# ---- design 1 ----
design_1/layers.png
Drawn at 3 px/micron.
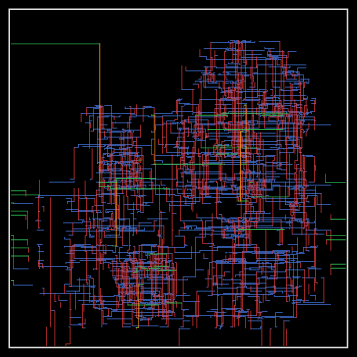
design_1/clock_wires.png
Drawn at 2 px/micron.
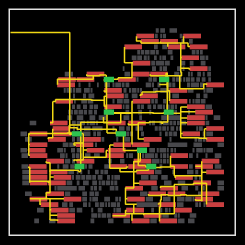
design_1/closeup.png
Window x 74 to 94, y 18 to 38 microns. Cells in grey, sequential cells in the stronger grey; small squares are vias.
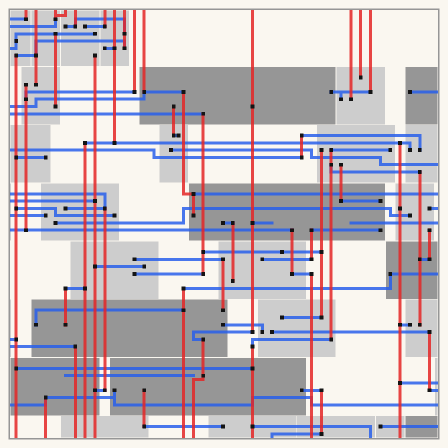
===== config.mk =====
export PLATFORM = sky130hd
export DESIGN_NAME = seven_segment_capture_flat
export DESIGN_NICKNAME = d
export VERILOG_FILES = /design/src/rtl/seven_segment_capture_if.sv /design/src/rtl/seven_segment_capture.sv /design/src/flat_wrapper.sv
export SDC_FILE = /design/constraint.sdc
export NUM_CORES = 1
export LEC_CHECK = 0
export CAP_MARGIN = 25
export CORE_MARGIN = 5
export CORE_UTILIZATION = 44
export DETAILED_ROUTE_END_ITERATION = 7
export GPL_TIMING_DRIVEN = 0
export PLACE_DENSITY_LB_ADDON = 0.3
export SKIP_CTS_REPAIR_TIMING = 1
export SYNTH_ARGS = -nofsm -noshare
export SYNTH_HDL_FRONTEND = slang
export SYNTH_SLANG_ARGS = --single-unit
export TNS_END_PERCENT = 1

===== constraint.sdc =====
create_clock -name clock -period 2.9 [get_ports clock]
set_clock_uncertainty 0.1 [all_clocks]
set_input_delay 0.58 -clock clock [delete_from_list [all_inputs] [get_ports clock]]
set_output_delay 0.58 -clock clock [all_outputs]
set_load 0.05 [all_outputs]

===== src/rtl/seven_segment_capture_if.sv =====
// Bus between a two-digit multiplexed seven-segment drive and its capture block.
// The master drives the display lines; the slave returns the reassembled frame and its status pulses.
interface seven_segment_capture_if;
    logic [3:0] sevenSegmentEnable;
    logic [7:0] sevenSegmentData;
    logic [3:0] segment2;
    logic [3:0] segment1;
    logic       frameValid;
    logic       decodeError;
    logic       frameTimeout;

    modport master (
        output sevenSegmentEnable, sevenSegmentData,
        input  segment2, segment1, frameValid, decodeError, frameTimeout
    );

    modport slave (
        input  sevenSegmentEnable, sevenSegmentData,
        output segment2, segment1, frameValid, decodeError, frameTimeout
    );
endinterface


===== src/rtl/seven_segment_capture.sv =====
// Recovers the two digits from a multiplexed seven-segment display and reassembles them into frames.
// Optional macro SEVEN_SEGMENT_CHANGE_ONLY_EN: frameValid pulses only when the committed pair changes.
module seven_segment_capture #(
    parameter int unsigned STABLE_CYCLES = 4,
    parameter int unsigned FRAME_TIMEOUT = 1024
) (
    input  logic                    clock,
    input  logic                    resetN,
    seven_segment_capture_if.slave  bus
);
    typedef enum logic [1:0] {IDLE, PARTIAL, COMMIT} state_t;

    localparam logic [3:0] EN_SEG2  = 4'b1101;
    localparam logic [3:0] EN_SEG1  = 4'b1110;
    localparam logic [7:0] STABLE_Q = 8'(STABLE_CYCLES);

    function automatic logic [4:0] decode(input logic [7:0] p);
        case (p)
            8'b10001000: decode = {1'b1, 4'h0};
            8'b11101011: decode = {1'b1, 4'h1};
            8'b01001100: decode = {1'b1, 4'h2};
            8'b01001001: decode = {1'b1, 4'h3};
            8'b00101011: decode = {1'b1, 4'h4};
            8'b00011001: decode = {1'b1, 4'h5};
            8'b00011000: decode = {1'b1, 4'h6};
            8'b11001011: decode = {1'b1, 4'h7};
            8'b00001000: decode = {1'b1, 4'h8};
            8'b00001001: decode = {1'b1, 4'h9};
            8'b00001010: decode = {1'b1, 4'hA};
            8'b00111000: decode = {1'b1, 4'hB};
            8'b10011100: decode = {1'b1, 4'hC};
            8'b01101000: decode = {1'b1, 4'hD};
            8'b00011100: decode = {1'b1, 4'hE};
            8'b00011110: decode = {1'b1, 4'hF};
            default:     decode = 5'b0_0000;
        endcase
    endfunction

    logic [3:0] en_q, prev_en;
    logic [7:0] data_q, prev_data;
    logic [7:0] cnt, cnt_next;
    logic       legal_q, same_q, hit;
    logic [4:0] dec_word;
    logic       cap_fire, cap_seg2, cap_ok;
    logic [3:0] cap_nib;
    logic       dec_err_q;

    assign legal_q  = (en_q == EN_SEG2) || (en_q == EN_SEG1);
    assign same_q   = (en_q == prev_en) && (data_q == prev_data);
    assign dec_word = decode(data_q);

    always_comb begin
        // NOTE: default assigned first so every path drives cnt_next and no latch is inferred.
        cnt_next = '0;
        if (legal_q)
            cnt_next = same_q ? ((cnt == STABLE_Q) ? cnt : cnt + 8'd1) : 8'd1;
    end

    // One capture per dwell: the count must newly arrive at the threshold, not sit saturated there.
    assign hit = legal_q && (cnt_next == STABLE_Q) && !(same_q && (cnt == STABLE_Q));

    // NOTE: registered state uses non-blocking assignments so all flops update together at the edge.
    always_ff @(posedge clock or negedge resetN) begin
        if (!resetN) begin
            en_q      <= '0;
            data_q    <= '0;
            prev_en   <= '0;
            prev_data <= '0;
            cnt       <= '0;
            cap_fire  <= 1'b0;
            cap_seg2  <= 1'b0;
            cap_ok    <= 1'b0;
            cap_nib   <= '0;
            dec_err_q <= 1'b0;
        end else begin
            en_q      <= bus.sevenSegmentEnable;
            data_q    <= bus.sevenSegmentData;
            prev_en   <= en_q;
            prev_data <= data_q;
            cnt       <= cnt_next;
            cap_fire  <= hit;
            cap_seg2  <= (en_q == EN_SEG2);
            cap_ok    <= dec_word[4];
            cap_nib   <= dec_word[3:0];
            dec_err_q <= hit && !dec_word[4];
        end
    end

    state_t     state;
    logic [3:0] shadow2, shadow1, seg2_q, seg1_q;
    logic       flag2, flag1, valid_q, tout_q;
    logic [31:0] tcnt;
    logic       cap_take, completes, pulse;
    logic [3:0] commit2, commit1;

    assign cap_take  = cap_fire && cap_ok;
    assign completes = cap_seg2 ? !flag2 : !flag1;
    assign commit2   = cap_seg2 ? cap_nib : shadow2;
    assign commit1   = cap_seg2 ? shadow1 : cap_nib;

`ifdef SEVEN_SEGMENT_CHANGE_ONLY_EN
    logic seen_q;
    assign pulse = !seen_q || ({commit2, commit1} != {seg2_q, seg1_q});

    always_ff @(posedge clock or negedge resetN) begin
        if (!resetN)
            seen_q <= 1'b0;
        else if (state == PARTIAL && cap_take && completes)
            seen_q <= 1'b1;
    end
`else
    assign pulse = 1'b1;
`endif

    always_ff @(posedge clock or negedge resetN) begin
        if (!resetN) begin
            state   <= IDLE;
            shadow2 <= '0;
            shadow1 <= '0;
            flag2   <= 1'b0;
            flag1   <= 1'b0;
            tcnt    <= '0;
            seg2_q  <= '0;
            seg1_q  <= '0;
            valid_q <= 1'b0;
            tout_q  <= 1'b0;
        end else begin
            valid_q <= 1'b0;
            tout_q  <= 1'b0;
            case (state)
                PARTIAL: begin
                    if (cap_take && completes) begin
                        seg2_q  <= commit2;
                        seg1_q  <= commit1;
                        valid_q <= pulse;
                        flag2   <= 1'b0;
                        flag1   <= 1'b0;
                        state   <= COMMIT;
                    end else begin
                        // Recapturing the held digit refreshes its nibble but keeps the timer running.
                        if (cap_take) begin
                            if (cap_seg2) shadow2 <= cap_nib;
                            else          shadow1 <= cap_nib;
                        end
                        if (FRAME_TIMEOUT != 0 && tcnt == FRAME_TIMEOUT - 1) begin
                            flag2  <= 1'b0;
                            flag1  <= 1'b0;
                            tout_q <= 1'b1;
                            state  <= IDLE;
                        end else begin
                            tcnt <= tcnt + 32'd1;
                        end
                    end
                end
                default: begin
                    // IDLE and COMMIT both start a new frame from a fresh capture; flags are already clear.
                    state <= IDLE;
                    if (cap_take) begin
                        if (cap_seg2) begin
                            shadow2 <= cap_nib;
                            flag2   <= 1'b1;
                        end else begin
                            shadow1 <= cap_nib;
                            flag1   <= 1'b1;
                        end
                        tcnt  <= '0;
                        state <= PARTIAL;
                    end
                end
            endcase
        end
    end

    assign bus.segment2     = seg2_q;
    assign bus.segment1     = seg1_q;
    assign bus.frameValid   = valid_q;
    assign bus.decodeError  = dec_err_q;
    assign bus.frameTimeout = tout_q;
endmodule


===== src/flat_wrapper.sv =====
// flat-port wrapper written by rule: the top's interface ports become plain ports
module seven_segment_capture_flat 
#(
    parameter int unsigned STABLE_CYCLES = 4,
    parameter int unsigned FRAME_TIMEOUT = 1024
)
  (clock, resetN, bus_sevenSegmentEnable, bus_sevenSegmentData, bus_segment2, bus_segment1, bus_frameValid, bus_decodeError, bus_frameTimeout);
  seven_segment_capture_if bus_i ();
  input  logic clock;
  input  logic resetN;
  input wire logic [$bits(bus_i.sevenSegmentEnable)-1:0] bus_sevenSegmentEnable;
  input wire logic [$bits(bus_i.sevenSegmentData)-1:0] bus_sevenSegmentData;
  output wire logic [$bits(bus_i.segment2)-1:0] bus_segment2;
  output wire logic [$bits(bus_i.segment1)-1:0] bus_segment1;
  output wire logic [$bits(bus_i.frameValid)-1:0] bus_frameValid;
  output wire logic [$bits(bus_i.decodeError)-1:0] bus_decodeError;
  output wire logic [$bits(bus_i.frameTimeout)-1:0] bus_frameTimeout;
  assign bus_i.sevenSegmentEnable = bus_sevenSegmentEnable;
  assign bus_i.sevenSegmentData = bus_sevenSegmentData;
  assign bus_segment2 = bus_i.segment2;
  assign bus_segment1 = bus_i.segment1;
  assign bus_frameValid = bus_i.frameValid;
  assign bus_decodeError = bus_i.decodeError;
  assign bus_frameTimeout = bus_i.frameTimeout;
  seven_segment_capture #(.STABLE_CYCLES(STABLE_CYCLES), .FRAME_TIMEOUT(FRAME_TIMEOUT)) u_core (.clock(clock), .resetN(resetN), .bus(bus_i));
endmodule

==> impl_metrics.tcl <==
# implementation run metrics
set metrics [dict create \
    numCtsBuffers 9 \
    die_area_sq_um 12600 \
    ys_area_sq_um 4602 \
    start_kind "flip-flop" \
    io_pins 25 \
    die_height_microns 112.3 \
    hp-class "input port to async pin" \
    p_comb_share_pct 4.8 \
    row_count 37 \
    nNetsFinal 502 \
    power_switching_mw 0.5642 \
    status "finished clean" \
    tightest_slew_ps 813.9 \
    avgViaCountPerCell 5.540 \
    cp-endpoint "u_core.flag2" \
    path_clk_slew_ps 100 \
    ys_cells 449 \
    seq_power_mw 1.35 \
    relSlewSlack_pct 45.29 \
    drt_first_pass_iters 4 \
    startpoint "u_core.tcnt[0]" \
]
About design_1/layers.png:
colour	layer	wire length
red	M2	4350 microns
green	M3	352 microns
orange	M4	142 microns
blue	M1	4350 microns

About design_1/clock_wires.png:
[green] clock-net drivers | count: 9
[yellow] clock wires | length: 1170 microns
[red] flip-flops | count: 94
routed clock nets	10

About design_1/closeup.png:
colour	layer
blue	M1
red	M2
sequential cells in the window	4
netlist names of flops here include	u_core.shadow1 (2)
cells with their middle in the window	19
most frequent	mux2i_1 (4), dfrtp_1 (4), o21ai_0 (3)

[final cells by class]
cell class                 instances  area [sq um]
sequential                        94          2352
clock buffer                      10         127.6
tap                              136         170.2
fill                             938          5044
timing repair buffer              25         265.3
multi-input combinational        325          2123
clock inverter                     6         68.82
buffer                            19         85.08
inverter                          11         41.29
[stage by stage]
| step | total power, mW | setup TNS (ps) | area (sq um) | worst slack, ps | util [%] |
|---|---|---|---|---|---|
| final | 2.350 | 0 | 5234 | 308.0 | 50.93 |
| after floorplan | 1.422 | 0 | 4602 | 749.4 | - |
| after global routing | 2.449 | 0 | 5234 | 99.49 | 50.93 |
| after CTS | 2.367 | 0 | 5234 | 333.6 | 50.93 |
| after global placement | 1.477 | -209080 | 5012 | -2229 | 48.77 |
| after detailed placement | 1.485 | 0 | 5037 | 367.6 | 49.01 |
[worst max-delay path, stage by stage (launching register included)]
cell and delay, ps:
dfrtp_1 430, ha_1 260, nand3_1 140, or3_1 430
nor3_1 410, buf_2 320, nand2_1 100, a32o_1 280
[metal layers]
layer  part of all wire, %  vias up
met1                    47     1684
met4                   1.5        0
met2                    47       70
met5                     0        -
met3                   3.8       12
li1                      -     1702

# ---- design 2 ----
==> src/rtl/uart_pkg.sv <==
// Constants and state type shared by the UART transmitter and receiver.
// Both blocks take their line levels and frame size from here, so their framing always matches.
package uart_pkg;

  typedef enum logic [1:0] {
    IDLE,
    START,
    DATA,
    STOP
  } uart_state_t;

  localparam int DATA_BITS = 8;

  localparam logic START_LEVEL = 1'b0;
  localparam logic STOP_LEVEL  = 1'b1;
  localparam logic IDLE_LEVEL  = 1'b1;

endpackage

==> src/rtl/uart_baud_tick.sv <==
// Bit-period counter. It raises tick for one cycle on the last clock of every bit period.
// A synchronous clear restarts the period, which lets each FSM state begin on a fresh bit boundary.
module uart_baud_tick #(
  parameter int SAMPLE_COUNT = 434
) (
  input  logic clk,
  input  logic reset,
  input  logic clear,
  output logic tick
);

  localparam int CW = $clog2(SAMPLE_COUNT);
  localparam logic [CW-1:0] LAST = CW'(SAMPLE_COUNT - 1);

  logic [CW-1:0] count;

  // The counter wraps on its own at the end of each period, so consecutive bits never drift.
  always_ff @(posedge clk) begin
    if (reset || clear) begin
      count <= '0;
    end else if (tick) begin
      count <= '0;
    end else begin
      count <= count + CW'(1);
    end
  end

  assign tick = (count == LAST);

endmodule

==> src/rtl/uart_tx.sv <==
// 8N1 UART transmitter with a one-byte holding register, so frames can run back to back.
// The FSM owns the shift register and the hold register. The bit timing comes from uart_baud_tick.
module uart_tx #(
  parameter int SAMPLE_COUNT = 434
) (
  input  logic       clk,
  input  logic       reset,
  input  logic [7:0] data,
  input  logic       valid,
  output logic       ready,
  output logic       tx,
  output logic       busy
);

  import uart_pkg::*;

  localparam logic [2:0] LAST_BIT = 3'(DATA_BITS - 1);

  uart_state_t          state;
  uart_state_t          state_next;
  logic [DATA_BITS-1:0] shift_reg;
  logic [DATA_BITS-1:0] hold_reg;
  logic                 hold_full;
  logic [2:0]           bit_idx;
  logic                 tick;
  logic                 accept;
  logic                 stop_end;
  logic                 clear;

  assign ready    = !hold_full;
  assign accept   = valid && ready;
  assign stop_end = (state == STOP) && tick;
  assign clear    = (state_next != state);

  uart_baud_tick #(
    .SAMPLE_COUNT(SAMPLE_COUNT)
  ) u_baud (
    .clk  (clk),
    .reset(reset),
    .clear(clear),
    .tick (tick)
  );

  always_ff @(posedge clk) begin
    if (reset) begin
      state <= IDLE;
    end else begin
      state <= state_next;
    end
  end

  // At the end of the stop bit, a pending byte (held, or arriving on this same edge) starts a new frame at once.
  always_comb begin
    state_next = state;
    case (state)
      IDLE:  if (accept) state_next = START;
      START: if (tick) state_next = DATA;
      DATA:  if (tick && bit_idx == LAST_BIT) state_next = STOP;
      STOP:  if (tick) state_next = (hold_full || accept) ? START : IDLE;
      default: state_next = IDLE;
    endcase
  end

  always_comb begin
    tx   = IDLE_LEVEL;
    busy = 1'b1;
    case (state)
      IDLE:    busy = 1'b0;
      START:   tx = START_LEVEL;
      DATA:    tx = shift_reg[0];
      STOP:    tx = STOP_LEVEL;
      default: busy = 1'b0;
    endcase
  end

  // An accept on the stop-end edge with hold empty goes straight into the shifter and skips the hold register.
  always_ff @(posedge clk) begin
    if (reset) begin
      shift_reg <= '0;
      hold_reg  <= '0;
      hold_full <= 1'b0;
      bit_idx   <= '0;
    end else begin
      if (state == IDLE && accept) begin
        shift_reg <= data;
      end else if (state == DATA && tick) begin
        shift_reg <= shift_reg >> 1;
        bit_idx   <= (bit_idx == LAST_BIT) ? 3'd0 : bit_idx + 3'd1;
      end else if (stop_end) begin
        if (hold_full) begin
          shift_reg <= hold_reg;
          hold_full <= 1'b0;
        end else if (accept) begin
          shift_reg <= data;
        end
      end

      if (accept && state != IDLE && !stop_end) begin
        hold_reg  <= data;
        hold_full <= 1'b1;
      end
    end
  end

endmodule

==> config.mk <==
export PLATFORM = sky130hd
export DESIGN_NAME = uart_tx
export DESIGN_NICKNAME = d
export VERILOG_FILES = /design/src/rtl/uart_pkg.sv /design/src/rtl/uart_baud_tick.sv /design/src/rtl/uart_tx.sv
export SDC_FILE = /design/constraint.sdc
export NUM_CORES = 1
export LEC_CHECK = 0
export ABC_CLOCK_PERIOD_IN_PS = 4950
export CELL_PAD_IN_SITES_DETAIL_PLACEMENT = 1
export CELL_PAD_IN_SITES_GLOBAL_PLACEMENT = 1
export CORE_MARGIN = 2
export CORE_UTILIZATION = 47
export CTS_CLUSTER_DIAMETER = 50
export DETAILED_ROUTE_END_ITERATION = 16
export GPL_TIMING_DRIVEN = 0
export PLACE_DENSITY = 0.81
export RECOVER_POWER = 100
export SYNTH_ARGS = -nofsm -noshare
export SYNTH_HDL_FRONTEND = slang
export SYNTH_SLANG_ARGS = --single-unit
==> constraint.sdc <==
create_clock -name clk -period 4.95 [get_ports clk]
set_input_delay 1.2375 -clock clk [delete_from_list [all_inputs] [get_ports clk]]
set_output_delay 1.2375 -clock clk [all_outputs]
set_load 0.01 [all_outputs]
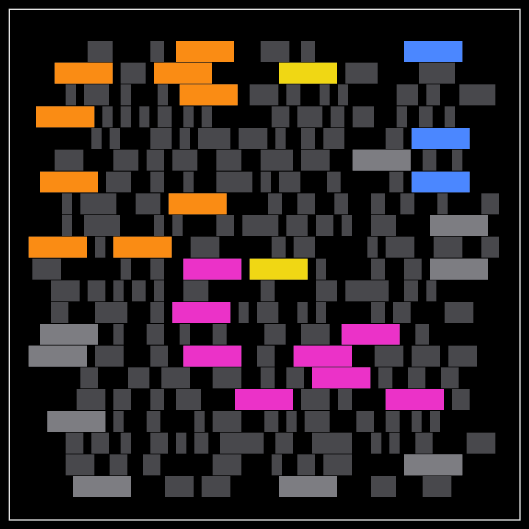
design_2/ff_map.png
Drawn at 8 px/micron. Other sequential cells in the stronger grey, the rest of the logic in the fainter grey.
colour	netlist name	flops
yellow	state	2
orange	u_baud.count	9
magenta	shift_reg	8
blue	bit_idx	3

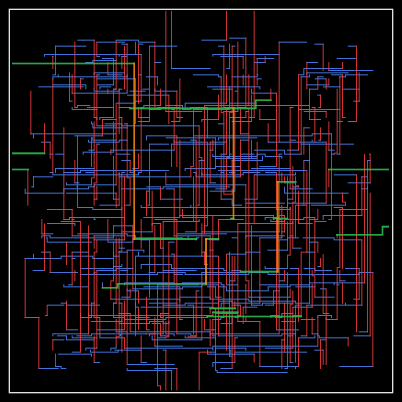
design_2/layers.png
Drawn at 6 px/micron.
colour	layer	wire length
red	M2	2120 microns
orange	M4	70.0 microns
green	M3	139 microns
blue	M1	1900 microns

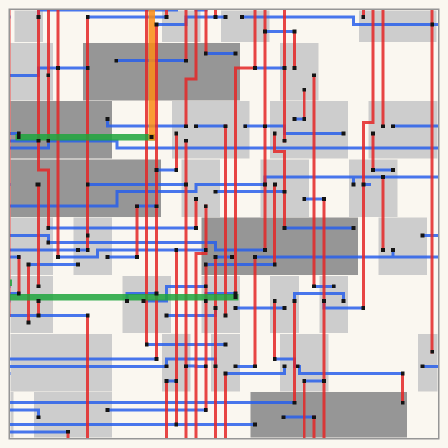
design_2/closeup.png
Window x 38 to 58, y 6 to 26 microns. Cells in grey, sequential cells in the stronger grey; small squares are vias.
colour	layer
red	M2
blue	M1
orange	M4
green	M3
netlist names of flops here include	shift_reg (4), hold_reg (1)
sequential cells in the window	5
cells with their middle in the window	30
most frequent	nand2b_1 (6), mux2i_1 (5), dfxtp_1 (5)

==> impl_metrics.tcl <==
# implementation run metrics
set metrics [dict create \
    status "finished clean" \
    post-cts-setup-buffer-count 0 \
    largestPowerGroup "registers" \
    largest_reg_flops 9 \
    warnings 27 \
    layout_top_cells "dfxtp_1, nand2b_1, nand2_1" \
    placedCellCount 247 \
    ctsResizeCount 0 \
    layout_top_cell "dfxtp_1" \
    gr-usage-met3_pct 6.429 \
    cts.path.max_buffers 2 \
    crit_arrival_ps 2190 \
    fin_hold_ws_ps 463.1 \
    rr_startpoint "state[1]" \
    dp_slack_ps 1680 \
    drt_first_pass_iters 4 \
    num_vias 1391 \
    gp_congestion 0.7982 \
    io_pins 14 \
    leakage_nw 0.6772 \
    avgSynthCellArea_sq_um 8.898 \
    intPower_mw 0.3683 \
    drive_gt1_share_pct 8.173 \
    synth_top_area_share_pct 37.10 \
    fin_ws_ps 1519 \
    fp-utilization_pct 49.35 \
    synth_nets 203 \
    nNetsFinal 223 \
]
==> cells by family after synthesis <==
| logic type | count (synthesis) | synth area share, % |
|---|---|---|
| AOI/OAI and AO/OA | 27 | 13.69 |
| xor gates and xnor gates | 8 | 4.189 |
| adders and majority gates | 4 | 2.992 |
| buffers and inverters | 17 | 5.609 |
| DFF | 31 | 37.10 |
| muxes | 16 | 9.648 |
| and+or+nand+nor | 85 | 26.78 |
==> area by class of cell <==
type | instances | area (sq um) | share of cell area [%]
multi-input cells | 140 | 912.1 | 48.99
well taps | 46 | 57.56 | 3.091
clock inverters | 1 | 5.005 | 0.2688
repair buffers | 13 | 130.1 | 6.989
inverters | 6 | 22.52 | 1.210
flip-flops and latches | 31 | 620.6 | 33.33
plain buffers | 11 | 62.56 | 3.360
clock buffers | 6 | 51.30 | 2.755
==> how the worst max path moves through the flow <==
stage	startpoint	end	slack, ps	cells past startpoint
final	hold_full	ready	1520	4
after global routing	hold_full	ready	1410	4
after CTS	hold_full	ready	1630	4
after detailed placement	valid	shift_reg[2]	1680	5
after global placement	valid	shift_reg[4]	1710	5
after floorplan	valid	shift_reg[6]	2680	5

# ---- design 3 ----
==> src/rtl/cic_decim_r16.sv <==
// cic_decim_r16: 1-bit PDM to multi-bit PCM Hogenauer CIC decimator.
// N integrators run at the PDM bit rate. An internal phase counter marks every
// R-th clock as a decimation tick, and only on that tick are the N combs
// (differential delay 1) evaluated.
// All sums use OW-bit wrap-around arithmetic. The comb output is exact because
// the true result never exceeds R**N, and R**N fits in OW bits.
module cic_decim_r16 #(
   parameter int N = 4,
   parameter int LOG2R = 4,
   localparam int OW = N * LOG2R + 1
) (
   input  logic          clk,
   input  logic          rst,
   input  logic          x_in,
   output logic [OW-1:0] y_out,
   output logic          y_valid
);

   localparam logic [LOG2R-1:0] PH_LAST = {LOG2R{1'b1}};
   localparam logic [LOG2R-1:0] PH_ONE  = {{(LOG2R-1){1'b0}}, 1'b1};

   logic [OW-1:0]    integ_r    [N];
   logic [OW-1:0]    comb_dly_r [N];
   logic [OW-1:0]    comb_s     [N+1];
   logic [LOG2R-1:0] ph_r;
   logic             tick_s;

   // Phase counter: free-running modulo-R count that locates the decimation tick
   always_ff @(posedge clk or posedge rst) begin
      if (rst) begin
         ph_r <= {LOG2R{1'b0}};
      end else begin
         ph_r <= ph_r + PH_ONE;
      end
   end

   // Tick decode: the last phase of each R-clock frame
   always_comb begin
      tick_s = 1'b0;
      if (ph_r == PH_LAST) begin
         tick_s = 1'b1;
      end else begin
         tick_s = 1'b0;
      end
   end

   // Integrator cascade: accumulates every clock; each stage uses the previous stage's old value
   always_ff @(posedge clk or posedge rst) begin
      if (rst) begin
         for (int k = 0; k < N; k++) begin
            integ_r[k] <= {OW{1'b0}};
         end
      end else begin
         integ_r[0] <= integ_r[0] + {{(OW-1){1'b0}}, x_in};
         for (int k = 1; k < N; k++) begin
            integ_r[k] <= integ_r[k] + integ_r[k-1];
         end
      end
   end

   // Comb chain: combinational differences from the last integrator to the output
   always_comb begin
      for (int k = 0; k <= N; k++) begin
         comb_s[k] = {OW{1'b0}};
      end
      comb_s[0] = integ_r[N-1];
      for (int k = 0; k < N; k++) begin
         comb_s[k+1] = comb_s[k] - comb_dly_r[k];
      end
   end

   // Comb delay registers: each captures its stage input only on a decimation tick
   always_ff @(posedge clk or posedge rst) begin
      if (rst) begin
         for (int k = 0; k < N; k++) begin
            comb_dly_r[k] <= {OW{1'b0}};
         end
      end else if (tick_s) begin
         for (int k = 0; k < N; k++) begin
            comb_dly_r[k] <= comb_s[k];
         end
      end else begin
         for (int k = 0; k < N; k++) begin
            comb_dly_r[k] <= comb_dly_r[k];
         end
      end
   end

   // Output register: loads the comb result and pulses the strobe once per tick; otherwise holds the sample
   always_ff @(posedge clk or posedge rst) begin
      if (rst) begin
         y_out   <= {OW{1'b0}};
         y_valid <= 1'b0;
      end else if (tick_s) begin
         y_out   <= comb_s[N];
         y_valid <= 1'b1;
      end else begin
         y_out   <= y_out;
         y_valid <= 1'b0;
      end
   end

endmodule

==> config.mk <==
export PLATFORM = sky130hd
export DESIGN_NAME = cic_decim_r16
export DESIGN_NICKNAME = d
export VERILOG_FILES = /design/src/rtl/cic_decim_r16.sv
export SDC_FILE = /design/constraint.sdc
export NUM_CORES = 1
export LEC_CHECK = 0
export CAP_MARGIN = 40
export CORE_ASPECT_RATIO = 2
export CORE_UTILIZATION = 43
export DETAILED_ROUTE_END_ITERATION = 10
export GPL_ROUTABILITY_DRIVEN = 0
export PLACE_DENSITY = 0.67
export SLEW_MARGIN = 20
export SYNTH_ARGS = -nofsm -noshare
export SYNTH_HDL_FRONTEND = slang
export SYNTH_SLANG_ARGS = --single-unit
==> constraint.sdc <==
create_clock -name clk -period 16.8 [get_ports clk]
set_input_delay 2.52 -clock clk [delete_from_list [all_inputs] [get_ports clk]]
set_output_delay 2.52 -clock clk [all_outputs]
set_load 0.01 [all_outputs]
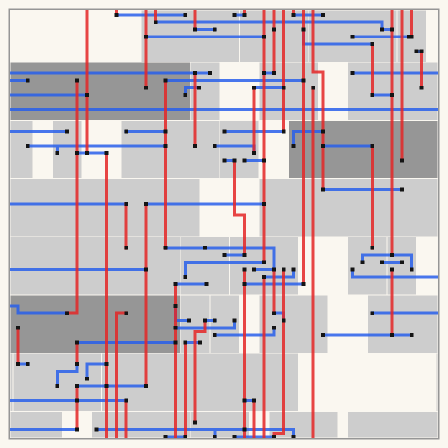
design_3/closeup.png
Window x 73 to 93, y 45 to 65 microns. Cells in grey, sequential cells in the stronger grey; small squares are vias.
colour	layer
blue	M1
red	M2
cells with their middle in the window	26
sequential cells in the window	3
most frequent	ha_1 (4)
netlist names of flops here include	comb_dly_r (3)

==> impl_metrics.tcl <==
# implementation run metrics
set metrics [dict create \
    post-synth-top-area-cell "dfrtp_1" \
    synth_top_area_share_pct 38.74 \
    num-multi-input-gates 766 \
    num-nonclk-buffers 26 \
    cts_tree "yes" \
    drive_gt1_share_pct 9.208 \
    fin_area_sq_um 11490 \
    edf_count 0 \
    synth-main-ff-cell "dfrtp_1" \
    synthesis.area_sq_um 10200 \
    ff_count 158 \
    dr_wl_met3_microns 266 \
    core_sq_um 23230 \
    synth_adder_area_share_pct 15.47 \
    placedCellCount 1336 \
    dp_hpwl_microns 14040 \
    dpl_cell_area_sq_um 10790 \
    ys_sh_xor_pct 9.551 \
    die_area_sq_um 24390 \
    routed.top_layer "met4" \
    syn_to_final_growth_pct 12.64 \
    crit_type "flip-flop to flip-flop" \
    grt_pass1_wl_microns 33210 \
    start_kind "flip-flop" \
    fin_hold_ws_ps 466.4 \
    layout.cells.non_filler 1369 \
    ys_ff 158 \
    top_logic_kind "AND-OR/OR-AND gates" \
    status "finished clean" \
]
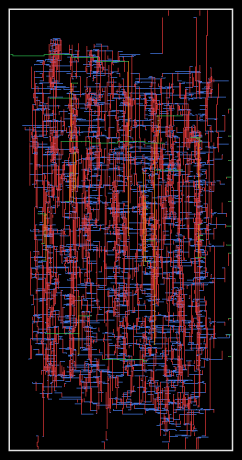
design_3/layers.png
Drawn at 2 px/micron.
colour	layer	wire length
green	M3	266 microns
red	M2	11000 microns
orange	M4	467 microns
blue	M1	7130 microns

==> cells in the final DEF, fill, tap and decap left out, types with 3 or more instances in the layout <==
cell type        synthesis  layout
buf_4                    0       3
o21a_1                  17      17
o21bai_1                 8       8
or3_1                   12      12
clkbuf_8                 0       3
ha_1                   115     115
a31oi_1                  6       6
o31a_1                   6       6
clkdlybuf4s50_1          0      20
nand2_1                 70      70
a21o_1                  29      29
o21ai_0                 42      42
clkbuf_16                0      17
or2_2                    7       7
a21boi_1                 9       9
a21oi_1                 50      50
nor2_1                  62      62
bufinv_16                0       6
and3_1                  12      12
fa_1                     7       7
mux2_2                  44      44
a31o_1                   4       4
o31ai_1                  9       9
o21ai_1                 30      30
a211oi_1                10      10
nand4_1                  3       3
dfrtp_1                158     158
xor2_1                  38      38
o2111ai_1                3       3
nand3_1                 36      35
inv_1                  102     101
and2_1                   4       4
nor3_1                  18      18
o211ai_1                 6       6
xnor2_1                 67      67
nand2b_1                 6       6
nor2b_1                  9       9
==> sequential cells by signal, indices dropped and copies added, names as in the netlist <==
register    cells
comb_dly_r     68
y_out          17
y_valid         1
ph_r            4
comb_s         17
integ_r        51

# ---- design 4 ----
File: src/rtl/multicycle_alu_pkg.sv
// Shared command codes, status bit positions and FSM state type for the
// multi-cycle execute-stage ALU.
package multicycle_alu_pkg;

  localparam int LEN_EXECUTE_COMMAND = 4;
  localparam int LEN_STATUS          = 4;

  localparam int STAT_N = 3;
  localparam int STAT_Z = 2;
  localparam int STAT_C = 1;
  localparam int STAT_V = 0;

  // Code 4'hF is left unassigned and yields a zero result.
  typedef enum logic [LEN_EXECUTE_COMMAND-1:0] {
    EXE_MOV  = 4'h0,
    EXE_MVN  = 4'h1,
    EXE_ADD  = 4'h2,
    EXE_ADC  = 4'h3,
    EXE_SUB  = 4'h4,
    EXE_SBC  = 4'h5,
    EXE_AND  = 4'h6,
    EXE_ORR  = 4'h7,
    EXE_EOR  = 4'h8,
    EXE_CMP  = 4'h9,
    EXE_TST  = 4'hA,
    EXE_LDR  = 4'hB,
    EXE_STR  = 4'hC,
    EXE_MUL  = 4'hD,
    EXE_UDIV = 4'hE
  } exe_cmd_e;

  typedef enum logic [1:0] {
    S_IDLE = 2'd0,
    S_BUSY = 2'd1,
    S_DONE = 2'd2
  } alu_state_e;

endpackage

File: src/rtl/multicycle_alu_seq_muldiv_core.sv
// Iterative unsigned shift-add multiplier / restoring divider, one bit per
// cycle; done flags the cycle whose step produces the final value on res.
module seq_muldiv_core #(
  parameter int WIDTH = 32,
  parameter int CNT_W = $clog2(WIDTH+1)
) (
  input  logic             clk,
  input  logic             rst,
  input  logic             start,
  input  logic             is_div,
  input  logic [WIDTH-1:0] a,
  input  logic [WIDTH-1:0] b,
  output logic             done,
  output logic [WIDTH-1:0] res
);

  localparam logic [CNT_W-1:0] CNT_LAST = CNT_W'(WIDTH);

  logic             run;
  logic [CNT_W-1:0] cnt;
  logic [CNT_W-1:0] cnt_nxt;
  logic             div_mode;
  logic [WIDTH-1:0] a_sh;
  logic [WIDTH-1:0] b_sh;
  logic [WIDTH-1:0] acc;
  logic [WIDTH-1:0] rem;
  logic [WIDTH-1:0] a_nxt;
  logic [WIDTH-1:0] b_nxt;
  logic [WIDTH-1:0] acc_nxt;
  logic [WIDTH-1:0] rem_nxt;
  logic [WIDTH:0]   rem_sh;
  logic [WIDTH:0]   rem_sub;

  // For division a_sh shifts the dividend out at the top and quotient bits in at the bottom.
  always_comb begin
    cnt_nxt = cnt + 1'b1;
    done    = run && (cnt_nxt == CNT_LAST);
    rem_sh  = {rem, a_sh[WIDTH-1]};
    rem_sub = rem_sh - {1'b0, b_sh};
    a_nxt   = a_sh;
    b_nxt   = b_sh;
    acc_nxt = acc;
    rem_nxt = rem;
    if (div_mode) begin
      rem_nxt = rem_sub[WIDTH] ? rem_sh[WIDTH-1:0] : rem_sub[WIDTH-1:0];
      a_nxt   = {a_sh[WIDTH-2:0], ~rem_sub[WIDTH]};
    end else begin
      if (b_sh[0]) acc_nxt = acc + a_sh;
      a_nxt = {a_sh[WIDTH-2:0], 1'b0};
      b_nxt = {1'b0, b_sh[WIDTH-1:1]};
    end
    res = div_mode ? a_nxt : acc_nxt;
  end

  always_ff @(posedge clk) begin
    if (rst) begin
      run <= 1'b0;
      cnt <= '0;
    end else if (start) begin
      run <= 1'b1;
      cnt <= '0;
    end else if (run) begin
      if (done) begin
        run <= 1'b0;
        cnt <= '0;
      end else begin
        cnt <= cnt_nxt;
      end
    end
  end

  always_ff @(posedge clk) begin
    if (start) begin
      div_mode <= is_div;
      a_sh     <= a;
      b_sh     <= b;
      acc      <= '0;
      rem      <= '0;
    end else if (run) begin
      a_sh <= a_nxt;
      b_sh <= b_nxt;
      acc  <= acc_nxt;
      rem  <= rem_nxt;
    end
  end

endmodule

File: src/rtl/multicycle_alu.sv
// Handshaked execute-stage ALU: registered single-cycle ops plus WIDTH-cycle
// unsigned multiply and divide through seq_muldiv_core.
module multicycle_alu
  import multicycle_alu_pkg::*;
#(
  parameter int WIDTH = 32,
  parameter int CNT_W = $clog2(WIDTH+1)
) (
  input  logic                           clk,
  input  logic                           rst,
  input  logic                           in_valid,
  output logic                           in_ready,
  input  logic [LEN_EXECUTE_COMMAND-1:0] command,
  input  logic [WIDTH-1:0]               op1,
  input  logic [WIDTH-1:0]               op2,
  input  logic [LEN_STATUS-1:0]          status_in,
  output logic                           out_valid,
  input  logic                           out_ready,
  output logic [WIDTH-1:0]               result,
  output logic [LEN_STATUS-1:0]          status_bits,
  output logic                           busy
);

  function automatic logic [WIDTH+LEN_STATUS-1:0] alu_exec(
    input logic [LEN_EXECUTE_COMMAND-1:0] cmd,
    input logic [WIDTH-1:0]               a,
    input logic [WIDTH-1:0]               b,
    input logic                           cin
  );
    logic [WIDTH:0]          ext;
    logic                    chk_add;
    logic                    chk_sub;
    logic                    v;
    logic signed [WIDTH-1:0] sa;
    logic signed [WIDTH-1:0] sb;
    logic signed [WIDTH-1:0] sr;
    logic [LEN_STATUS-1:0]   st;
    ext     = '0;
    chk_add = 1'b0;
    chk_sub = 1'b0;
    case (cmd)
      EXE_MOV:          ext = {1'b0, b};
      EXE_MVN:          ext = {1'b0, ~b};
      EXE_ADD: begin
        ext     = {1'b0, a} + {1'b0, b};
        chk_add = 1'b1;
      end
      EXE_LDR, EXE_STR: ext = {1'b0, a} + {1'b0, b};
      EXE_ADC: begin
        ext     = {1'b0, a} + {1'b0, b} + {{WIDTH{1'b0}}, cin};
        chk_add = 1'b1;
      end
      EXE_SUB, EXE_CMP: begin
        ext     = {1'b0, a} - {1'b0, b};
        chk_sub = 1'b1;
      end
      EXE_SBC: begin
        ext     = {1'b0, a} - {1'b0, b} - {{WIDTH{1'b0}}, ~cin};
        chk_sub = 1'b1;
      end
      EXE_AND, EXE_TST: ext = {1'b0, a & b};
      EXE_ORR:          ext = {1'b0, a | b};
      EXE_EOR:          ext = {1'b0, a ^ b};
      default:          ext = '0;
    endcase
    sa = a;
    sb = b;
    sr = ext[WIDTH-1:0];
    v  = 1'b0;
    if (chk_add) v = ((sa < 0) == (sb < 0)) && ((sr < 0) != (sa < 0));
    if (chk_sub) v = ((sa < 0) != (sb < 0)) && ((sr < 0) != (sa < 0));
    st         = '0;
    st[STAT_N] = ext[WIDTH-1];
    st[STAT_Z] = (ext[WIDTH-1:0] == '0);
    st[STAT_C] = ext[WIDTH];
    st[STAT_V] = v;
    return {ext[WIDTH-1:0], st};
  endfunction

  alu_state_e                    state;
  alu_state_e                    state_nxt;
  logic                          accept;
  logic                          is_multi;
  logic                          is_div;
  logic [WIDTH+LEN_STATUS-1:0]   alu_out;
  logic [WIDTH-1:0]              alu_res;
  logic [LEN_STATUS-1:0]         alu_st;
  logic                          core_done;
  logic [WIDTH-1:0]              core_res;
  logic [LEN_STATUS-1:0]         core_st;
  logic [1:0]                    cv_p0;
  logic                          stat_unused;

  assign stat_unused = status_in[STAT_N] ^ status_in[STAT_Z];

  assign is_div    = (command == EXE_UDIV);
  assign is_multi  = (command == EXE_MUL) || (is_div && (op2 != '0));
  assign in_ready  = !rst && ((state == S_IDLE) || ((state == S_DONE) && out_ready));
  assign accept    = in_valid && in_ready;
  assign out_valid = (state == S_DONE);
  assign busy      = (state == S_BUSY);

  // Divide by zero finishes here with a zero quotient; C and V pass through.
  always_comb begin
    alu_out = alu_exec(command, op1, op2, status_in[STAT_C]);
    alu_res = alu_out[WIDTH+LEN_STATUS-1:LEN_STATUS];
    alu_st  = alu_out[LEN_STATUS-1:0];
    if (is_div) begin
      alu_st[STAT_C] = status_in[STAT_C];
      alu_st[STAT_V] = status_in[STAT_V];
    end
  end

  always_comb begin
    core_st         = '0;
    core_st[STAT_N] = core_res[WIDTH-1];
    core_st[STAT_Z] = (core_res == '0);
    core_st[STAT_C] = cv_p0[1];
    core_st[STAT_V] = cv_p0[0];
  end

  always_comb begin
    state_nxt = state;
    case (state)
      S_IDLE: if (accept) state_nxt = is_multi ? S_BUSY : S_DONE;
      S_BUSY: if (core_done) state_nxt = S_DONE;
      S_DONE: begin
        if (out_ready) begin
          if (in_valid) state_nxt = is_multi ? S_BUSY : S_DONE;
          else          state_nxt = S_IDLE;
        end
      end
      default: state_nxt = S_IDLE;
    endcase
  end

  always_ff @(posedge clk) begin
    if (rst) begin
      state       <= S_IDLE;
      result      <= '0;
      status_bits <= '0;
    end else begin
      state <= state_nxt;
      if (accept && !is_multi) begin
        result      <= alu_res;
        status_bits <= alu_st;
      end else if (core_done) begin
        result      <= core_res;
        status_bits <= core_st;
      end
    end
  end

  always_ff @(posedge clk) begin
    if (accept) cv_p0 <= {status_in[STAT_C], status_in[STAT_V]};
  end

  seq_muldiv_core #(
    .WIDTH (WIDTH),
    .CNT_W (CNT_W)
  ) u_core (
    .clk    (clk),
    .rst    (rst),
    .start  (accept && is_multi),
    .is_div (is_div),
    .a      (op1),
    .b      (op2),
    .done   (core_done),
    .res    (core_res)
  );

endmodule

File: config.mk
export PLATFORM = sky130hd
export DESIGN_NAME = multicycle_alu
export DESIGN_NICKNAME = d
export VERILOG_FILES = /design/src/rtl/multicycle_alu_pkg.sv /design/src/rtl/multicycle_alu_seq_muldiv_core.sv /design/src/rtl/multicycle_alu.sv
export SDC_FILE = /design/constraint.sdc
export NUM_CORES = 1
export LEC_CHECK = 0
export CORE_ASPECT_RATIO = 0.7
export CORE_MARGIN = 2
export CORE_UTILIZATION = 40
export CTS_BUF_LIST = sky130_fd_sc_hd__clkbuf_8
export DETAILED_ROUTE_END_ITERATION = 12
export GPL_TIMING_DRIVEN = 0
export PLACE_DENSITY = 0.66
export SLEW_MARGIN = 20
export SYNTH_ARGS = -nofsm -noshare
export SYNTH_HDL_FRONTEND = slang
export SYNTH_SLANG_ARGS = --single-unit
File: constraint.sdc
create_clock -name clk -period 13.7 [get_ports clk]
set_clock_uncertainty 0.05 [all_clocks]
set_input_delay 2.74 -clock clk [delete_from_list [all_inputs] [get_ports clk]]
set_output_delay 2.74 -clock clk [all_outputs]
set_load 0.01 [all_outputs]
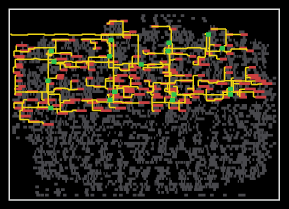
design_4/clock_wires.png
Drawn at 1 px/micron.
[yellow] clock wires | length: 2600 microns
[red] flip-flops | count: 175
[green] clock-net drivers | count: 17
routed clock nets	18

==> impl_metrics.tcl <==
# implementation run metrics
set metrics [dict create \
    relSlewSlack_pct 20.96 \
    seq_area_sq_um 4174 \
    final-setup-viol-count 0 \
    status "finished clean" \
    crit_type "input port to flip-flop" \
    cp_max_fo 10 \
    hp-start "u_core.acc[18]" \
    max_clock_freq_mhz 117.3 \
    comb_area_sq_um 14240 \
    drt_first_pass_iters 6 \
    pg_comb_mw 1.41 \
    cp-endpoint "status_bits[2]" \
    mux_share_pct 1.597 \
    num_vias 21910 \
    ff2ff_path_depth 17 \
    drive_gt1_share_pct 4.633 \
    hold_buffers 0 \
    row_count 67 \
    cp_top_family "simple AND/OR/NAND/NOR gates" \
    path_clk_slew_ps 100 \
    yosys.area_share.simple_pct 23.28 \
    seqPwrFrac_pct 27.9 \
    cpMaxStageDelayCell "clkdlybuf4s50_1" \
    die_w_microns 268.5 \
]
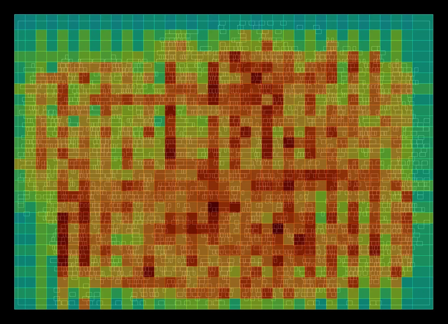
design_4/congestion_map.png
busiest grt layer: met1
met3 Use GR: 9.507%
global routing usage on met1: 49.49%

## metal layers
metal	vias up	global-route usage (%)	routed length (microns)
met5	-	0	0
met4	0	10.15	2792
li1	9905	-	-
met2	1330	44.92	33120
met3	158	9.507	11480
met1	10520	49.49	38830
## cell type report
type | count | area share, %
diodes | 2 | 0.02276
plain buffers | 149 | 2.805
clock buffers | 17 | 1.064
clock inverters | 15 | 0.8705
inverters | 155 | 2.646
multi-input cells | 2141 | 64.77
flip-flops and latches | 175 | 18.98
well taps | 655 | 3.726
repair buffers | 111 | 5.120
## sequential cells by signal, indices dropped and copies added (netlist names)
name	count
u_core.b_sh	32
u_core.rem	32
u_core.div_mode	1
u_core.cnt	6
u_core.run	1
status_bits	3
state	2
cv_p0	2
u_core.a_sh	32
result	32
u_core.acc	32
## per-stage QoR
step / hold slack [ps] / cells / util, % / worst slack [ps] / area (sq um)
global placement: 406.8 / 3384 / 44.69 / 4919 / 21500
floorplan: 398.5 / 2620 / - / 7105 / 19590
finish: 431.4 / 3420 / 45.70 / 5175 / 21990
CTS: 431.5 / 3418 / 45.69 / 5529 / 21990
detailed placement: 418.1 / 3386 / 44.81 / 5020 / 21560
global route: 452.8 / 3418 / 45.69 / 5048 / 21990

# ---- design 5 ----
design_5/congestion_map.png
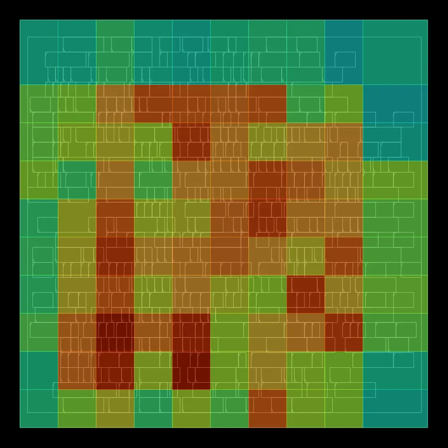
design_5/clock_wires.png
Drawn at 4 px/micron.
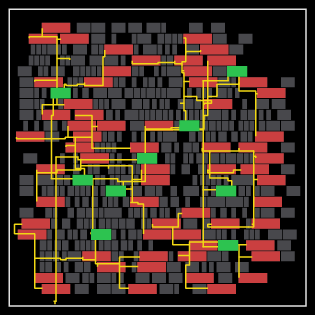
--- src/rtl/vga_timing_gen.sv ---
// Parametrised VGA timing generator with registered sync, display enable, coordinates and colour.
// Define VGA_BORDER_EN to force a one-pixel all-ones frame around the active area.
module vga_timing_gen #(
  parameter int H_ACTIVE = 640,
  parameter int H_FP     = 16,
  parameter int H_SYNC   = 96,
  parameter int H_BP     = 48,
  parameter int V_ACTIVE = 480,
  parameter int V_FP     = 10,
  parameter int V_SYNC   = 2,
  parameter int V_BP     = 33,
  parameter int HS_POL   = 0,
  parameter int VS_POL   = 0,
  parameter int COLOR_W  = 4,
  parameter int CNT_W    = 11,
  parameter int PIX_DIV  = 1,
  parameter int CHK_LOG2 = 5
) (
  input  logic               clk,
  input  logic               rst,
  input  logic [1:0]         mode,
  input  logic [COLOR_W-1:0] ext_r,
  input  logic [COLOR_W-1:0] ext_g,
  input  logic [COLOR_W-1:0] ext_b,
  output logic [CNT_W-1:0]   req_x,
  output logic [CNT_W-1:0]   req_y,
  output logic [COLOR_W-1:0] VGA_RED,
  output logic [COLOR_W-1:0] VGA_GREEN,
  output logic [COLOR_W-1:0] VGA_BLUE,
  output logic               VGA_HSYNC,
  output logic               VGA_VSYNC,
  output logic               de,
  output logic [CNT_W-1:0]   pix_x,
  output logic [CNT_W-1:0]   pix_y,
  output logic               frame_start
);

  localparam int H_TOTAL = H_ACTIVE + H_FP + H_SYNC + H_BP;
  localparam int V_TOTAL = V_ACTIVE + V_FP + V_SYNC + V_BP;
  localparam int DIV_W   = (PIX_DIV > 1) ? $clog2(PIX_DIV) : 1;

  localparam logic [DIV_W-1:0] DIV_LAST   = DIV_W'(PIX_DIV - 1);
  localparam logic [CNT_W-1:0] H_LAST     = CNT_W'(H_TOTAL - 1);
  localparam logic [CNT_W-1:0] V_LAST     = CNT_W'(V_TOTAL - 1);
  localparam logic [CNT_W-1:0] H_ACT      = CNT_W'(H_ACTIVE);
  localparam logic [CNT_W-1:0] V_ACT      = CNT_W'(V_ACTIVE);
  localparam logic [CNT_W-1:0] H_ACT_LAST = CNT_W'(H_ACTIVE - 1);
  localparam logic [CNT_W-1:0] V_ACT_LAST = CNT_W'(V_ACTIVE - 1);
  localparam logic [CNT_W-1:0] HS_START   = CNT_W'(H_ACTIVE + H_FP);
  localparam logic [CNT_W-1:0] HS_END     = CNT_W'(H_ACTIVE + H_FP + H_SYNC);
  localparam logic [CNT_W-1:0] VS_START   = CNT_W'(V_ACTIVE + V_FP);
  localparam logic [CNT_W-1:0] VS_END     = CNT_W'(V_ACTIVE + V_FP + V_SYNC);
  localparam logic             HS_ACT     = 1'(HS_POL);
  localparam logic             VS_ACT     = 1'(VS_POL);

  typedef enum logic [1:0] {
    PAT_EXT     = 2'd0,
    PAT_BARS    = 2'd1,
    PAT_CHECKER = 2'd2,
    PAT_WHITE   = 2'd3
  } pattern_t;

  logic [DIV_W-1:0]   div_cnt;
  logic [CNT_W-1:0]   h_cnt;
  logic [CNT_W-1:0]   v_cnt;
  pattern_t           mode_q;
  logic               tick;
  logic               active;
  logic               in_hsync;
  logic               in_vsync;
  logic [2:0]         bar_idx;
  logic [2:0]         bar_col;
  logic               chk_white;
  logic [COLOR_W-1:0] r_d;
  logic [COLOR_W-1:0] g_d;
  logic [COLOR_W-1:0] b_d;

  assign tick  = (div_cnt == DIV_LAST);
  assign req_x = h_cnt;
  assign req_y = v_cnt;

  // Pattern selection only changes at the first pixel of a frame so a frame is never mixed.
  always_ff @(posedge clk) begin
    if (rst) begin
      div_cnt <= '0;
      h_cnt   <= '0;
      v_cnt   <= '0;
      mode_q  <= PAT_EXT;
    end else begin
      div_cnt <= tick ? '0 : div_cnt + 1'b1;
      if (tick) begin
        if (h_cnt == '0 && v_cnt == '0)
          mode_q <= pattern_t'(mode);
        if (h_cnt == H_LAST) begin
          h_cnt <= '0;
          v_cnt <= (v_cnt == V_LAST) ? '0 : v_cnt + 1'b1;
        end else begin
          h_cnt <= h_cnt + 1'b1;
        end
      end
    end
  end

  // Bar index found by comparing against ceil(k*H_ACTIVE/8), avoiding a divider.
  always_comb begin
    active   = (h_cnt < H_ACT) && (v_cnt < V_ACT);
    in_hsync = (h_cnt >= HS_START) && (h_cnt < HS_END);
    in_vsync = (v_cnt >= VS_START) && (v_cnt < VS_END);
    bar_idx  = '0;
    for (int k = 1; k < 8; k++)
      if (h_cnt >= CNT_W'((k * H_ACTIVE + 7) / 8))
        bar_idx = 3'(k);
    bar_col   = 3'd7 - bar_idx;
    chk_white = h_cnt[CHK_LOG2] ^ v_cnt[CHK_LOG2];
    r_d = '0;
    g_d = '0;
    b_d = '0;
    case (mode_q)
      PAT_EXT: begin
        r_d = ext_r;
        g_d = ext_g;
        b_d = ext_b;
      end
      PAT_BARS: begin
        r_d = {COLOR_W{bar_col[2]}};
        g_d = {COLOR_W{bar_col[1]}};
        b_d = {COLOR_W{bar_col[0]}};
      end
      PAT_CHECKER: begin
        r_d = {COLOR_W{chk_white}};
        g_d = {COLOR_W{chk_white}};
        b_d = {COLOR_W{chk_white}};
      end
      PAT_WHITE: begin
        r_d = '1;
        g_d = '1;
        b_d = '1;
      end
      default: ;
    endcase
`ifdef VGA_BORDER_EN
    if (h_cnt == '0 || h_cnt == H_ACT_LAST || v_cnt == '0 || v_cnt == V_ACT_LAST) begin
      r_d = '1;
      g_d = '1;
      b_d = '1;
    end
`endif
    if (!active) begin
      r_d = '0;
      g_d = '0;
      b_d = '0;
    end
  end

  // Output stage: everything presented to the pins is one clock behind the counters.
  always_ff @(posedge clk) begin
    if (rst) begin
      de          <= 1'b0;
      VGA_RED     <= '0;
      VGA_GREEN   <= '0;
      VGA_BLUE    <= '0;
      VGA_HSYNC   <= ~HS_ACT;
      VGA_VSYNC   <= ~VS_ACT;
      pix_x       <= '0;
      pix_y       <= '0;
      frame_start <= 1'b0;
    end else begin
      de          <= active;
      VGA_RED     <= r_d;
      VGA_GREEN   <= g_d;
      VGA_BLUE    <= b_d;
      VGA_HSYNC   <= in_hsync ? HS_ACT : ~HS_ACT;
      VGA_VSYNC   <= in_vsync ? VS_ACT : ~VS_ACT;
      pix_x       <= h_cnt;
      pix_y       <= v_cnt;
      frame_start <= (h_cnt == '0) && (v_cnt == '0) && (div_cnt == '0);
    end
  end

endmodule
--- config.mk ---
export PLATFORM = sky130hd
export DESIGN_NAME = vga_timing_gen
export DESIGN_NICKNAME = d
export VERILOG_FILES = /design/src/rtl/vga_timing_gen.sv
export SDC_FILE = /design/constraint.sdc
export NUM_CORES = 1
export LEC_CHECK = 0
export ABC_AREA = 1
export CAP_MARGIN = 10
export CORE_UTILIZATION = 51
export DETAILED_ROUTE_END_ITERATION = 6
export MAX_ROUTING_LAYER = met4
export PLACE_DENSITY = 0.95
export SLEW_MARGIN = 20
export SYNTH_ARGS = -nofsm -noshare
export SYNTH_HDL_FRONTEND = slang
export SYNTH_SLANG_ARGS = --single-unit
--- constraint.sdc ---
create_clock -name clk -period 3.7 [get_ports clk]
set_input_delay 1.11 -clock clk [delete_from_list [all_inputs] [get_ports clk]]
set_output_delay 1.11 -clock clk [all_outputs]
set_load 0.01 [all_outputs]
==> impl_metrics.tcl <==
# implementation run metrics
set metrics [dict create \
    status "finished clean" \
    drt_first_pass_iters 5 \
    seqPwrFrac_pct 52.6 \
    power_switching_mw 0.3417 \
    topCellsByArea "dfxtp_1, nand2_1, nor2_1" \
    grt_start_max_net_pins 40 \
    fill_cells 394 \
    tightest_slew_ps 727.0 \
    ys_area_sq_um 2630 \
    hold_path_depth 2 \
    cp.required_ps 2590 \
    power_mw 1.351 \
    dpl_cell_area_sq_um 3440 \
    hp-class "flip-flop to flip-flop" \
    hp-start "req_x[2]" \
]
About design_5/congestion_map.png:
busiest grt layer: met2
met3 Use GR: 4.527%
post-layout util: 74.19%

About design_5/clock_wires.png:
[red] flip-flops | count: 63
[green] clock-net drivers | count: 9
[yellow] clock wires | length: 759 microns
flops lie	widely spread
routed clock nets	10

==> state kept, by name (all words and copies together) (netlist names), 2 cells and up <==
register and flops:
req_x 11, VGA_GREEN 4, VGA_BLUE 4, pix_y 11, VGA_RED 4, req_y 11, mode_q 2, pix_x 11
==> through the flow <==
| step | hold WS [ps] | util [%] |
|---|---|---|
| after floorplan | 495.0 | - |
| after global placement | 488.0 | 70.94 |
| after detailed placement | 494.5 | 70.94 |
| after CTS | 508.7 | 74.19 |
| after global routing | 537.0 | 74.19 |
| final | 506.3 | 74.19 |
==> cell usage in the layout (no fill, tap or decap), types with 2 or more instances in the layout <==
cell type	n
xor2_1	4
nor2_1	60
clkinv_2	3
a21oi_1	14
inv_1	52
clkbuf_8	9
nor2_2	2
nand3_1	27
clkbuf_1	3
clkdlybuf4s50_1	75
nand4_1	8
dfxtp_1	63
nor4_1	4
nor3_1	13
o21ai_0	13
ha_1	4
nand2_2	3
nand2_1	80
nor3_2	2
==> layout make-up <==
class,count,area (sq um),area share [%]
timing repair buffer,76,758.2,21.08
inverter,53,198.9,5.530
tap,67,83.83,2.330
clock inverter,4,22.52,0.6261
multi-input combinational,242,1137,31.62
clock buffer,12,135.1,3.757
sequential,63,1261,35.06

# ---- design 6 ----
design_6/clock_wires.png
Drawn at 4 px/micron.
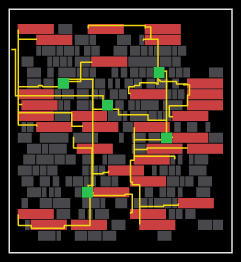
design_6/congestion_map.png
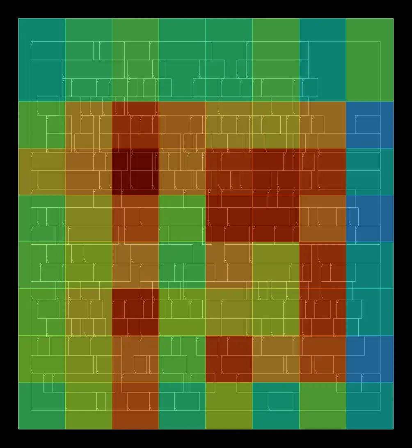
### src/rtl/quad_enc_emulator.sv
// PmodENC-style quadrature/pushbutton waveform generator with a signed detent
// position tracker, used to exercise the encoder decode path in self-test.
module quad_enc_emulator #(
  parameter int PHASE_CYCLES = 4,
  parameter int PRESS_CYCLES = 16,
  parameter int CNT_W        = 4,
  parameter int POS_W        = 8
) (
  input  logic             clk,
  input  logic             rst_n,
  input  logic             start,
  input  logic             dir,
  input  logic [CNT_W-1:0] count,
  input  logic             btn_req,
  output logic             enc_a,
  output logic             enc_b,
  output logic             enc_sw,
  output logic             busy,
  output logic             done,
  output logic [POS_W-1:0] pos
);

  localparam int MAXC = (PHASE_CYCLES > PRESS_CYCLES) ? PHASE_CYCLES : PRESS_CYCLES;
  localparam int TW   = $clog2(MAXC) + 1;
  localparam logic [TW-1:0] PH_LAST = TW'(PHASE_CYCLES - 1);
  localparam logic [TW-1:0] PR_LAST = TW'(PRESS_CYCLES - 1);

  typedef enum logic [1:0] {IDLE, RUN, FIN} state_e;

  state_e           state_q, state_d;
  logic             dir_q, dir_d;
  logic [CNT_W-1:0] rem_q, rem_d;
  logic [1:0]       ph_q, ph_d;
  logic [TW-1:0]    tmr_q, tmr_d;
  logic [POS_W-1:0] pos_q, pos_d;
  logic             a_q, a_d, b_q, b_d, busy_q, busy_d, done_q, done_d;
  logic             sw_q, sw_d;
  logic [TW-1:0]    btmr_q, btmr_d;

  always_ff @(posedge clk or negedge rst_n) begin
    if (!rst_n) begin
      state_q <= IDLE;
      dir_q   <= 1'b0;
      rem_q   <= '0;
      ph_q    <= '0;
      tmr_q   <= '0;
      pos_q   <= '0;
      a_q     <= 1'b0;
      b_q     <= 1'b0;
      busy_q  <= 1'b0;
      done_q  <= 1'b0;
      sw_q    <= 1'b0;
      btmr_q  <= '0;
    end else begin
      state_q <= state_d;
      dir_q   <= dir_d;
      rem_q   <= rem_d;
      ph_q    <= ph_d;
      tmr_q   <= tmr_d;
      pos_q   <= pos_d;
      a_q     <= a_d;
      b_q     <= b_d;
      busy_q  <= busy_d;
      done_q  <= done_d;
      sw_q    <= sw_d;
      btmr_q  <= btmr_d;
    end
  end

  always_comb begin
    state_d = state_q;
    dir_d   = dir_q;
    rem_d   = rem_q;
    ph_d    = ph_q;
    tmr_d   = tmr_q;
    pos_d   = pos_q;
    case (state_q)
      IDLE: begin
        if (start && (count != '0)) begin
          state_d = RUN;
          dir_d   = dir;
          rem_d   = count;
          ph_d    = '0;
          tmr_d   = '0;
        end
      end
      RUN: begin
        if (tmr_q == PH_LAST) begin
          tmr_d = '0;
          ph_d  = ph_q + 2'd1;
          // Final 00 hold of a detent: commit the position step here only.
          if (ph_q == 2'd3) begin
            pos_d = dir_q ? pos_q + POS_W'(1) : pos_q - POS_W'(1);
            rem_d = rem_q - CNT_W'(1);
            if (rem_q == CNT_W'(1)) state_d = FIN;
          end
        end else begin
          tmr_d = tmr_q + TW'(1);
        end
      end
      FIN:     state_d = IDLE;
      default: state_d = IDLE;
    endcase
  end

  // Outputs are decoded from next-state values so they can be registered
  // without adding a cycle of latency.
  always_comb begin
    a_d    = 1'b0;
    b_d    = 1'b0;
    busy_d = (state_d == RUN);
    done_d = (state_d == FIN);
    if (state_d == RUN) begin
      case (ph_d)
        2'd0:    {a_d, b_d} = dir_d ? 2'b10 : 2'b01;
        2'd1:    {a_d, b_d} = 2'b11;
        2'd2:    {a_d, b_d} = dir_d ? 2'b01 : 2'b10;
        default: {a_d, b_d} = 2'b00;
      endcase
    end
  end

  always_comb begin
    sw_d   = sw_q;
    btmr_d = btmr_q;
    if (!sw_q) begin
      if (btn_req) begin
        sw_d   = 1'b1;
        btmr_d = '0;
      end
    end else if (btmr_q == PR_LAST) begin
      sw_d = 1'b0;
    end else begin
      btmr_d = btmr_q + TW'(1);
    end
  end

  assign enc_a  = a_q;
  assign enc_b  = b_q;
  assign enc_sw = sw_q;
  assign busy   = busy_q;
  assign done   = done_q;
  assign pos    = pos_q;

endmodule

### config.mk
export PLATFORM = sky130hd
export DESIGN_NAME = quad_enc_emulator
export DESIGN_NICKNAME = d
export VERILOG_FILES = /design/src/rtl/quad_enc_emulator.sv
export SDC_FILE = /design/constraint.sdc
export NUM_CORES = 1
export LEC_CHECK = 0
export ABC_CLOCK_PERIOD_IN_PS = 3100
export CAP_MARGIN = 40
export CORE_ASPECT_RATIO = 1.1
export CORE_MARGIN = 1.5
export CORE_UTILIZATION = 59
export DETAILED_ROUTE_END_ITERATION = 6
export PLACE_DENSITY = 0.84
export SETUP_SLACK_MARGIN = 0.15
export SYNTH_ARGS = -nofsm -noshare
export SYNTH_HDL_FRONTEND = slang
export SYNTH_SLANG_ARGS = --single-unit
### constraint.sdc
create_clock -name clk -period 3.1 [get_ports clk]
set_clock_uncertainty 0.05 [all_clocks]
set_input_delay 0.93 -clock clk [delete_from_list [all_inputs] [get_ports clk]]
set_output_delay 0.93 -clock clk [all_outputs]
set_load 0.03 [all_outputs]
==> impl_metrics.tcl <==
# implementation run metrics
set metrics [dict create \
    mux_share_pct 4.020 \
    hold_violations 0 \
    drv_slew 0 \
    drt_first_pass_iters 4 \
    row_count 20 \
    worst-path-stages 6 \
    die_w_microns 55.29 \
    gr-usage-met3_pct 5.970 \
    drv_cap 0 \
    cts_sinks 32 \
    antenna_found_initial 0 \
    crit_type "input port to flip-flop" \
    synth_top_area_share_pct 45.13 \
    p_comb_share_pct 46.9 \
    post-synth-top-area-cell "dfrtp_1" \
    status "finished clean" \
    power_mw 1.863 \
    syn_to_final_growth_pct 17.84 \
    grt_pass1_wl_microns 6196 \
    ir_drop_mv 0.5931 \
    start_kind "input port" \
    seq_area_sq_um 800.8 \
    hold_buffers 0 \
]
Notes on design_6/clock_wires.png above:
[yellow] clock wires | length: 408 microns
[red] flip-flops | count: 32
[green] clock-net drivers | count: 5
flops lie	widely spread
routed clock nets	6

Notes on design_6/congestion_map.png above:
busiest grt layer: met2
global routing usage on met1: 28.89%
post-layout util: 74.60%

layout make-up:
type	count	area share [%]
inverters	13	2.334
flip-flops and latches	32	38.30
well taps	33	1.975
repair buffers	24	11.13
multi-input cells	131	43.45
clock buffers	8	2.813
cells by family after synthesis:
group | Yosys count
AOI/OAI and AO/OA | 47
xor gates and xnor gates | 8
adders and majority gates | 13
buffers and inverters | 17
DFF | 32
muxes | 7
and+or+nand+nor | 56
metal layers:
layer	up-vias	part of all wire, %
met5	-	0
met2	43	49
li1	701	-
met4	0	2.4
met1	709	44
met3	12	4.6
per-stage QoR:
step	instance area [sq um]	utilization (%)	hold WS (ps)	cells
after floorplan	1774	-	416.4	180
after global placement	2032	72.50	405.8	233
after detailed placement	2032	72.50	428.7	233
after CTS	2091	74.60	448.3	241
after global routing	2091	74.60	468.9	241
final	2091	74.60	447.9	241
sequential cells by signal, summed over array words and instances (netlist names), 2 cells and up:
| name | count |
|---|---|
| pos | 8 |
| btmr_q | 5 |
| tmr_q | 5 |
| rem_q | 4 |
| ph_q | 2 |
| state_q | 2 |

# ---- design 7 ----
design_7/m4.png
Drawn at 3 px/micron.
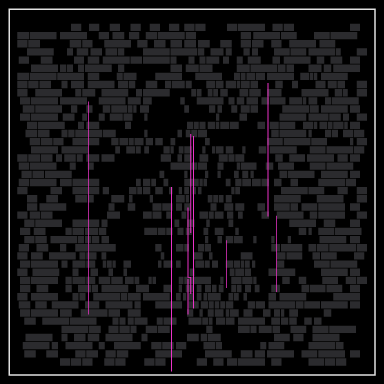
File: config.mk
export PLATFORM = sky130hd
export DESIGN_NAME = module_multicycle_wide_adder_flat
export DESIGN_NICKNAME = d
export VERILOG_FILES = /design/src/rtl/module_multicycle_wide_adder_pkg.sv /design/src/rtl/module_multicycle_wide_adder_if.sv /design/src/rtl/module_multicycle_wide_adder_cla_slice.sv /design/src/rtl/module_multicycle_wide_adder.sv /design/src/flat_wrapper.sv
export SDC_FILE = /design/constraint.sdc
export NUM_CORES = 1
export LEC_CHECK = 0
export ABC_AREA = 0
export CORE_MARGIN = 2
export CORE_UTILIZATION = 50
export DETAILED_ROUTE_END_ITERATION = 10
export PLACE_DENSITY = 0.75
export SYNTH_ARGS = -nofsm -noshare
export SYNTH_HDL_FRONTEND = slang
export SYNTH_HIERARCHICAL = 1
export SYNTH_SLANG_ARGS = --single-unit
File: constraint.sdc
create_clock -name clk_i -period 9.9 [get_ports clk_i]
set_input_delay 2.475 -clock clk_i [delete_from_list [all_inputs] [get_ports clk_i]]
set_output_delay 2.475 -clock clk_i [all_outputs]
set_load 0.02 [all_outputs]
File: src/rtl/module_multicycle_wide_adder_pkg.sv
// Shared definitions for the multicycle wide adder.
//   state_t / ST_*  : controller state encoding (IDLE, RUN, DONE)
//   wide_of()       : full operand width from slice width and slice count
`timescale 1ns/1ps
package pkg_wide_adder;

    typedef logic [1:0] state_t;

    localparam state_t ST_IDLE = 2'd0;
    localparam state_t ST_RUN  = 2'd1;
    localparam state_t ST_DONE = 2'd2;

    function automatic int wide_of(input int cla_width, input int num_chunks);
        return cla_width * num_chunks;
    endfunction

endpackage

File: src/rtl/module_multicycle_wide_adder_if.sv
// Request/response bundle for the multicycle wide adder.
//   request  : valid_i, ready_o, a_i, b_i, carry_i
//   response : valid_o, ready_i, sum_o, carry_o, ovf_o
//   status   : busy_o
// master = requester/consumer side, slave = adder side.
`timescale 1ns/1ps
interface module_multicycle_wide_adder_if #(
    parameter int WIDE = 128
);
    logic            valid_i;
    logic            ready_o;
    logic [WIDE-1:0] a_i;
    logic [WIDE-1:0] b_i;
    logic            carry_i;
    logic            valid_o;
    logic            ready_i;
    logic [WIDE-1:0] sum_o;
    logic            carry_o;
    logic            ovf_o;
    logic            busy_o;

    modport master (
        output valid_i, a_i, b_i, carry_i, ready_i,
        input  ready_o, valid_o, sum_o, carry_o, ovf_o, busy_o
    );

    modport slave (
        input  valid_i, a_i, b_i, carry_i, ready_i,
        output ready_o, valid_o, sum_o, carry_o, ovf_o, busy_o
    );
endinterface

File: src/rtl/module_multicycle_wide_adder_cla_slice.sv
// Combinational W-bit carry-lookahead adder slice.
//   a, b : slice operands
//   cin  : carry into bit 0
//   sum  : a + b + cin (low W bits)
//   cout : true carry out of bit W-1
`timescale 1ns/1ps
module module_cla_slice #(
    parameter int W = 32
) (
    input  logic [W-1:0] a,
    input  logic [W-1:0] b,
    input  logic         cin,
    output logic [W-1:0] sum,
    output logic         cout
);
    logic [W-1:0] g;
    logic [W-1:0] p;
    logic [W:0]   c;
    logic         run;

    // Each carry is the flattened lookahead sum-of-products:
    // c[i+1] = g[i] | p[i]g[i-1] | ... | p[i..0]cin, so no carry depends
    // on another carry term.
    always_comb begin
        g   = a & b;
        p   = a ^ b;
        c   = '0;
        run = 1'b0;
        c[0] = cin;
        for (int i = 0; i < W; i++) begin
            c[i+1] = g[i];
            run    = p[i];
            for (int j = i - 1; j >= 0; j--) begin
                c[i+1] = c[i+1] | (g[j] & run);
                run    = run & p[j];
            end
            c[i+1] = c[i+1] | (run & cin);
        end
        sum  = p ^ c[W-1:0];
        cout = c[W];
    end
endmodule

File: src/rtl/module_multicycle_wide_adder.sv
// Multicycle wide adder: adds WIDE = CLA_WIDTH*NUM_CHUNKS bit operands one
// CLA_WIDTH slice per clock (LSB slice first) through a single shared CLA
// slice, carrying between slices in a register.
//   clk_i, rst_n_i : clock, async active-low reset
//   bus (slave)    : valid/ready request (a_i, b_i, carry_i) and
//                    valid/ready response (sum_o, carry_o, ovf_o), busy_o
`timescale 1ns/1ps
module module_multicycle_wide_adder
    import pkg_wide_adder::*;
#(
    parameter int CLA_WIDTH  = 32,
    parameter int NUM_CHUNKS = 4
) (
    input  logic                          clk_i,
    input  logic                          rst_n_i,
    module_multicycle_wide_adder_if.slave bus
);
    localparam int WIDE  = wide_of(CLA_WIDTH, NUM_CHUNKS);
    localparam int IDX_W = (NUM_CHUNKS > 1) ? $clog2(NUM_CHUNKS) : 1;
    localparam logic [IDX_W-1:0] LAST_IDX = IDX_W'(NUM_CHUNKS - 1);

    state_t            state;
    logic [IDX_W-1:0]  idx;
    logic              carry_q;
    logic [WIDE-1:0]   a_q;
    logic [WIDE-1:0]   b_q;
    logic [WIDE-1:0]   sum_q;
    logic              cout_q;
    logic              ovf_q;
    logic              valid_q;

    logic [CLA_WIDTH-1:0] slice_a;
    logic [CLA_WIDTH-1:0] slice_b;
    logic [CLA_WIDTH-1:0] slice_sum;
    logic                 slice_cout;

    assign slice_a = a_q[idx*CLA_WIDTH +: CLA_WIDTH];
    assign slice_b = b_q[idx*CLA_WIDTH +: CLA_WIDTH];

    module_cla_slice #(.W(CLA_WIDTH)) u_slice (
        .a    (slice_a),
        .b    (slice_b),
        .cin  (carry_q),
        .sum  (slice_sum),
        .cout (slice_cout)
    );

    always_ff @(posedge clk_i or negedge rst_n_i) begin
        if (!rst_n_i) begin
            state   <= ST_IDLE;
            idx     <= '0;
            carry_q <= 1'b0;
            a_q     <= '0;
            b_q     <= '0;
            sum_q   <= '0;
            cout_q  <= 1'b0;
            ovf_q   <= 1'b0;
            valid_q <= 1'b0;
        end else begin
            case (state)
                ST_IDLE: begin
                    if (bus.valid_i) begin
                        a_q     <= bus.a_i;
                        b_q     <= bus.b_i;
                        carry_q <= bus.carry_i;
                        idx     <= '0;
                        state   <= ST_RUN;
                    end
                end
                ST_RUN: begin
                    sum_q[idx*CLA_WIDTH +: CLA_WIDTH] <= slice_sum;
                    carry_q <= slice_cout;
                    if (idx == LAST_IDX) begin
                        // Top slice: its MSB is the result sign bit.
                        idx     <= '0;
                        cout_q  <= slice_cout;
                        ovf_q   <= (a_q[WIDE-1] == b_q[WIDE-1]) &&
                                   (slice_sum[CLA_WIDTH-1] != a_q[WIDE-1]);
                        valid_q <= 1'b1;
                        state   <= ST_DONE;
                    end else begin
                        idx <= idx + IDX_W'(1);
                    end
                end
                ST_DONE: begin
                    if (bus.ready_i) begin
                        valid_q <= 1'b0;
                        state   <= ST_IDLE;
                    end
                end
                default: state <= ST_IDLE;
            endcase
        end
    end

    assign bus.ready_o = (state == ST_IDLE);
    assign bus.busy_o  = (state != ST_IDLE);
    assign bus.valid_o = valid_q;
    assign bus.sum_o   = sum_q;
    assign bus.carry_o = cout_q;
    assign bus.ovf_o   = ovf_q;
endmodule

File: src/flat_wrapper.sv
// flat-port wrapper written by rule: the top's interface ports become plain ports
module module_multicycle_wide_adder_flat import pkg_wide_adder::*;
#(
    parameter int CLA_WIDTH  = 32,
    parameter int NUM_CHUNKS = 4
)
  (clk_i, rst_n_i, bus_valid_i, bus_a_i, bus_b_i, bus_carry_i, bus_ready_i, bus_ready_o, bus_valid_o, bus_sum_o, bus_carry_o, bus_ovf_o, bus_busy_o);
  module_multicycle_wide_adder_if #(.WIDE(32)) bus_i ();
  input  logic clk_i;
  input  logic rst_n_i;
  input wire logic [$bits(bus_i.valid_i)-1:0] bus_valid_i;
  input wire logic [$bits(bus_i.a_i)-1:0] bus_a_i;
  input wire logic [$bits(bus_i.b_i)-1:0] bus_b_i;
  input wire logic [$bits(bus_i.carry_i)-1:0] bus_carry_i;
  input wire logic [$bits(bus_i.ready_i)-1:0] bus_ready_i;
  output wire logic [$bits(bus_i.ready_o)-1:0] bus_ready_o;
  output wire logic [$bits(bus_i.valid_o)-1:0] bus_valid_o;
  output wire logic [$bits(bus_i.sum_o)-1:0] bus_sum_o;
  output wire logic [$bits(bus_i.carry_o)-1:0] bus_carry_o;
  output wire logic [$bits(bus_i.ovf_o)-1:0] bus_ovf_o;
  output wire logic [$bits(bus_i.busy_o)-1:0] bus_busy_o;
  assign bus_i.valid_i = bus_valid_i;
  assign bus_i.a_i = bus_a_i;
  assign bus_i.b_i = bus_b_i;
  assign bus_i.carry_i = bus_carry_i;
  assign bus_i.ready_i = bus_ready_i;
  assign bus_ready_o = bus_i.ready_o;
  assign bus_valid_o = bus_i.valid_o;
  assign bus_sum_o = bus_i.sum_o;
  assign bus_carry_o = bus_i.carry_o;
  assign bus_ovf_o = bus_i.ovf_o;
  assign bus_busy_o = bus_i.busy_o;
  module_multicycle_wide_adder #(.CLA_WIDTH(CLA_WIDTH), .NUM_CHUNKS(NUM_CHUNKS)) u_core (.clk_i(clk_i), .rst_n_i(rst_n_i), .bus(bus_i));
endmodule
==> impl_metrics.tcl <==
# implementation run metrics
set metrics [dict create \
    min_period_ps 4549 \
    h-tree-depth 3 \
    drv_slew 0 \
    core_sq_um 13350 \
    cts_tree "yes" \
    aoi_share_pct 11.76 \
    edf_count 0 \
    topCellsByArea "dfrtp_1, mux2_2, mux2_4" \
    hold_path_depth 1 \
    die_height_microns 121.4 \
    crit_type "flip-flop to flip-flop" \
    cpMaxStageDelayCell "dfrtp_1" \
    status "finished clean" \
    relSlewSlack_pct 22.93 \
    cts-root-buf "clkbuf_16" \
    crit_arrival_ps 4840 \
    die_area_sq_um 14740 \
    fill_cells 1092 \
]
## Picture notes: design_7/m4.png
main direction	vertical
share of all routed wire	2.0%
nets with wire on the layer	7

[power by group]
part	internal, mW	switching (mW)	leakage, nW	total [mW]
Clock	0.186	0.161	0.143	0.347
Combinational	0.874	1.02	2.09	1.89
Sequential	0.608	0.121	1.28	0.728
Total	1.67	1.30	3.52	2.97
[cell type report]
type | count | area (sq um) | share of cell area, %
Sequential cell | 104 | 2603 | 31.71
Clock inverter | 5 | 38.79 | 0.4726
Timing Repair Buffer | 108 | 1071 | 13.05
Inverter | 13 | 48.80 | 0.5946
Tap cell | 176 | 220.2 | 2.683
Multi-Input combinational cell | 488 | 3973 | 48.41
Clock buffer | 11 | 252.7 | 3.080
[through the flow]
step | cell area (sq um) | setup WS (ps) | total power [mW]
after detailed placement | 7915 | 5430 | 2.603
after CTS | 8207 | 5418 | 2.965
after global placement | 7915 | 5463 | 2.570
final | 8207 | 5351 | 2.969
after floorplan | 6893 | 6362 | 2.148
after global routing | 8207 | 5064 | 3.187
[routing by layer]
layer  vias up  GRT usage [%]  part of all wire (%)
li1       2493              -                     -
met1      2577          37.51                    49
met2       202          35.85                    43
met3        23          2.679                   5.9
met4         0          8.333                   2.0
met5         -              0                     0

# ---- design 8 ----
design_8/ff_map.png
Drawn at 4 px/micron. Other sequential cells in the stronger grey, the rest of the logic in the fainter grey.
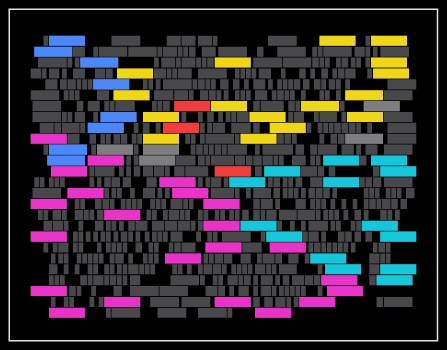
design_8/closeup.png
Window x 70 to 90, y 11 to 31 microns. Cells in grey, sequential cells in the stronger grey; small squares are vias.
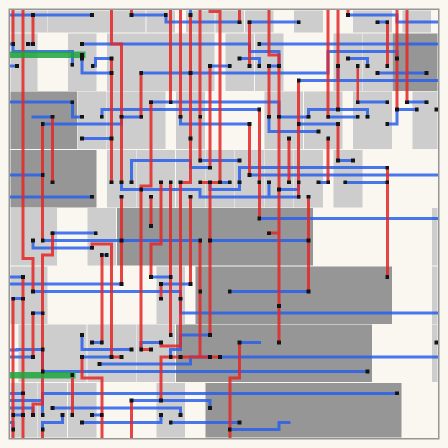
design_8/layers.png
Drawn at 4 px/micron.
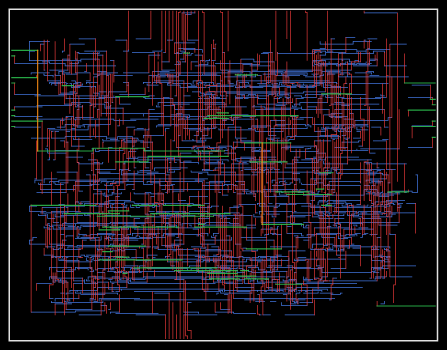
`src/rtl/frame_scheduler.sv`:
```
// frame_scheduler: double-buffer frame sequencer for the LED strip array.
// The SPI writer fills the back bank while the strip drivers read the front
// bank. Banks are swapped only when a whole frame is pending, no SPI write is
// in progress and all drivers are idle. The scheduler then holds the LED latch
// gap and pulses a common start to every driver. With no new frame, the front
// bank is re-sent periodically.
module frame_scheduler #(
   parameter int NUM_DRIVERS    = 8,
   parameter int CLOCK_FREQ_MHZ = 50,
   parameter int LATCH_US       = 300,
   parameter int REFRESH_MS     = 50
) (
   input  logic                   clk,
   input  logic                   resetn,
   input  logic                   wr_active,
   input  logic                   wr_frame_end,
   input  logic [NUM_DRIVERS-1:0] drv_busy,
   output logic [NUM_DRIVERS-1:0] drv_start,
   output logic                   rd_bank,
   output logic                   wr_bank,
   output logic [15:0]            frame_count,
   output logic [7:0]             dropped_count
);

   localparam int LATCH_CYCLES   = LATCH_US * CLOCK_FREQ_MHZ;
   localparam int LATCH_W        = (LATCH_CYCLES > 1) ? $clog2(LATCH_CYCLES) : 1;
   localparam int REFRESH_CYCLES = REFRESH_MS * 1000 * CLOCK_FREQ_MHZ;
   localparam int REF_W          = (REFRESH_CYCLES > 1) ? $clog2(REFRESH_CYCLES) : 1;

   localparam logic [LATCH_W-1:0] LATCH_LOAD = LATCH_W'(LATCH_CYCLES - 1);
   localparam logic [REF_W-1:0]   REF_LAST   = (REFRESH_CYCLES > 0) ? REF_W'(REFRESH_CYCLES - 1) : REF_W'(0);
   localparam logic               REF_EN     = (REFRESH_CYCLES > 0) ? 1'b1 : 1'b0;

   localparam logic [2:0] ST_IDLE  = 3'd0;
   localparam logic [2:0] ST_DRAIN = 3'd1;
   localparam logic [2:0] ST_LATCH = 3'd2;
   localparam logic [2:0] ST_SWAP  = 3'd3;
   localparam logic [2:0] ST_START = 3'd4;

   logic [2:0]             state_r;
   logic [2:0]             state_nxt_s;
   logic                   pending_r;
   logic                   do_swap_r;
   logic [LATCH_W-1:0]     latch_cnt_r;
   logic [REF_W-1:0]       refresh_cnt_r;
   logic                   rd_bank_r;
   logic                   wr_bank_r;
   logic [NUM_DRIVERS-1:0] drv_start_r;
   logic [15:0]            frame_count_r;
   logic [7:0]             dropped_count_r;
   logic                   refresh_due_s;
   logic                   drain_ok_s;
   logic                   latch_done_s;

   assign drv_start     = drv_start_r;
   assign rd_bank       = rd_bank_r;
   assign wr_bank       = wr_bank_r;
   assign frame_count   = frame_count_r;
   assign dropped_count = dropped_count_r;

   // Qualifiers: refresh timeout, drivers/writer quiet, latch gap elapsed.
   always_comb begin
      refresh_due_s = REF_EN && (refresh_cnt_r == REF_LAST);
      drain_ok_s    = (drv_busy == {NUM_DRIVERS{1'b0}}) && (!do_swap_r || !wr_active);
      latch_done_s  = (latch_cnt_r == {LATCH_W{1'b0}});
   end

   // Next-state logic of the sequencer.
   always_comb begin
      state_nxt_s = state_r;
      case (state_r)
         ST_IDLE: begin
            if (pending_r || refresh_due_s) begin
               state_nxt_s = ST_DRAIN;
            end else begin
               state_nxt_s = ST_IDLE;
            end
         end
         ST_DRAIN: begin
            if (drain_ok_s) begin
               state_nxt_s = ST_LATCH;
            end else begin
               state_nxt_s = ST_DRAIN;
            end
         end
         ST_LATCH: begin
            if (latch_done_s) begin
               state_nxt_s = ST_SWAP;
            end else begin
               state_nxt_s = ST_LATCH;
            end
         end
         ST_SWAP:  state_nxt_s = ST_START;
         ST_START: state_nxt_s = ST_IDLE;
         default:  state_nxt_s = ST_IDLE;
      endcase
   end

   // Pending-frame flag and saturating count of frames overwritten undisplayed.
   always_ff @(posedge clk or negedge resetn) begin
      if (!resetn) begin
         pending_r       <= 1'b0;
         dropped_count_r <= 8'h00;
      end else begin
         if (wr_frame_end && pending_r && (dropped_count_r != 8'hFF)) begin
            dropped_count_r <= dropped_count_r + 8'd1;
         end
         // A frame ending in the swap cycle is already in the bank going to
         // the front, so the clear takes priority over the set.
         if ((state_r == ST_SWAP) && do_swap_r) begin
            pending_r <= 1'b0;
         end else if (wr_frame_end) begin
            pending_r <= 1'b1;
         end
      end
   end

   // Sequencer state, latch/refresh timers, bank select and start pulse.
   always_ff @(posedge clk or negedge resetn) begin
      if (!resetn) begin
         state_r       <= ST_IDLE;
         do_swap_r     <= 1'b0;
         latch_cnt_r   <= {LATCH_W{1'b0}};
         refresh_cnt_r <= {REF_W{1'b0}};
         rd_bank_r     <= 1'b0;
         wr_bank_r     <= 1'b1;
         drv_start_r   <= {NUM_DRIVERS{1'b0}};
         frame_count_r <= 16'h0000;
      end else begin
         state_r <= state_nxt_s;

         if ((state_r == ST_IDLE) && (pending_r || refresh_due_s)) begin
            do_swap_r <= pending_r;
         end

         if ((state_r == ST_DRAIN) && drain_ok_s) begin
            latch_cnt_r <= LATCH_LOAD;
         end else if ((state_r == ST_LATCH) && !latch_done_s) begin
            latch_cnt_r <= latch_cnt_r - LATCH_W'(1);
         end

         if (state_r == ST_START) begin
            refresh_cnt_r <= {REF_W{1'b0}};
         end else if ((state_r == ST_IDLE) && (refresh_cnt_r != REF_LAST)) begin
            refresh_cnt_r <= refresh_cnt_r + REF_W'(1);
         end

         // Bank bits flip on entry to SWAP so the new front bank is already
         // presented during the SWAP cycle, one cycle before the start pulse.
         if ((state_r == ST_LATCH) && latch_done_s && do_swap_r) begin
            rd_bank_r     <= ~rd_bank_r;
            wr_bank_r     <= rd_bank_r;
            frame_count_r <= frame_count_r + 16'd1;
         end

         if (state_r == ST_SWAP) begin
            drv_start_r <= {NUM_DRIVERS{1'b1}};
         end else begin
            drv_start_r <= {NUM_DRIVERS{1'b0}};
         end
      end
   end

endmodule

```
`config.mk`:
```
export PLATFORM = sky130hd
export DESIGN_NAME = frame_scheduler
export DESIGN_NICKNAME = d
export VERILOG_FILES = /design/src/rtl/frame_scheduler.sv
export SDC_FILE = /design/constraint.sdc
export NUM_CORES = 1
export LEC_CHECK = 0
export ABC_AREA = 1
export CORE_ASPECT_RATIO = 0.75
export CORE_MARGIN = 5
export CORE_UTILIZATION = 59
export CTS_BUF_LIST = sky130_fd_sc_hd__clkbuf_4 sky130_fd_sc_hd__clkbuf_8
export CTS_CLUSTER_DIAMETER = 80
export DETAILED_ROUTE_END_ITERATION = 10
export PLACE_DENSITY_LB_ADDON = 0.05
export SLEW_MARGIN = 0
export SYNTH_ARGS = -nofsm -noshare
export SYNTH_HDL_FRONTEND = slang
export SYNTH_SLANG_ARGS = --single-unit
```
`constraint.sdc`:
```
create_clock -name clk -period 1.92 [get_ports clk]
set_input_delay 0.384 -clock clk [delete_from_list [all_inputs] [get_ports clk]]
set_output_delay 0.384 -clock clk [all_outputs]
set_load 0.1 [all_outputs]
```
==> impl_metrics.tcl <==
# implementation run metrics
set metrics [dict create \
    cpMaxStageDelayCell "dfrtp_1" \
    numPortBuffers 45 \
    hp-class "input port to async pin" \
    synth-async-reset-ratio_pct 100.0 \
    syn_to_final_growth_pct 26.78 \
    drt_wl_total_microns 10100 \
    status "finished clean" \
    avgViaCountPerCell 5.328 \
    drv_slew 0 \
    edf_count 0 \
    die_w_microns 106.7 \
    gp_congestion 0.9043 \
    grt_start_max_net_pins 69 \
    comb_area_sq_um 2106 \
    fin_hold_ws_ps 32.93 \
    cts_tree "yes" \
    hold_violations 0 \
    final-setup-viol-count 0 \
    post-cts-setup-buffer-count 0 \
    yosys_warnings 0 \
    common_cells "nand2_1, nor2_1, dfrtp_1" \
    clkLatencyLatePin_ps 340 \
    fp-utilization_pct 60.53 \
    grt_overflow 0 \
    worst-path-stages 9 \
    h-tree-depth 3 \
    warnings 27 \
    fin_ws_ps 134.3 \
]
About design_8/ff_map.png:
colour	netlist name	flops
yellow	frame_count	16
magenta	refresh_cnt_r	22
cyan	latch_cnt_r	14
red	state_r	3
blue	dropped_count	8
not coloured	5

About design_8/closeup.png:
colour	layer
red	M2
blue	M1
green	M3
netlist names of flops here include	latch_cnt_r (2), refresh_cnt_r (2)
cells with their middle in the window	36
sequential cells in the window	4
most frequent	nand2_1 (11), nor2_1 (7), dfrtp_1 (4)

About design_8/layers.png:
colour	layer	wire length
red	M2	4790 microns
blue	M1	4770 microns
orange	M4	45.6 microns
green	M3	505 microns

[logic make-up (layout without fill, tap and decap cells)]
logic type      count (synthesis)  after routing  synth area share [%]
xor+xnor                       26             26                 5.507
flops                          68             68                 41.18
compound gates                 29             29                 4.176
buf+inv                        72            137                 7.958
fa+ha+maj                       5              5                 1.513
simple gates                  374            374                 39.67
[cell type report]
type	count	share of cell area, %
Multi-Input combinational cell	434	40.17
Timing Repair Buffer	63	17.80
Sequential cell	68	32.63
Tap cell	84	2.005
Inverter	58	4.200
Clock buffer	11	2.649
Clock inverter	5	0.5489
[state kept, by name, summed over array words and instances (netlist names)]
register,flops
pending_r,1
do_swap_r,1
state_r,3
latch_cnt_r,14
refresh_cnt_r,22
wr_bank,1
frame_count,16
dropped_count,8
drv_start,1
rd_bank,1
[power breakdown]
group / switching [mW] / leakage (nW) / internal [mW]
combinational: 1.03 / 1.48 / 0.556
sequential: 0.233 / 0.864 / 1.59
clock: 0.543 / 0.0937 / 0.491
[layer usage]
metal | vias to the layer above | GRT usage, % | part of all wire (%)
met3 | 4 | 4.895 | 5.0
met4 | 0 | 4.470 | 0.45
li1 | 1934 | - | -
met1 | 1799 | 33.10 | 47
met2 | 115 | 40.70 | 47
met5 | - | 0 | 0

# ---- design 9 ----
design_9/congestion_map.png
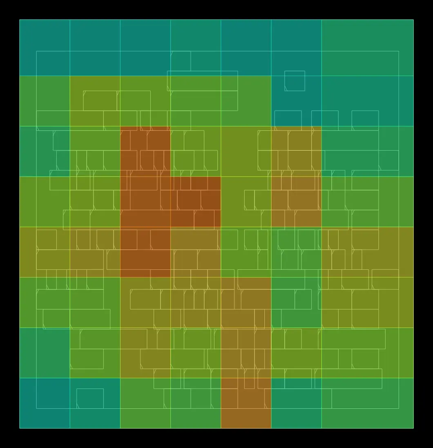
design_9/ff_map.png
Drawn at 8 px/micron. Other sequential cells in the stronger grey, the rest of the logic in the fainter grey.
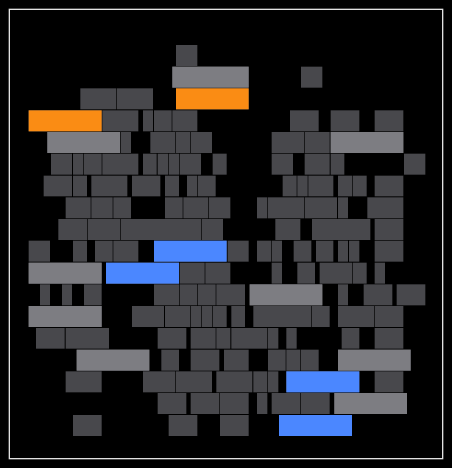
design_9/closeup.png
Window x 30 to 50, y 4 to 24 microns. Cells in grey, sequential cells in the stronger grey; small squares are vias.
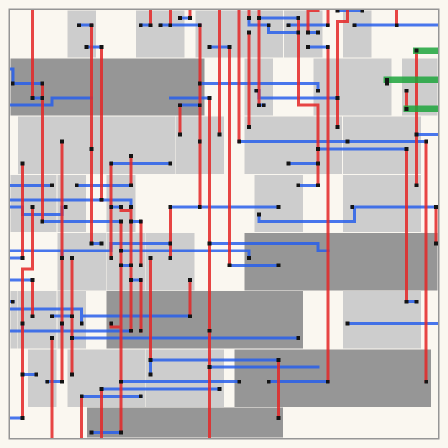
**src/rtl/accum_sched_if.sv**
```systemverilog
// Handshake/data bundle between two requesters and the accumulating scheduler.
// The master side drives the requests and clear. The slave side returns ready, grant and the sums.
interface accum_sched_if #(
  parameter int unsigned BUS_WIDTH = 4
);
  logic                 i_valid0;
  logic                 i_valid1;
  logic [BUS_WIDTH-1:0] i_data0;
  logic [BUS_WIDTH-1:0] i_data1;
  logic                 o_ready0;
  logic                 o_ready1;
  logic                 i_clear;
  logic [BUS_WIDTH-1:0] o_dout0;
  logic [BUS_WIDTH-1:0] o_dout1;
  logic [1:0]           o_grant;
  logic                 o_busy;

  modport master (
    output i_valid0, i_valid1, i_data0, i_data1, i_clear,
    input  o_ready0, o_ready1, o_dout0, o_dout1, o_grant, o_busy
  );

  modport slave (
    input  i_valid0, i_valid1, i_data0, i_data1, i_clear,
    output o_ready0, o_ready1, o_dout0, o_dout1, o_grant, o_busy
  );
endinterface

```
**src/rtl/accum_sched.sv**
```systemverilog
// Two-requester burst arbiter with one bubble cycle between grants.
// Each requester feeds its own wrapping accumulator, and the accumulators share a synchronous clear.
module accum_sched #(
  parameter int unsigned BUS_WIDTH = 4,
  parameter int unsigned BURST_LEN = 4
) (
  input  logic         i_clk,
  input  logic         i_arst_n,
  accum_sched_if.slave bus
);

  typedef enum logic [1:0] {IDLE, GNT0, GNT1} state_t;

  localparam logic [3:0] LAST_BEAT = 4'(BURST_LEN - 1);

  state_t               state_q;
  logic                 last_grant_q;
  logic [3:0]           beat_cnt_q;
  logic [BUS_WIDTH-1:0] acc0_q, acc0_d;
  logic [BUS_WIDTH-1:0] acc1_q, acc1_d;
  logic                 accept0, accept1;

  // Handshake outputs decode registered state only; valid never reaches ready combinationally.
  assign bus.o_ready0 = (state_q == GNT0);
  assign bus.o_ready1 = (state_q == GNT1);
  assign bus.o_grant  = {state_q == GNT1, state_q == GNT0};
  assign bus.o_busy   = (state_q != IDLE);
  assign bus.o_dout0  = acc0_q;
  assign bus.o_dout1  = acc1_q;

  assign accept0 = bus.i_valid0 && (state_q == GNT0);
  assign accept1 = bus.i_valid1 && (state_q == GNT1);

  always_ff @(posedge i_clk or negedge i_arst_n) begin
    if (!i_arst_n) begin
      state_q      <= IDLE;
      last_grant_q <= 1'b1;
      beat_cnt_q   <= '0;
    end else begin
      unique case (state_q)
        IDLE: begin
          beat_cnt_q <= '0;
          if (bus.i_valid0 && (!bus.i_valid1 || last_grant_q)) begin
            state_q      <= GNT0;
            last_grant_q <= 1'b0;
          end else if (bus.i_valid1) begin
            state_q      <= GNT1;
            last_grant_q <= 1'b1;
          end
        end
        GNT0: begin
          if (!accept0 || beat_cnt_q == LAST_BEAT) begin
            state_q <= IDLE;
          end else begin
            beat_cnt_q <= beat_cnt_q + 4'd1;
          end
        end
        GNT1: begin
          if (!accept1 || beat_cnt_q == LAST_BEAT) begin
            state_q <= IDLE;
          end else begin
            beat_cnt_q <= beat_cnt_q + 4'd1;
          end
        end
        default: state_q <= IDLE;
      endcase
    end
  end

  // A clear on an accepting cycle leaves only the new beat in that accumulator.
  always_comb begin
    acc0_d = bus.i_clear ? '0 : acc0_q;
    acc1_d = bus.i_clear ? '0 : acc1_q;
    if (accept0) acc0_d = acc0_d + bus.i_data0;
    if (accept1) acc1_d = acc1_d + bus.i_data1;
  end

  always_ff @(posedge i_clk or negedge i_arst_n) begin
    if (!i_arst_n) begin
      acc0_q <= '0;
      acc1_q <= '0;
    end else begin
      acc0_q <= acc0_d;
      acc1_q <= acc1_d;
    end
  end

endmodule

```
**src/flat_wrapper.sv**
```systemverilog
// flat-port wrapper written by rule: the top's interface ports become plain ports
module accum_sched_flat 
#(
  parameter int unsigned BUS_WIDTH = 4,
  parameter int unsigned BURST_LEN = 4
)
  (i_clk, i_arst_n, bus_i_valid0, bus_i_valid1, bus_i_data0, bus_i_data1, bus_i_clear, bus_o_ready0, bus_o_ready1, bus_o_dout0, bus_o_dout1, bus_o_grant, bus_o_busy);
  accum_sched_if #(.BUS_WIDTH(BUS_WIDTH)) bus_i ();
  input  logic i_clk;
  input  logic i_arst_n;
  input wire logic [$bits(bus_i.i_valid0)-1:0] bus_i_valid0;
  input wire logic [$bits(bus_i.i_valid1)-1:0] bus_i_valid1;
  input wire logic [$bits(bus_i.i_data0)-1:0] bus_i_data0;
  input wire logic [$bits(bus_i.i_data1)-1:0] bus_i_data1;
  input wire logic [$bits(bus_i.i_clear)-1:0] bus_i_clear;
  output wire logic [$bits(bus_i.o_ready0)-1:0] bus_o_ready0;
  output wire logic [$bits(bus_i.o_ready1)-1:0] bus_o_ready1;
  output wire logic [$bits(bus_i.o_dout0)-1:0] bus_o_dout0;
  output wire logic [$bits(bus_i.o_dout1)-1:0] bus_o_dout1;
  output wire logic [$bits(bus_i.o_grant)-1:0] bus_o_grant;
  output wire logic [$bits(bus_i.o_busy)-1:0] bus_o_busy;
  assign bus_i.i_valid0 = bus_i_valid0;
  assign bus_i.i_valid1 = bus_i_valid1;
  assign bus_i.i_data0 = bus_i_data0;
  assign bus_i.i_data1 = bus_i_data1;
  assign bus_i.i_clear = bus_i_clear;
  assign bus_o_ready0 = bus_i.o_ready0;
  assign bus_o_ready1 = bus_i.o_ready1;
  assign bus_o_dout0 = bus_i.o_dout0;
  assign bus_o_dout1 = bus_i.o_dout1;
  assign bus_o_grant = bus_i.o_grant;
  assign bus_o_busy = bus_i.o_busy;
  accum_sched #(.BUS_WIDTH(BUS_WIDTH), .BURST_LEN(BURST_LEN)) u_core (.i_clk(i_clk), .i_arst_n(i_arst_n), .bus(bus_i));
endmodule
```
**config.mk**
```make
export PLATFORM = sky130hd
export DESIGN_NAME = accum_sched_flat
export DESIGN_NICKNAME = d
export VERILOG_FILES = /design/src/rtl/accum_sched_if.sv /design/src/rtl/accum_sched.sv /design/src/flat_wrapper.sv
export SDC_FILE = /design/constraint.sdc
export NUM_CORES = 1
export LEC_CHECK = 0
export CAP_MARGIN = 25
export CORE_AREA = 2 2 52 54
export CTS_CLUSTER_DIAMETER = 150
export DETAILED_ROUTE_END_ITERATION = 7
export DIE_AREA = 0 0 54 56
export PLACE_DENSITY = 0.86
export SYNTH_ARGS = -nofsm -noshare
export SYNTH_HDL_FRONTEND = slang
export SYNTH_SLANG_ARGS = --single-unit
```
**constraint.sdc**
```tcl
create_clock -name i_clk -period 2.3 [get_ports i_clk]
set_input_delay 0.46 -clock i_clk [delete_from_list [all_inputs] [get_ports i_clk]]
set_output_delay 0.46 -clock i_clk [all_outputs]
set_load 0.05 [all_outputs]
```
==> impl_metrics.tcl <==
# implementation run metrics
set metrics [dict create \
    finalSetupTns_ps 0 \
    p_comb_share_pct 61.8 \
    die_height_microns 56 \
    drt_first_pass_iters 4 \
    status "finished clean" \
    power_switching_mw 0.6990 \
    yosys_warnings 0 \
    comb_area_sq_um 745.7 \
    ff_count 15 \
    largestClassByArea "multi-input combinational cells" \
    post-synth-top-area-cell "dfrtp_1" \
    drt_iter0_markers 20 \
    cp.required_ps 2450 \
    dpl_cell_area_sq_um 1446 \
    min_period_ps 2032 \
    seq_area_sq_um 376.6 \
    synthDistinctLibCells 40 \
    h-tree-depth 1 \
    common_cells "dfrtp_1, ha_1, inv_1" \
    sh_comb_area_pct 50.59 \
    mux_share_pct 5.690 \
    fp-utilization_pct 48.82 \
    drv_slew 0 \
    fin_ws_ps 268.0 \
    wl_met2_microns 1277 \
    aoi_share_pct 18.55 \
]
Notes on design_9/congestion_map.png above:
met2 Track Usage GR: 33.80%
DR WL/cell: 13.98 microns
met3 Use GR: 4.032%
global routing usage on met1: 22.86%
busiest grt layer: met2

Notes on design_9/ff_map.png above:
colour	netlist name	flops
blue	u_core.bus.o_dout1	4
orange	u_core.state_q	2
not coloured	9

Notes on design_9/closeup.png above:
colour	layer
green	M3
red	M2
blue	M1
cells with their middle in the window	29
sequential cells in the window	5
most frequent	clkdlybuf4s50_1 (6), inv_1 (5), dfrtp_1 (5)
netlist names of flops here include	u_core.bus.o_dout0 (3), u_core.bus.o_dout1 (2)

path summary, 6_finish.rpt:
kind,start,to,slack [ps],cells after the start
hold reg to reg,u_core.last_grant_q,u_core.last_grant_q,550,2
setup reg to reg,u_core.state_q[1],u_core.beat_cnt_q[0],310,5
setup / recovery,bus_i_clear,u_core.bus.o_dout0[3],270,7
max in group asynchronous,i_arst_n,u_core.bus.o_dout0[3],1260,1
min in group asynchronous,i_arst_n,u_core.beat_cnt_q[0],590,1
hold / removal,u_core.last_grant_q,u_core.last_grant_q,550,2
registers in the layout, indices dropped and copies added, names as in the netlist:
signal	count
u_core.bus.o_dout0	4
u_core.last_grant_q	1
u_core.beat_cnt_q	4
u_core.state_q	2
u_core.bus.o_dout1	4
power by group through the flow:
stage	Sequential [mW]	Combinational [mW]	Clock (mW)
3_5_place_dp	0.402	0.900	0
6_report	0.397	0.895	0.156
2_1_floorplan	0.503	0.568	0
5_1_grt	0.407	0.974	0.176
4_1_cts	0.397	0.901	0.160
3_3_place_gp	0.397	0.873	0
worst max-delay path, delay by kind of cell:
family	cells	cell delay (ps)
compound gates	2	330
fa+ha+maj	1	280
buf+inv	2	700
simple gates	1	190
mux	1	210

# ---- design 10 ----
design_10/congestion_map.png
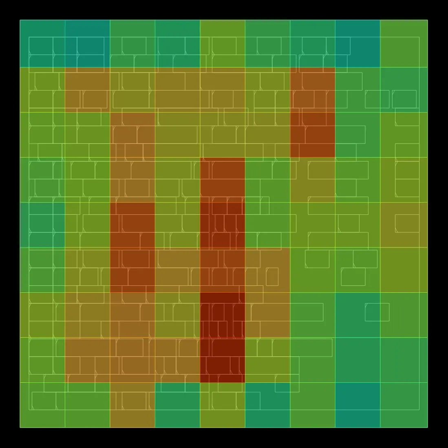
design_10/clock_wires.png
Drawn at 4 px/micron.
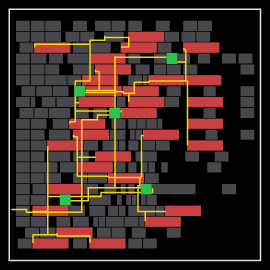
### src/rtl/io_bus_arb.sv
// -----------------------------------------------------------------------------
// io_bus_arb
// Shares the internal I/O register bus between the AVR core and one auxiliary
// master (OCD/DMA). The core has priority. The aux master is granted idle bus
// slots, and it is also granted a forced slot after STARVE_LIM consecutive
// blocked request cycles. While the aux master owns the bus the core is
// stalled. Wait states from io_rdy stretch both core and aux accesses. An aux
// access that is still waiting after MAX_WAIT cycles ends with an error.
//
// Ports
//   cp2, ireset          clock (rising edge), asynchronous active-low reset
//   core_adr/iore/iowe   core I/O access request
//   core_dbusout         core write data
//   core_rdata           read data to the core (io_dbusin)
//   core_wait            core stall request (combinational)
//   aux_req              aux request; level, held until aux_gnt
//   aux_adr/we/wdata     aux access attributes, latched on grant
//   aux_gnt              one-cycle grant pulse (combinational)
//   aux_done, aux_err    completion pulse and its timeout qualifier (registered)
//   aux_rdata            aux read data, held until the next completion
//   io_adr/iore/iowe     I/O bus address and strobes
//   io_dbusout           I/O bus write data
//   io_dbusin, io_rdy    I/O bus read data and peripheral ready
// -----------------------------------------------------------------------------
module io_bus_arb #(
   parameter int ADR_W      = 6,
   parameter int DATA_W     = 8,
   parameter int STARVE_LIM = 4,
   parameter int MAX_WAIT   = 7
) (
   input  logic              cp2,
   input  logic              ireset,
   input  logic [ADR_W-1:0]  core_adr,
   input  logic              core_iore,
   input  logic              core_iowe,
   input  logic [DATA_W-1:0] core_dbusout,
   output logic [DATA_W-1:0] core_rdata,
   output logic              core_wait,
   input  logic              aux_req,
   input  logic [ADR_W-1:0]  aux_adr,
   input  logic              aux_we,
   input  logic [DATA_W-1:0] aux_wdata,
   output logic              aux_gnt,
   output logic              aux_done,
   output logic              aux_err,
   output logic [DATA_W-1:0] aux_rdata,
   output logic [ADR_W-1:0]  io_adr,
   output logic              io_iore,
   output logic              io_iowe,
   output logic [DATA_W-1:0] io_dbusout,
   input  logic [DATA_W-1:0] io_dbusin,
   input  logic              io_rdy
);

   localparam logic [0:0] ST_IDLE = 1'b0;
   localparam logic [0:0] ST_AUX  = 1'b1;

   // Counters only need to reach LIM-1, so width is clog2(LIM), at least 1.
   localparam int SW = (STARVE_LIM > 1) ? $clog2(STARVE_LIM) : 1;
   localparam int WW = (MAX_WAIT > 1) ? $clog2(MAX_WAIT) : 1;
   localparam logic [SW-1:0] STARVE_MAX = SW'(STARVE_LIM - 1);
   localparam logic [WW-1:0] WAIT_MAX   = WW'(MAX_WAIT - 1);

   logic [0:0]        state_q,  state_d;
   logic [SW-1:0]     starve_q, starve_d;
   logic [WW-1:0]     wait_q,   wait_d;
   logic [ADR_W-1:0]  adr_q,    adr_d;
   logic              we_q,     we_d;
   logic [DATA_W-1:0] wdata_q,  wdata_d;
   logic              done_q,   done_d;
   logic              err_q,    err_d;
   logic [DATA_W-1:0] rdata_q,  rdata_d;
   logic              core_busy;

   assign core_busy  = core_iore | core_iowe;
   assign core_rdata = io_dbusin;
   assign aux_done   = done_q;
   assign aux_err    = err_q;
   assign aux_rdata  = rdata_q;

   always_comb begin
      state_d    = state_q;
      starve_d   = starve_q;
      wait_d     = wait_q;
      adr_d      = adr_q;
      we_d       = we_q;
      wdata_d    = wdata_q;
      done_d     = 1'b0;
      err_d      = err_q;
      rdata_d    = rdata_q;
      aux_gnt    = 1'b0;
      core_wait  = 1'b0;
      io_adr     = core_adr;
      io_dbusout = core_dbusout;
      io_iore    = core_iore;
      io_iowe    = core_iowe;

      case (state_q)
         ST_IDLE: begin
            core_wait = core_busy & ~io_rdy;
            if (aux_req && (!core_busy || starve_q == STARVE_MAX)) begin
               aux_gnt  = 1'b1;
               adr_d    = aux_adr;
               we_d     = aux_we;
               wdata_d  = aux_wdata;
               starve_d = '0;
               state_d  = ST_AUX;
               // Forced slot: core access is suppressed and retried after.
               if (core_busy) begin
                  core_wait = 1'b1;
                  io_iore   = 1'b0;
                  io_iowe   = 1'b0;
               end
            end else if (aux_req) begin
               // Reaching here with aux_req implies core busy and below limit.
               starve_d = starve_q + SW'(1);
            end else begin
               starve_d = '0;
            end
         end
         ST_AUX: begin
            io_adr     = adr_q;
            io_dbusout = wdata_q;
            io_iore    = ~we_q;
            io_iowe    = we_q;
            core_wait  = core_busy;
            starve_d   = '0;
            if (io_rdy) begin
               done_d  = 1'b1;
               err_d   = 1'b0;
               if (!we_q) rdata_d = io_dbusin;
               wait_d  = '0;
               state_d = ST_IDLE;
            end else if (wait_q == WAIT_MAX) begin
               done_d  = 1'b1;
               err_d   = 1'b1;
               if (!we_q) rdata_d = '1;
               wait_d  = '0;
               state_d = ST_IDLE;
            end else begin
               wait_d = wait_q + WW'(1);
            end
         end
         default: state_d = ST_IDLE;
      endcase
   end

   always_ff @(posedge cp2 or negedge ireset) begin
      if (!ireset) begin
         state_q  <= ST_IDLE;
         starve_q <= '0;
         wait_q   <= '0;
         adr_q    <= '0;
         we_q     <= 1'b0;
         wdata_q  <= '0;
         done_q   <= 1'b0;
         err_q    <= 1'b0;
         rdata_q  <= '0;
      end else begin
         state_q  <= state_d;
         starve_q <= starve_d;
         wait_q   <= wait_d;
         adr_q    <= adr_d;
         we_q     <= we_d;
         wdata_q  <= wdata_d;
         done_q   <= done_d;
         err_q    <= err_d;
         rdata_q  <= rdata_d;
      end
   end

endmodule

### config.mk
export PLATFORM = sky130hd
export DESIGN_NAME = io_bus_arb
export DESIGN_NICKNAME = d
export VERILOG_FILES = /design/src/rtl/io_bus_arb.sv
export SDC_FILE = /design/constraint.sdc
export NUM_CORES = 1
export LEC_CHECK = 0
export CAP_MARGIN = 30
export CORE_UTILIZATION = 43
export CTS_CLUSTER_SIZE = 12
export DETAILED_ROUTE_END_ITERATION = 12
export PLACE_DENSITY = 0.95
export SLEW_MARGIN = 20
export SYNTH_ARGS = -nofsm -noshare
export SYNTH_HDL_FRONTEND = slang
export SYNTH_SLANG_ARGS = --single-unit
### constraint.sdc
create_clock -name cp2 -period 2.85 [get_ports cp2]
set_input_delay 0.285 -clock cp2 [delete_from_list [all_inputs] [get_ports cp2]]
set_output_delay 0.285 -clock cp2 [all_outputs]
set_load 0.02 [all_outputs]
==> impl_metrics.tcl <==
# implementation run metrics
set metrics [dict create \
    topCellsByArea "dfrtp_1, mux2_2, mux2_4" \
    post-synth-top-area-cell "dfrtp_1" \
    drv_slew 0 \
    first_global_vias 1294 \
    ys_cells 119 \
    cp-endpoint "aux_gnt" \
    final-setup-viol-count 0 \
    row_count 21 \
    edf_count 0 \
    drive_gt1_share_pct 22.80 \
    ys_sh_xor_pct 0 \
    fill_cells 225 \
    fin_hold_ws_ps 346.1 \
    p_per_area_nw_per_um2 763.1 \
    synth-main-ff-cell "dfrtp_1" \
    path_clk_slew_ps 100 \
    startpoint "state_q" \
    ys_area_sq_um 1572 \
    cts-root-buf "clkbuf_4" \
    ir_drop_mv 0.4273 \
    status "finished clean" \
    grt_overflow 0 \
    clkPwrFrac_pct 19.9 \
    relSlewSlack_pct 59.29 \
    leakage_nw 1.040 \
]
Notes on design_10/congestion_map.png above:
GRT Total Usage: 21.35%
global routing usage on met1: 25.27%
post-layout util: 70.37%
busiest grt layer: met2
DR WL/cell: 16.03 microns

Notes on design_10/clock_wires.png above:
[red] flip-flops | count: 31
[yellow] clock wires | length: 400 microns
[green] clock-net drivers | count: 5
routed clock nets	6

## critical path: stages, from the launching register on
cell             delay (ps)
dfrtp_1                 610
buf_8                   270
nor2b_4                 150
nand2_4                 170
inv_1                    90
clkdlybuf4s50_1         600
## routing by layer
layer,vias to the layer above,GRT usage (%),part of all wire (%)
li1,560,-,-
met1,589,25.27,40
met2,58,36.55,52
met3,8,6.204,6.4
met4,0,7.849,1.9
met5,-,0,0
## flip-flops by register name (all words and copies together), names as in the netlist
name	flops
aux_done	1
wait_q	3
starve_q	2
wdata_q	8
adr_q	6
we_q	1
aux_err	1
aux_rdata	8
state_q	1
## layout make-up
| cell class | count | area, sq um | area share [%] |
|---|---|---|---|
| Clock buffer | 6 | 51.30 | 2.134 |
| Clock inverter | 2 | 35.03 | 1.458 |
| Inverter | 3 | 11.26 | 0.4685 |
| Multi-Input combinational cell | 71 | 669.4 | 27.85 |
| Sequential cell | 31 | 775.7 | 32.27 |
| Tap cell | 46 | 57.56 | 2.395 |
| Timing Repair Buffer | 80 | 803.3 | 33.42 |

# ---- design 11 ----
design_11/layers.png
Drawn at 4 px/micron.
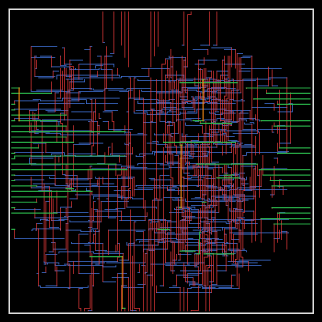
design_11/gates.png
Drawn at 4 px/micron.
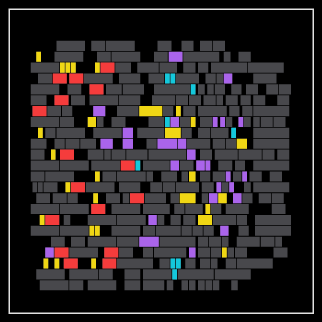
[config.mk]
export PLATFORM = sky130hd
export DESIGN_NAME = addition
export DESIGN_NICKNAME = d
export VERILOG_FILES = /design/src/rtl/addition_pkg.sv /design/src/rtl/addition_sat_add_comb.sv /design/src/rtl/addition.sv
export SDC_FILE = /design/constraint.sdc
export NUM_CORES = 1
export LEC_CHECK = 0
export CORE_MARGIN = 5
export CORE_UTILIZATION = 40
export CTS_BUF_LIST = sky130_fd_sc_hd__clkbuf_4
export DETAILED_ROUTE_END_ITERATION = 10
export GPL_TIMING_DRIVEN = 0
export PLACE_DENSITY = 0.77
export SLEW_MARGIN = 25
export SYNTH_ARGS = -nofsm -noshare
export SYNTH_HDL_FRONTEND = slang
export SYNTH_HIERARCHICAL = 1
export SYNTH_SLANG_ARGS = --single-unit
export TNS_END_PERCENT = 10
[constraint.sdc]
create_clock -name clk -period 4.25 [get_ports clk]
set_clock_uncertainty 0.2 [all_clocks]
set_input_delay 1.275 -clock clk [delete_from_list [all_inputs] [get_ports clk]]
set_output_delay 1.275 -clock clk [all_outputs]
set_load 0.1 [all_outputs]
[src/rtl/addition_pkg.sv]
// Shared types and saturation limits for the signed saturating adder.
package addition_pkg;

  typedef enum logic [1:0] {
    OVF_NONE = 2'd0,
    OVF_POS  = 2'd1,
    OVF_NEG  = 2'd2
  } ovf_t;

  // Limits are returned at 64 bits; callers slice to their own width.
  function automatic logic signed [63:0] sat_max(input int width);
    return (64'sd1 <<< (width - 1)) - 64'sd1;
  endfunction

  function automatic logic signed [63:0] sat_min(input int width);
    return -(64'sd1 <<< (width - 1));
  endfunction

endpackage

[src/rtl/addition_sat_add_comb.sv]
// Purely combinational two's-complement saturating adder with overflow status.
module sat_add_comb
  import addition_pkg::*;
#(
  parameter int WIDTH = 16
) (
  input  logic [WIDTH-1:0] a,
  input  logic [WIDTH-1:0] b,
  output logic [WIDTH-1:0] s,
  output ovf_t             ovf
);

  localparam logic signed [63:0]    MAX_64  = sat_max(WIDTH);
  localparam logic signed [63:0]    MIN_64  = sat_min(WIDTH);
  localparam logic signed [WIDTH:0] MAX_EXT = MAX_64[WIDTH:0];
  localparam logic signed [WIDTH:0] MIN_EXT = MIN_64[WIDTH:0];

  logic signed [WIDTH-1:0] a_s;
  logic signed [WIDTH-1:0] b_s;
  logic signed [WIDTH:0]   sum_full;

  assign a_s      = $signed(a);
  assign b_s      = $signed(b);
  assign sum_full = $signed({a_s[WIDTH-1], a_s}) + $signed({b_s[WIDTH-1], b_s});

  // Only same-sign operands can leave the WIDTH-bit range.
  always_comb begin
    s   = sum_full[WIDTH-1:0];
    ovf = OVF_NONE;
    if (!a_s[WIDTH-1] && !b_s[WIDTH-1] && (sum_full > MAX_EXT)) begin
      s   = MAX_EXT[WIDTH-1:0];
      ovf = OVF_POS;
    end else if (a_s[WIDTH-1] && b_s[WIDTH-1] && (sum_full < MIN_EXT)) begin
      s   = MIN_EXT[WIDTH-1:0];
      ovf = OVF_NEG;
    end
  end

endmodule

[src/rtl/addition.sv]
// Saturating adder: combinational sum plus a registered copy with overflow flags.
// Optional saturation event counter enabled by defining ADDITION_SAT_COUNT_EN.
module addition
  import addition_pkg::*;
#(
  parameter int WIDTH     = 16,
  parameter int CNT_WIDTH = 16
) (
  input  logic                 clk,
  input  logic                 rst,
  input  logic [WIDTH-1:0]     A,
  input  logic [WIDTH-1:0]     B,
  output logic [WIDTH-1:0]     S,
  input  logic                 in_valid,
  output logic [WIDTH-1:0]     S_q,
  output logic                 out_valid,
  output logic                 ovf_pos,
  output logic                 ovf_neg,
  output logic                 sticky_ovf,
  input  logic                 clr_sticky
`ifdef ADDITION_SAT_COUNT_EN
  ,
  output logic [CNT_WIDTH-1:0] sat_count
`endif
);

  ovf_t       ovf_p0;
  logic       sat_evt_p0;

  logic [WIDTH-1:0] s_p1;
  logic             vld_p1;
  logic             ovf_pos_p1;
  logic             ovf_neg_p1;
  logic             sticky_p1;

  sat_add_comb #(
    .WIDTH (WIDTH)
  ) u_sat_add (
    .a   (A),
    .b   (B),
    .s   (S),
    .ovf (ovf_p0)
  );

  assign sat_evt_p0 = in_valid && (ovf_p0 != OVF_NONE);

  // ---- stage p0 -> p1: capture accepted sample ----
  always_ff @(posedge clk) begin
    if (rst) begin
      s_p1       <= '0;
      vld_p1     <= 1'b0;
      ovf_pos_p1 <= 1'b0;
      ovf_neg_p1 <= 1'b0;
    end else begin
      vld_p1 <= in_valid;
      if (in_valid) begin
        s_p1       <= S;
        ovf_pos_p1 <= (ovf_p0 == OVF_POS);
        ovf_neg_p1 <= (ovf_p0 == OVF_NEG);
      end
    end
  end

  // A saturation event in the same cycle as a clear wins, so no event is lost.
  always_ff @(posedge clk) begin
    if (rst) begin
      sticky_p1 <= 1'b0;
    end else if (sat_evt_p0) begin
      sticky_p1 <= 1'b1;
    end else if (clr_sticky) begin
      sticky_p1 <= 1'b0;
    end
  end

`ifdef ADDITION_SAT_COUNT_EN
  localparam logic [CNT_WIDTH-1:0] CNT_MAX = '1;
  localparam logic [CNT_WIDTH-1:0] CNT_ONE = {{(CNT_WIDTH-1){1'b0}}, 1'b1};

  logic [CNT_WIDTH-1:0] cnt_p1;

  always_ff @(posedge clk) begin
    if (rst) begin
      cnt_p1 <= '0;
    end else if (sat_evt_p0) begin
      if (clr_sticky) begin
        cnt_p1 <= CNT_ONE;
      end else if (cnt_p1 != CNT_MAX) begin
        cnt_p1 <= cnt_p1 + CNT_ONE;
      end
    end else if (clr_sticky) begin
      cnt_p1 <= '0;
    end
  end

  assign sat_count = cnt_p1;
`else
  localparam int unused_cnt_width = CNT_WIDTH;
`endif

  assign S_q        = s_p1;
  assign out_valid  = vld_p1;
  assign ovf_pos    = ovf_pos_p1;
  assign ovf_neg    = ovf_neg_p1;
  assign sticky_ovf = sticky_p1;

endmodule

==> impl_metrics.tcl <==
# implementation run metrics
set metrics [dict create \
    final-setup-viol-count 16 \
    violations "setup timing" \
    yosys_warnings 6 \
    fin_ws_ps -566.3 \
    post-synth-top-area-cell "dfxtp_1" \
    worst-path-stages 10 \
    n_clock_buffer 3 \
    syn_inst 203 \
    ir_drop_mv 0.3778 \
    endpoint_kind "output pin" \
    dp_slack_ps -2053 \
    synth-async-reset-ratio_pct 0 \
    layout_top_cells "clkdlybuf4s50_1, buf_4, dfxtp_1, nor2_1" \
    postRouteAntennaNets 0 \
    finalSetupTns_ps -8176 \
    avgViaCountPerCell 5.516 \
    rsz0062_at_grt "true" \
    status "finished, violations left" \
    power_mw 1.303 \
    clkLatencyLatePin_ps 290 \
    ff2ff_path_depth 2 \
    comb_area_sq_um 1722 \
    route.detailed.drc 0 \
    ys_ff 20 \
    relSlewSlack_pct 32.90 \
]
About design_11/layers.png:
colour	layer	wire length
orange	M4	46.9 microns
blue	M1	2300 microns
red	M2	2890 microns
green	M3	525 microns

About design_11/gates.png:
colour	family	cells	most used
cyan	inv cells	9	inv_1
yellow	nor cells	28	nor2_1
purple	nand cells	27	nand2_1
red	mux cells	16	mux2i_1

## cell families after synthesis
family,Yosys count,share of synthesized area (%)
buf+inv,16,4.942
flops,20,23.26
simple gates,57,16.79
xor+xnor,12,6.105
compound gates,64,26.09
mux,16,9.302
fa+ha+maj,18,13.52
## Yosys cell counts, drive strengths merged (3+ instances only)
cell,count
nand4,3
mux2i,16
nor2,22
inv,9
nor3,3
xnor2,10
nand2,12
nand2b,8
buf,5
dfxtp,20
a21oi,23
o21bai,3
a21o,12
a211oi,4
ha,17
o21ai,10
o211ai,4
## repair_timing
item	CTS	global route
pin swaps	29	18
gates resized	229	34
setup endpoints to repair	16	16
cloned	1	0
setup buffers	23	3
hold endpoints to repair	0	0
## routing by layer
layer,wire length [microns],vias up,GRT usage (%)
li1,-,927,-
met2,2885,71,33.84
met1,2301,930,23.24
met5,0,-,0
met4,46,0,5.437
met3,524,8,5.673
## sequential cells by signal, indices dropped and copies added (netlist names)
signal	count
S_q	16
out_valid	1
ovf_neg	1
ovf_pos	1
sticky_ovf	1
## report_power, final
part | internal (mW) | leakage, nW | switching, mW
registers | 0.207 | 0.165 | 0.00984
logic | 0.364 | 1.17 | 0.636
clock network | 0.0329 | 0.0138 | 0.0522

# ---- design 12 ----
design_12/congestion_map.png
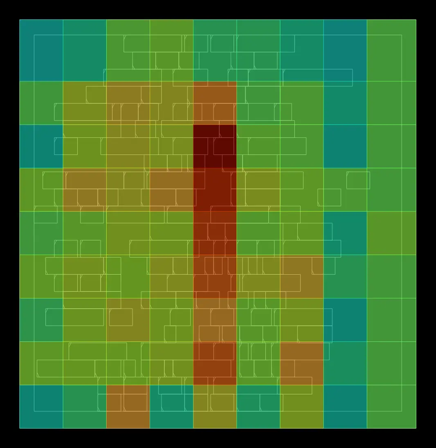
design_12/clock_wires.png
Drawn at 4 px/micron.
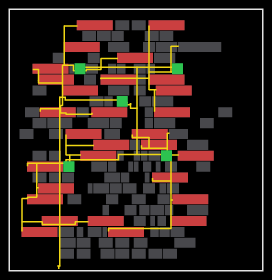
## src/rtl/alu_result_stage.sv

```systemverilog
// -----------------------------------------------------------------------------
// alu_result_stage
//
// Registered stage that sits directly after the 8-bit ALU. Each ALU beat
// (result, writeback tag) is captured into a 2-entry skid buffer behind a
// valid/ready handshake, so a stalled writeback never loses a beat. The
// architectural flag register (flag_zero, flag_lt) read by the branch logic
// is also kept here. It is updated when a beat is accepted, not when the beat
// is written back.
//
// Parameters
//   DW  data width; must match the ALU operand/result width
//   AW  register-file address width of the writeback destination
//
// Ports
//   clk        single clock; all state updates on posedge
//   rst_n      asynchronous, active-low reset
//   in_valid   upstream: ALU beat present
//   in_ready   upstream: stage can accept a beat this cycle (registered)
//   alu_out    ALU result
//   alu_zero   ALU Zero (result == 0)
//   alu_lt     ALU LT (A < B, unsigned)
//   dest_reg   writeback register index
//   wr_en      beat writes the register file
//   set_flags  beat updates the flag register
//   out_valid  downstream: writeback beat present
//   out_ready  downstream: writeback consumes the beat this cycle
//   wb_data    registered result (the last main-entry contents while idle)
//   wb_dest    registered destination
//   wb_wr_en   registered write enable
//   flag_zero  architectural Zero flag
//   flag_lt    architectural LT flag
// -----------------------------------------------------------------------------
module alu_result_stage #(
  parameter int DW = 8,
  parameter int AW = 3
) (
  input  logic          clk,
  input  logic          rst_n,
  input  logic          in_valid,
  output logic          in_ready,
  input  logic [DW-1:0] alu_out,
  input  logic          alu_zero,
  input  logic          alu_lt,
  input  logic [AW-1:0] dest_reg,
  input  logic          wr_en,
  input  logic          set_flags,
  output logic          out_valid,
  input  logic          out_ready,
  output logic [DW-1:0] wb_data,
  output logic [AW-1:0] wb_dest,
  output logic          wb_wr_en,
  output logic          flag_zero,
  output logic          flag_lt
);

  typedef struct packed {
    logic [DW-1:0] data;
    logic [AW-1:0] dest;
    logic          wr_en;
  } entry_t;

  entry_t main_q, main_d;
  entry_t skid_q, skid_d;
  entry_t in_entry;
  logic   main_valid_q, main_valid_d;
  logic   skid_valid_q, skid_valid_d;
  logic   in_ready_q;
  logic   accept;
  logic   consume;

  assign in_entry = '{data: alu_out, dest: dest_reg, wr_en: wr_en};
  assign accept   = in_valid & in_ready_q;
  assign consume  = main_valid_q & out_ready;

  // Next-state of the two-entry buffer. The skid entry is only ever filled
  // while main is held, and in_ready is low whenever skid is occupied, so a
  // new beat can never arrive in the same cycle skid drains into main.
  // NOTE: every signal assigned here gets a default first; a path that
  // leaves one unassigned would infer a latch.
  always_comb begin
    main_d       = main_q;
    skid_d       = skid_q;
    main_valid_d = main_valid_q;
    skid_valid_d = skid_valid_q;
    if (consume) begin
      if (skid_valid_q) begin
        main_d       = skid_q;
        skid_valid_d = 1'b0;
      end else begin
        main_valid_d = accept;
        if (accept) main_d = in_entry;
      end
    end else if (main_valid_q) begin
      if (accept) begin
        skid_d       = in_entry;
        skid_valid_d = 1'b1;
      end
    end else if (accept) begin
      main_d       = in_entry;
      main_valid_d = 1'b1;
    end
  end

  // in_ready is registered from the next skid state, which keeps out_ready
  // off any combinational path to in_ready. It resets low and rises on the
  // first edge after reset release.
  // NOTE: sequential state uses non-blocking assignments so every register
  // samples the pre-edge values regardless of statement order.
  always_ff @(posedge clk or negedge rst_n) begin
    if (!rst_n) begin
      main_q       <= '0;
      skid_q       <= '0;
      main_valid_q <= 1'b0;
      skid_valid_q <= 1'b0;
      in_ready_q   <= 1'b0;
    end else begin
      main_q       <= main_d;
      skid_q       <= skid_d;
      main_valid_q <= main_valid_d;
      skid_valid_q <= skid_valid_d;
      in_ready_q   <= !skid_valid_d;
    end
  end

  // Flags follow issue order, not writeback order: the next instruction must
  // see them one cycle after issue even while its producer is still buffered.
  always_ff @(posedge clk or negedge rst_n) begin
    if (!rst_n) begin
      flag_zero <= 1'b0;
      flag_lt   <= 1'b0;
    end else if (accept && set_flags) begin
      flag_zero <= alu_zero;
      flag_lt   <= alu_lt;
    end
  end

  assign in_ready  = in_ready_q;
  assign out_valid = main_valid_q;
  assign wb_data   = main_q.data;
  assign wb_dest   = main_q.dest;
  assign wb_wr_en  = main_q.wr_en;

endmodule

```

## config.mk

```make
export PLATFORM = sky130hd
export DESIGN_NAME = alu_result_stage
export DESIGN_NICKNAME = d
export VERILOG_FILES = /design/src/rtl/alu_result_stage.sv
export SDC_FILE = /design/constraint.sdc
export NUM_CORES = 1
export LEC_CHECK = 0
export CAP_MARGIN = 10
export CORE_AREA = 2 2 61 63
export DETAILED_ROUTE_END_ITERATION = 7
export DIE_AREA = 0 0 63 65
export GPL_TIMING_DRIVEN = 0
export PLACE_DENSITY = 0.74
export SLEW_MARGIN = 10
export SYNTH_ARGS = -nofsm -noshare
export SYNTH_HDL_FRONTEND = slang
export SYNTH_SLANG_ARGS = --single-unit
export TNS_END_PERCENT = 20
```

## constraint.sdc

```tcl
create_clock -name clk -period 3.85 [get_ports clk]
set_input_delay 0.5775 -clock clk [delete_from_list [all_inputs] [get_ports clk]]
set_output_delay 0.5775 -clock clk [all_outputs]
set_load 0.05 [all_outputs]
```

==> impl_metrics.tcl <==
# implementation run metrics
set metrics [dict create \
    status "finished clean" \
    layout.nonclk_buf_share_pct 21.18 \
    fill_cells 315 \
    seq_area_sq_um 725.7 \
    row_count 22 \
    relSlewSlack_pct 56.72 \
    tightest_slew_ps 649.2 \
    path_clk_slew_ps 90 \
    ir_drop_mv 0.4192 \
    ys_cells 99 \
    worst-path-stages 1 \
    pg_comb_mw 0.797 \
    edf_count 0 \
    synth_top_area_share_pct 54.67 \
    synth_nets 118 \
]
Notes on design_12/congestion_map.png above:
busiest grt layer: met2
DR WL/cell: 15.76 microns
GRT Total Usage: 16.15%

Notes on design_12/clock_wires.png above:
[yellow] clock wires | length: 392 microns
[red] flip-flops | count: 29
[green] clock-net drivers | count: 5
routed clock nets	6

## sequential cells by signal, summed over array words and instances (netlist names)
register / count
skid_q: 12
wb_data: 8
wb_dest: 3
flag_lt: 1
flag_zero: 1
in_ready: 1
out_valid: 1
skid_valid_q: 1
wb_wr_en: 1
## per-stage QoR
stage / instance area (sq um) / hold WS [ps] / setup slack (ps) / total power, mW / instances
2_1_floorplan: 1328 / 281.9 / 2267 / 1.083 / 99
3_3_place_gp: 1728 / 477.9 / 1738 / 1.325 / 181
3_5_place_dp: 1723 / 472.8 / 1748 / 1.341 / 181
4_1_cts: 1808 / 276.4 / 1607 / 1.612 / 189
5_1_grt: 1808 / 294.1 / 1567 / 1.683 / 189
6_report: 1808 / 260.7 / 1611 / 1.600 / 189
## metal layers
metal / global-route usage [%] / up-vias / part of all wire (%)
met5: 0 / - / 0
met4: 8.333 / 0 / 2.1
met2: 24.07 / 23 / 46
li1: - / 473 / -
met1: 21.40 / 484 / 47
met3: 4.514 / 5 / 4.8
## logic make-up after synthesis
logic type	synth area share [%]
compound gates	15.46
buf+inv	3.582
flops	54.67
simple gates	11.59
mux	14.70


==> layout pictures side by side <==
Clock distribution.
(a)
Drawn at 4 px/micron.
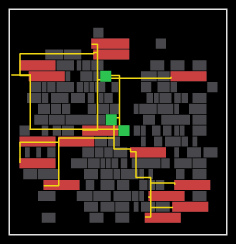
(b)
Drawn at 1.5 px/micron.
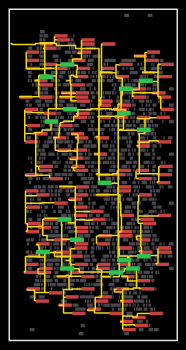
(c)
Drawn at 4 px/micron.
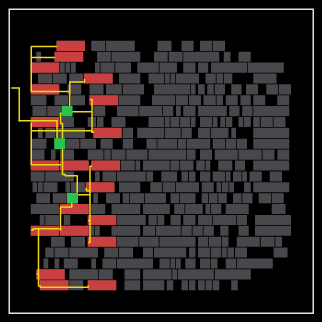
(d)
Drawn at 4 px/micron.
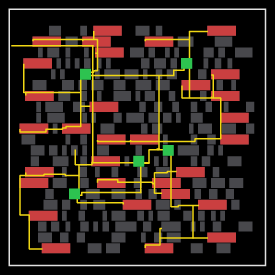
(e)
Drawn at 2 px/micron.
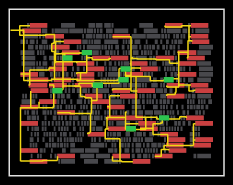
(f)
Drawn at 2 px/micron.
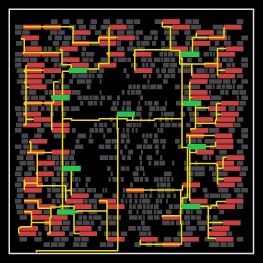
(a): design 9
(d): design 2
(f): design 7
(c): design 11
(b): design 3
(e): design 8
- fewest sequential cells: (a)


## Gallery

Layout detail.
Plate I
Window x 31 to 51, y 5 to 25 microns. Cells in grey, sequential cells in the stronger grey; small squares are vias.
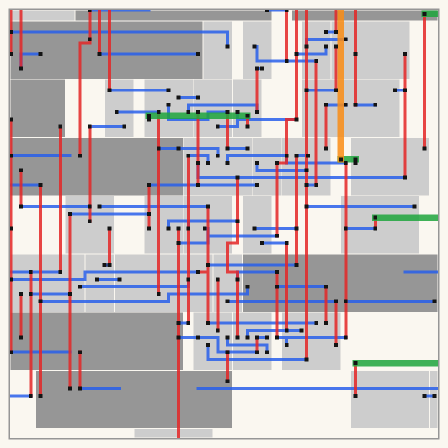
Plate II
Window x 37 to 57, y 6 to 26 microns. Cells in grey, sequential cells in the stronger grey; small squares are vias.
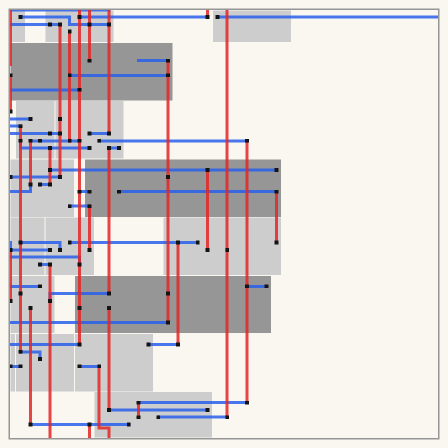
Plate III
Window x 45 to 65, y 8 to 28 microns. Cells in grey, sequential cells in the stronger grey; small squares are vias.
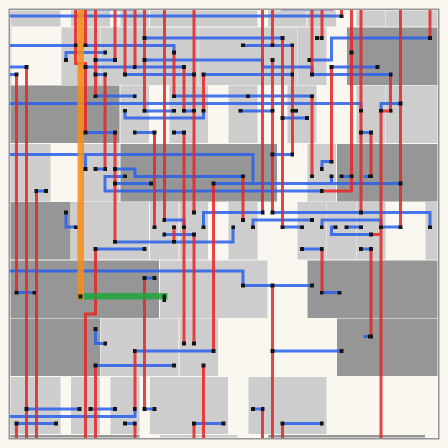
Plate IV
Window x 47 to 67, y 9 to 29 microns. Cells in grey, sequential cells in the stronger grey; small squares are vias.
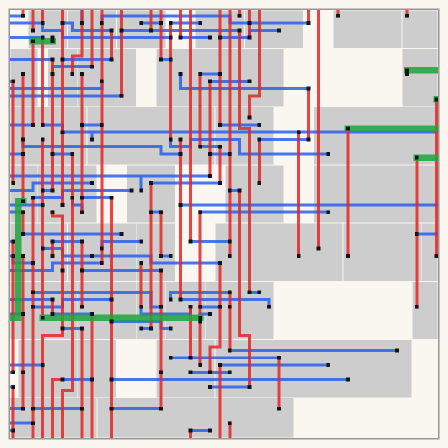
Plate V
Window x 81 to 101, y 20 to 40 microns. Cells in grey, sequential cells in the stronger grey; small squares are vias.
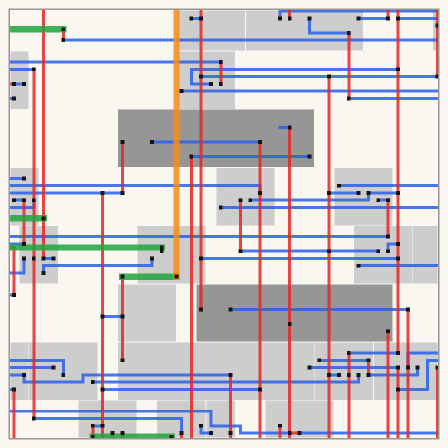
Plate VI
Window x 37 to 57, y 6 to 26 microns. Cells in grey, sequential cells in the stronger grey; small squares are vias.
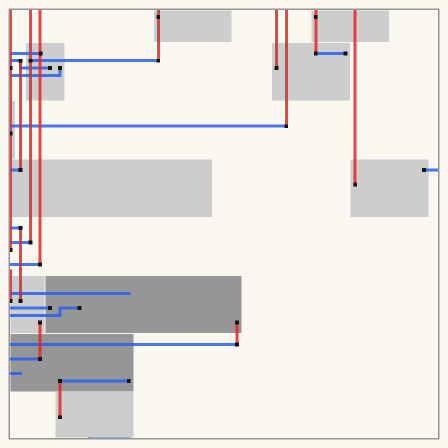
- Plate I = design 6
- Plate V = design 7
- Plate IV = design 11
- Plate II = design 12
- Plate III = design 5
- Plate VI = design 10

Key to Plate III:
colour	layer
blue	M1
orange	M4
red	M2
green	M3
most frequent	dfxtp_1 (8), clkdlybuf4s50_1 (7), nor2_1 (6)
sequential cells in the window	8
netlist names of flops here include	pix_x (3), pix_y (3)
cells with their middle in the window	36

Power figures rest on the tool's default switching activity, not on a simulated workload.
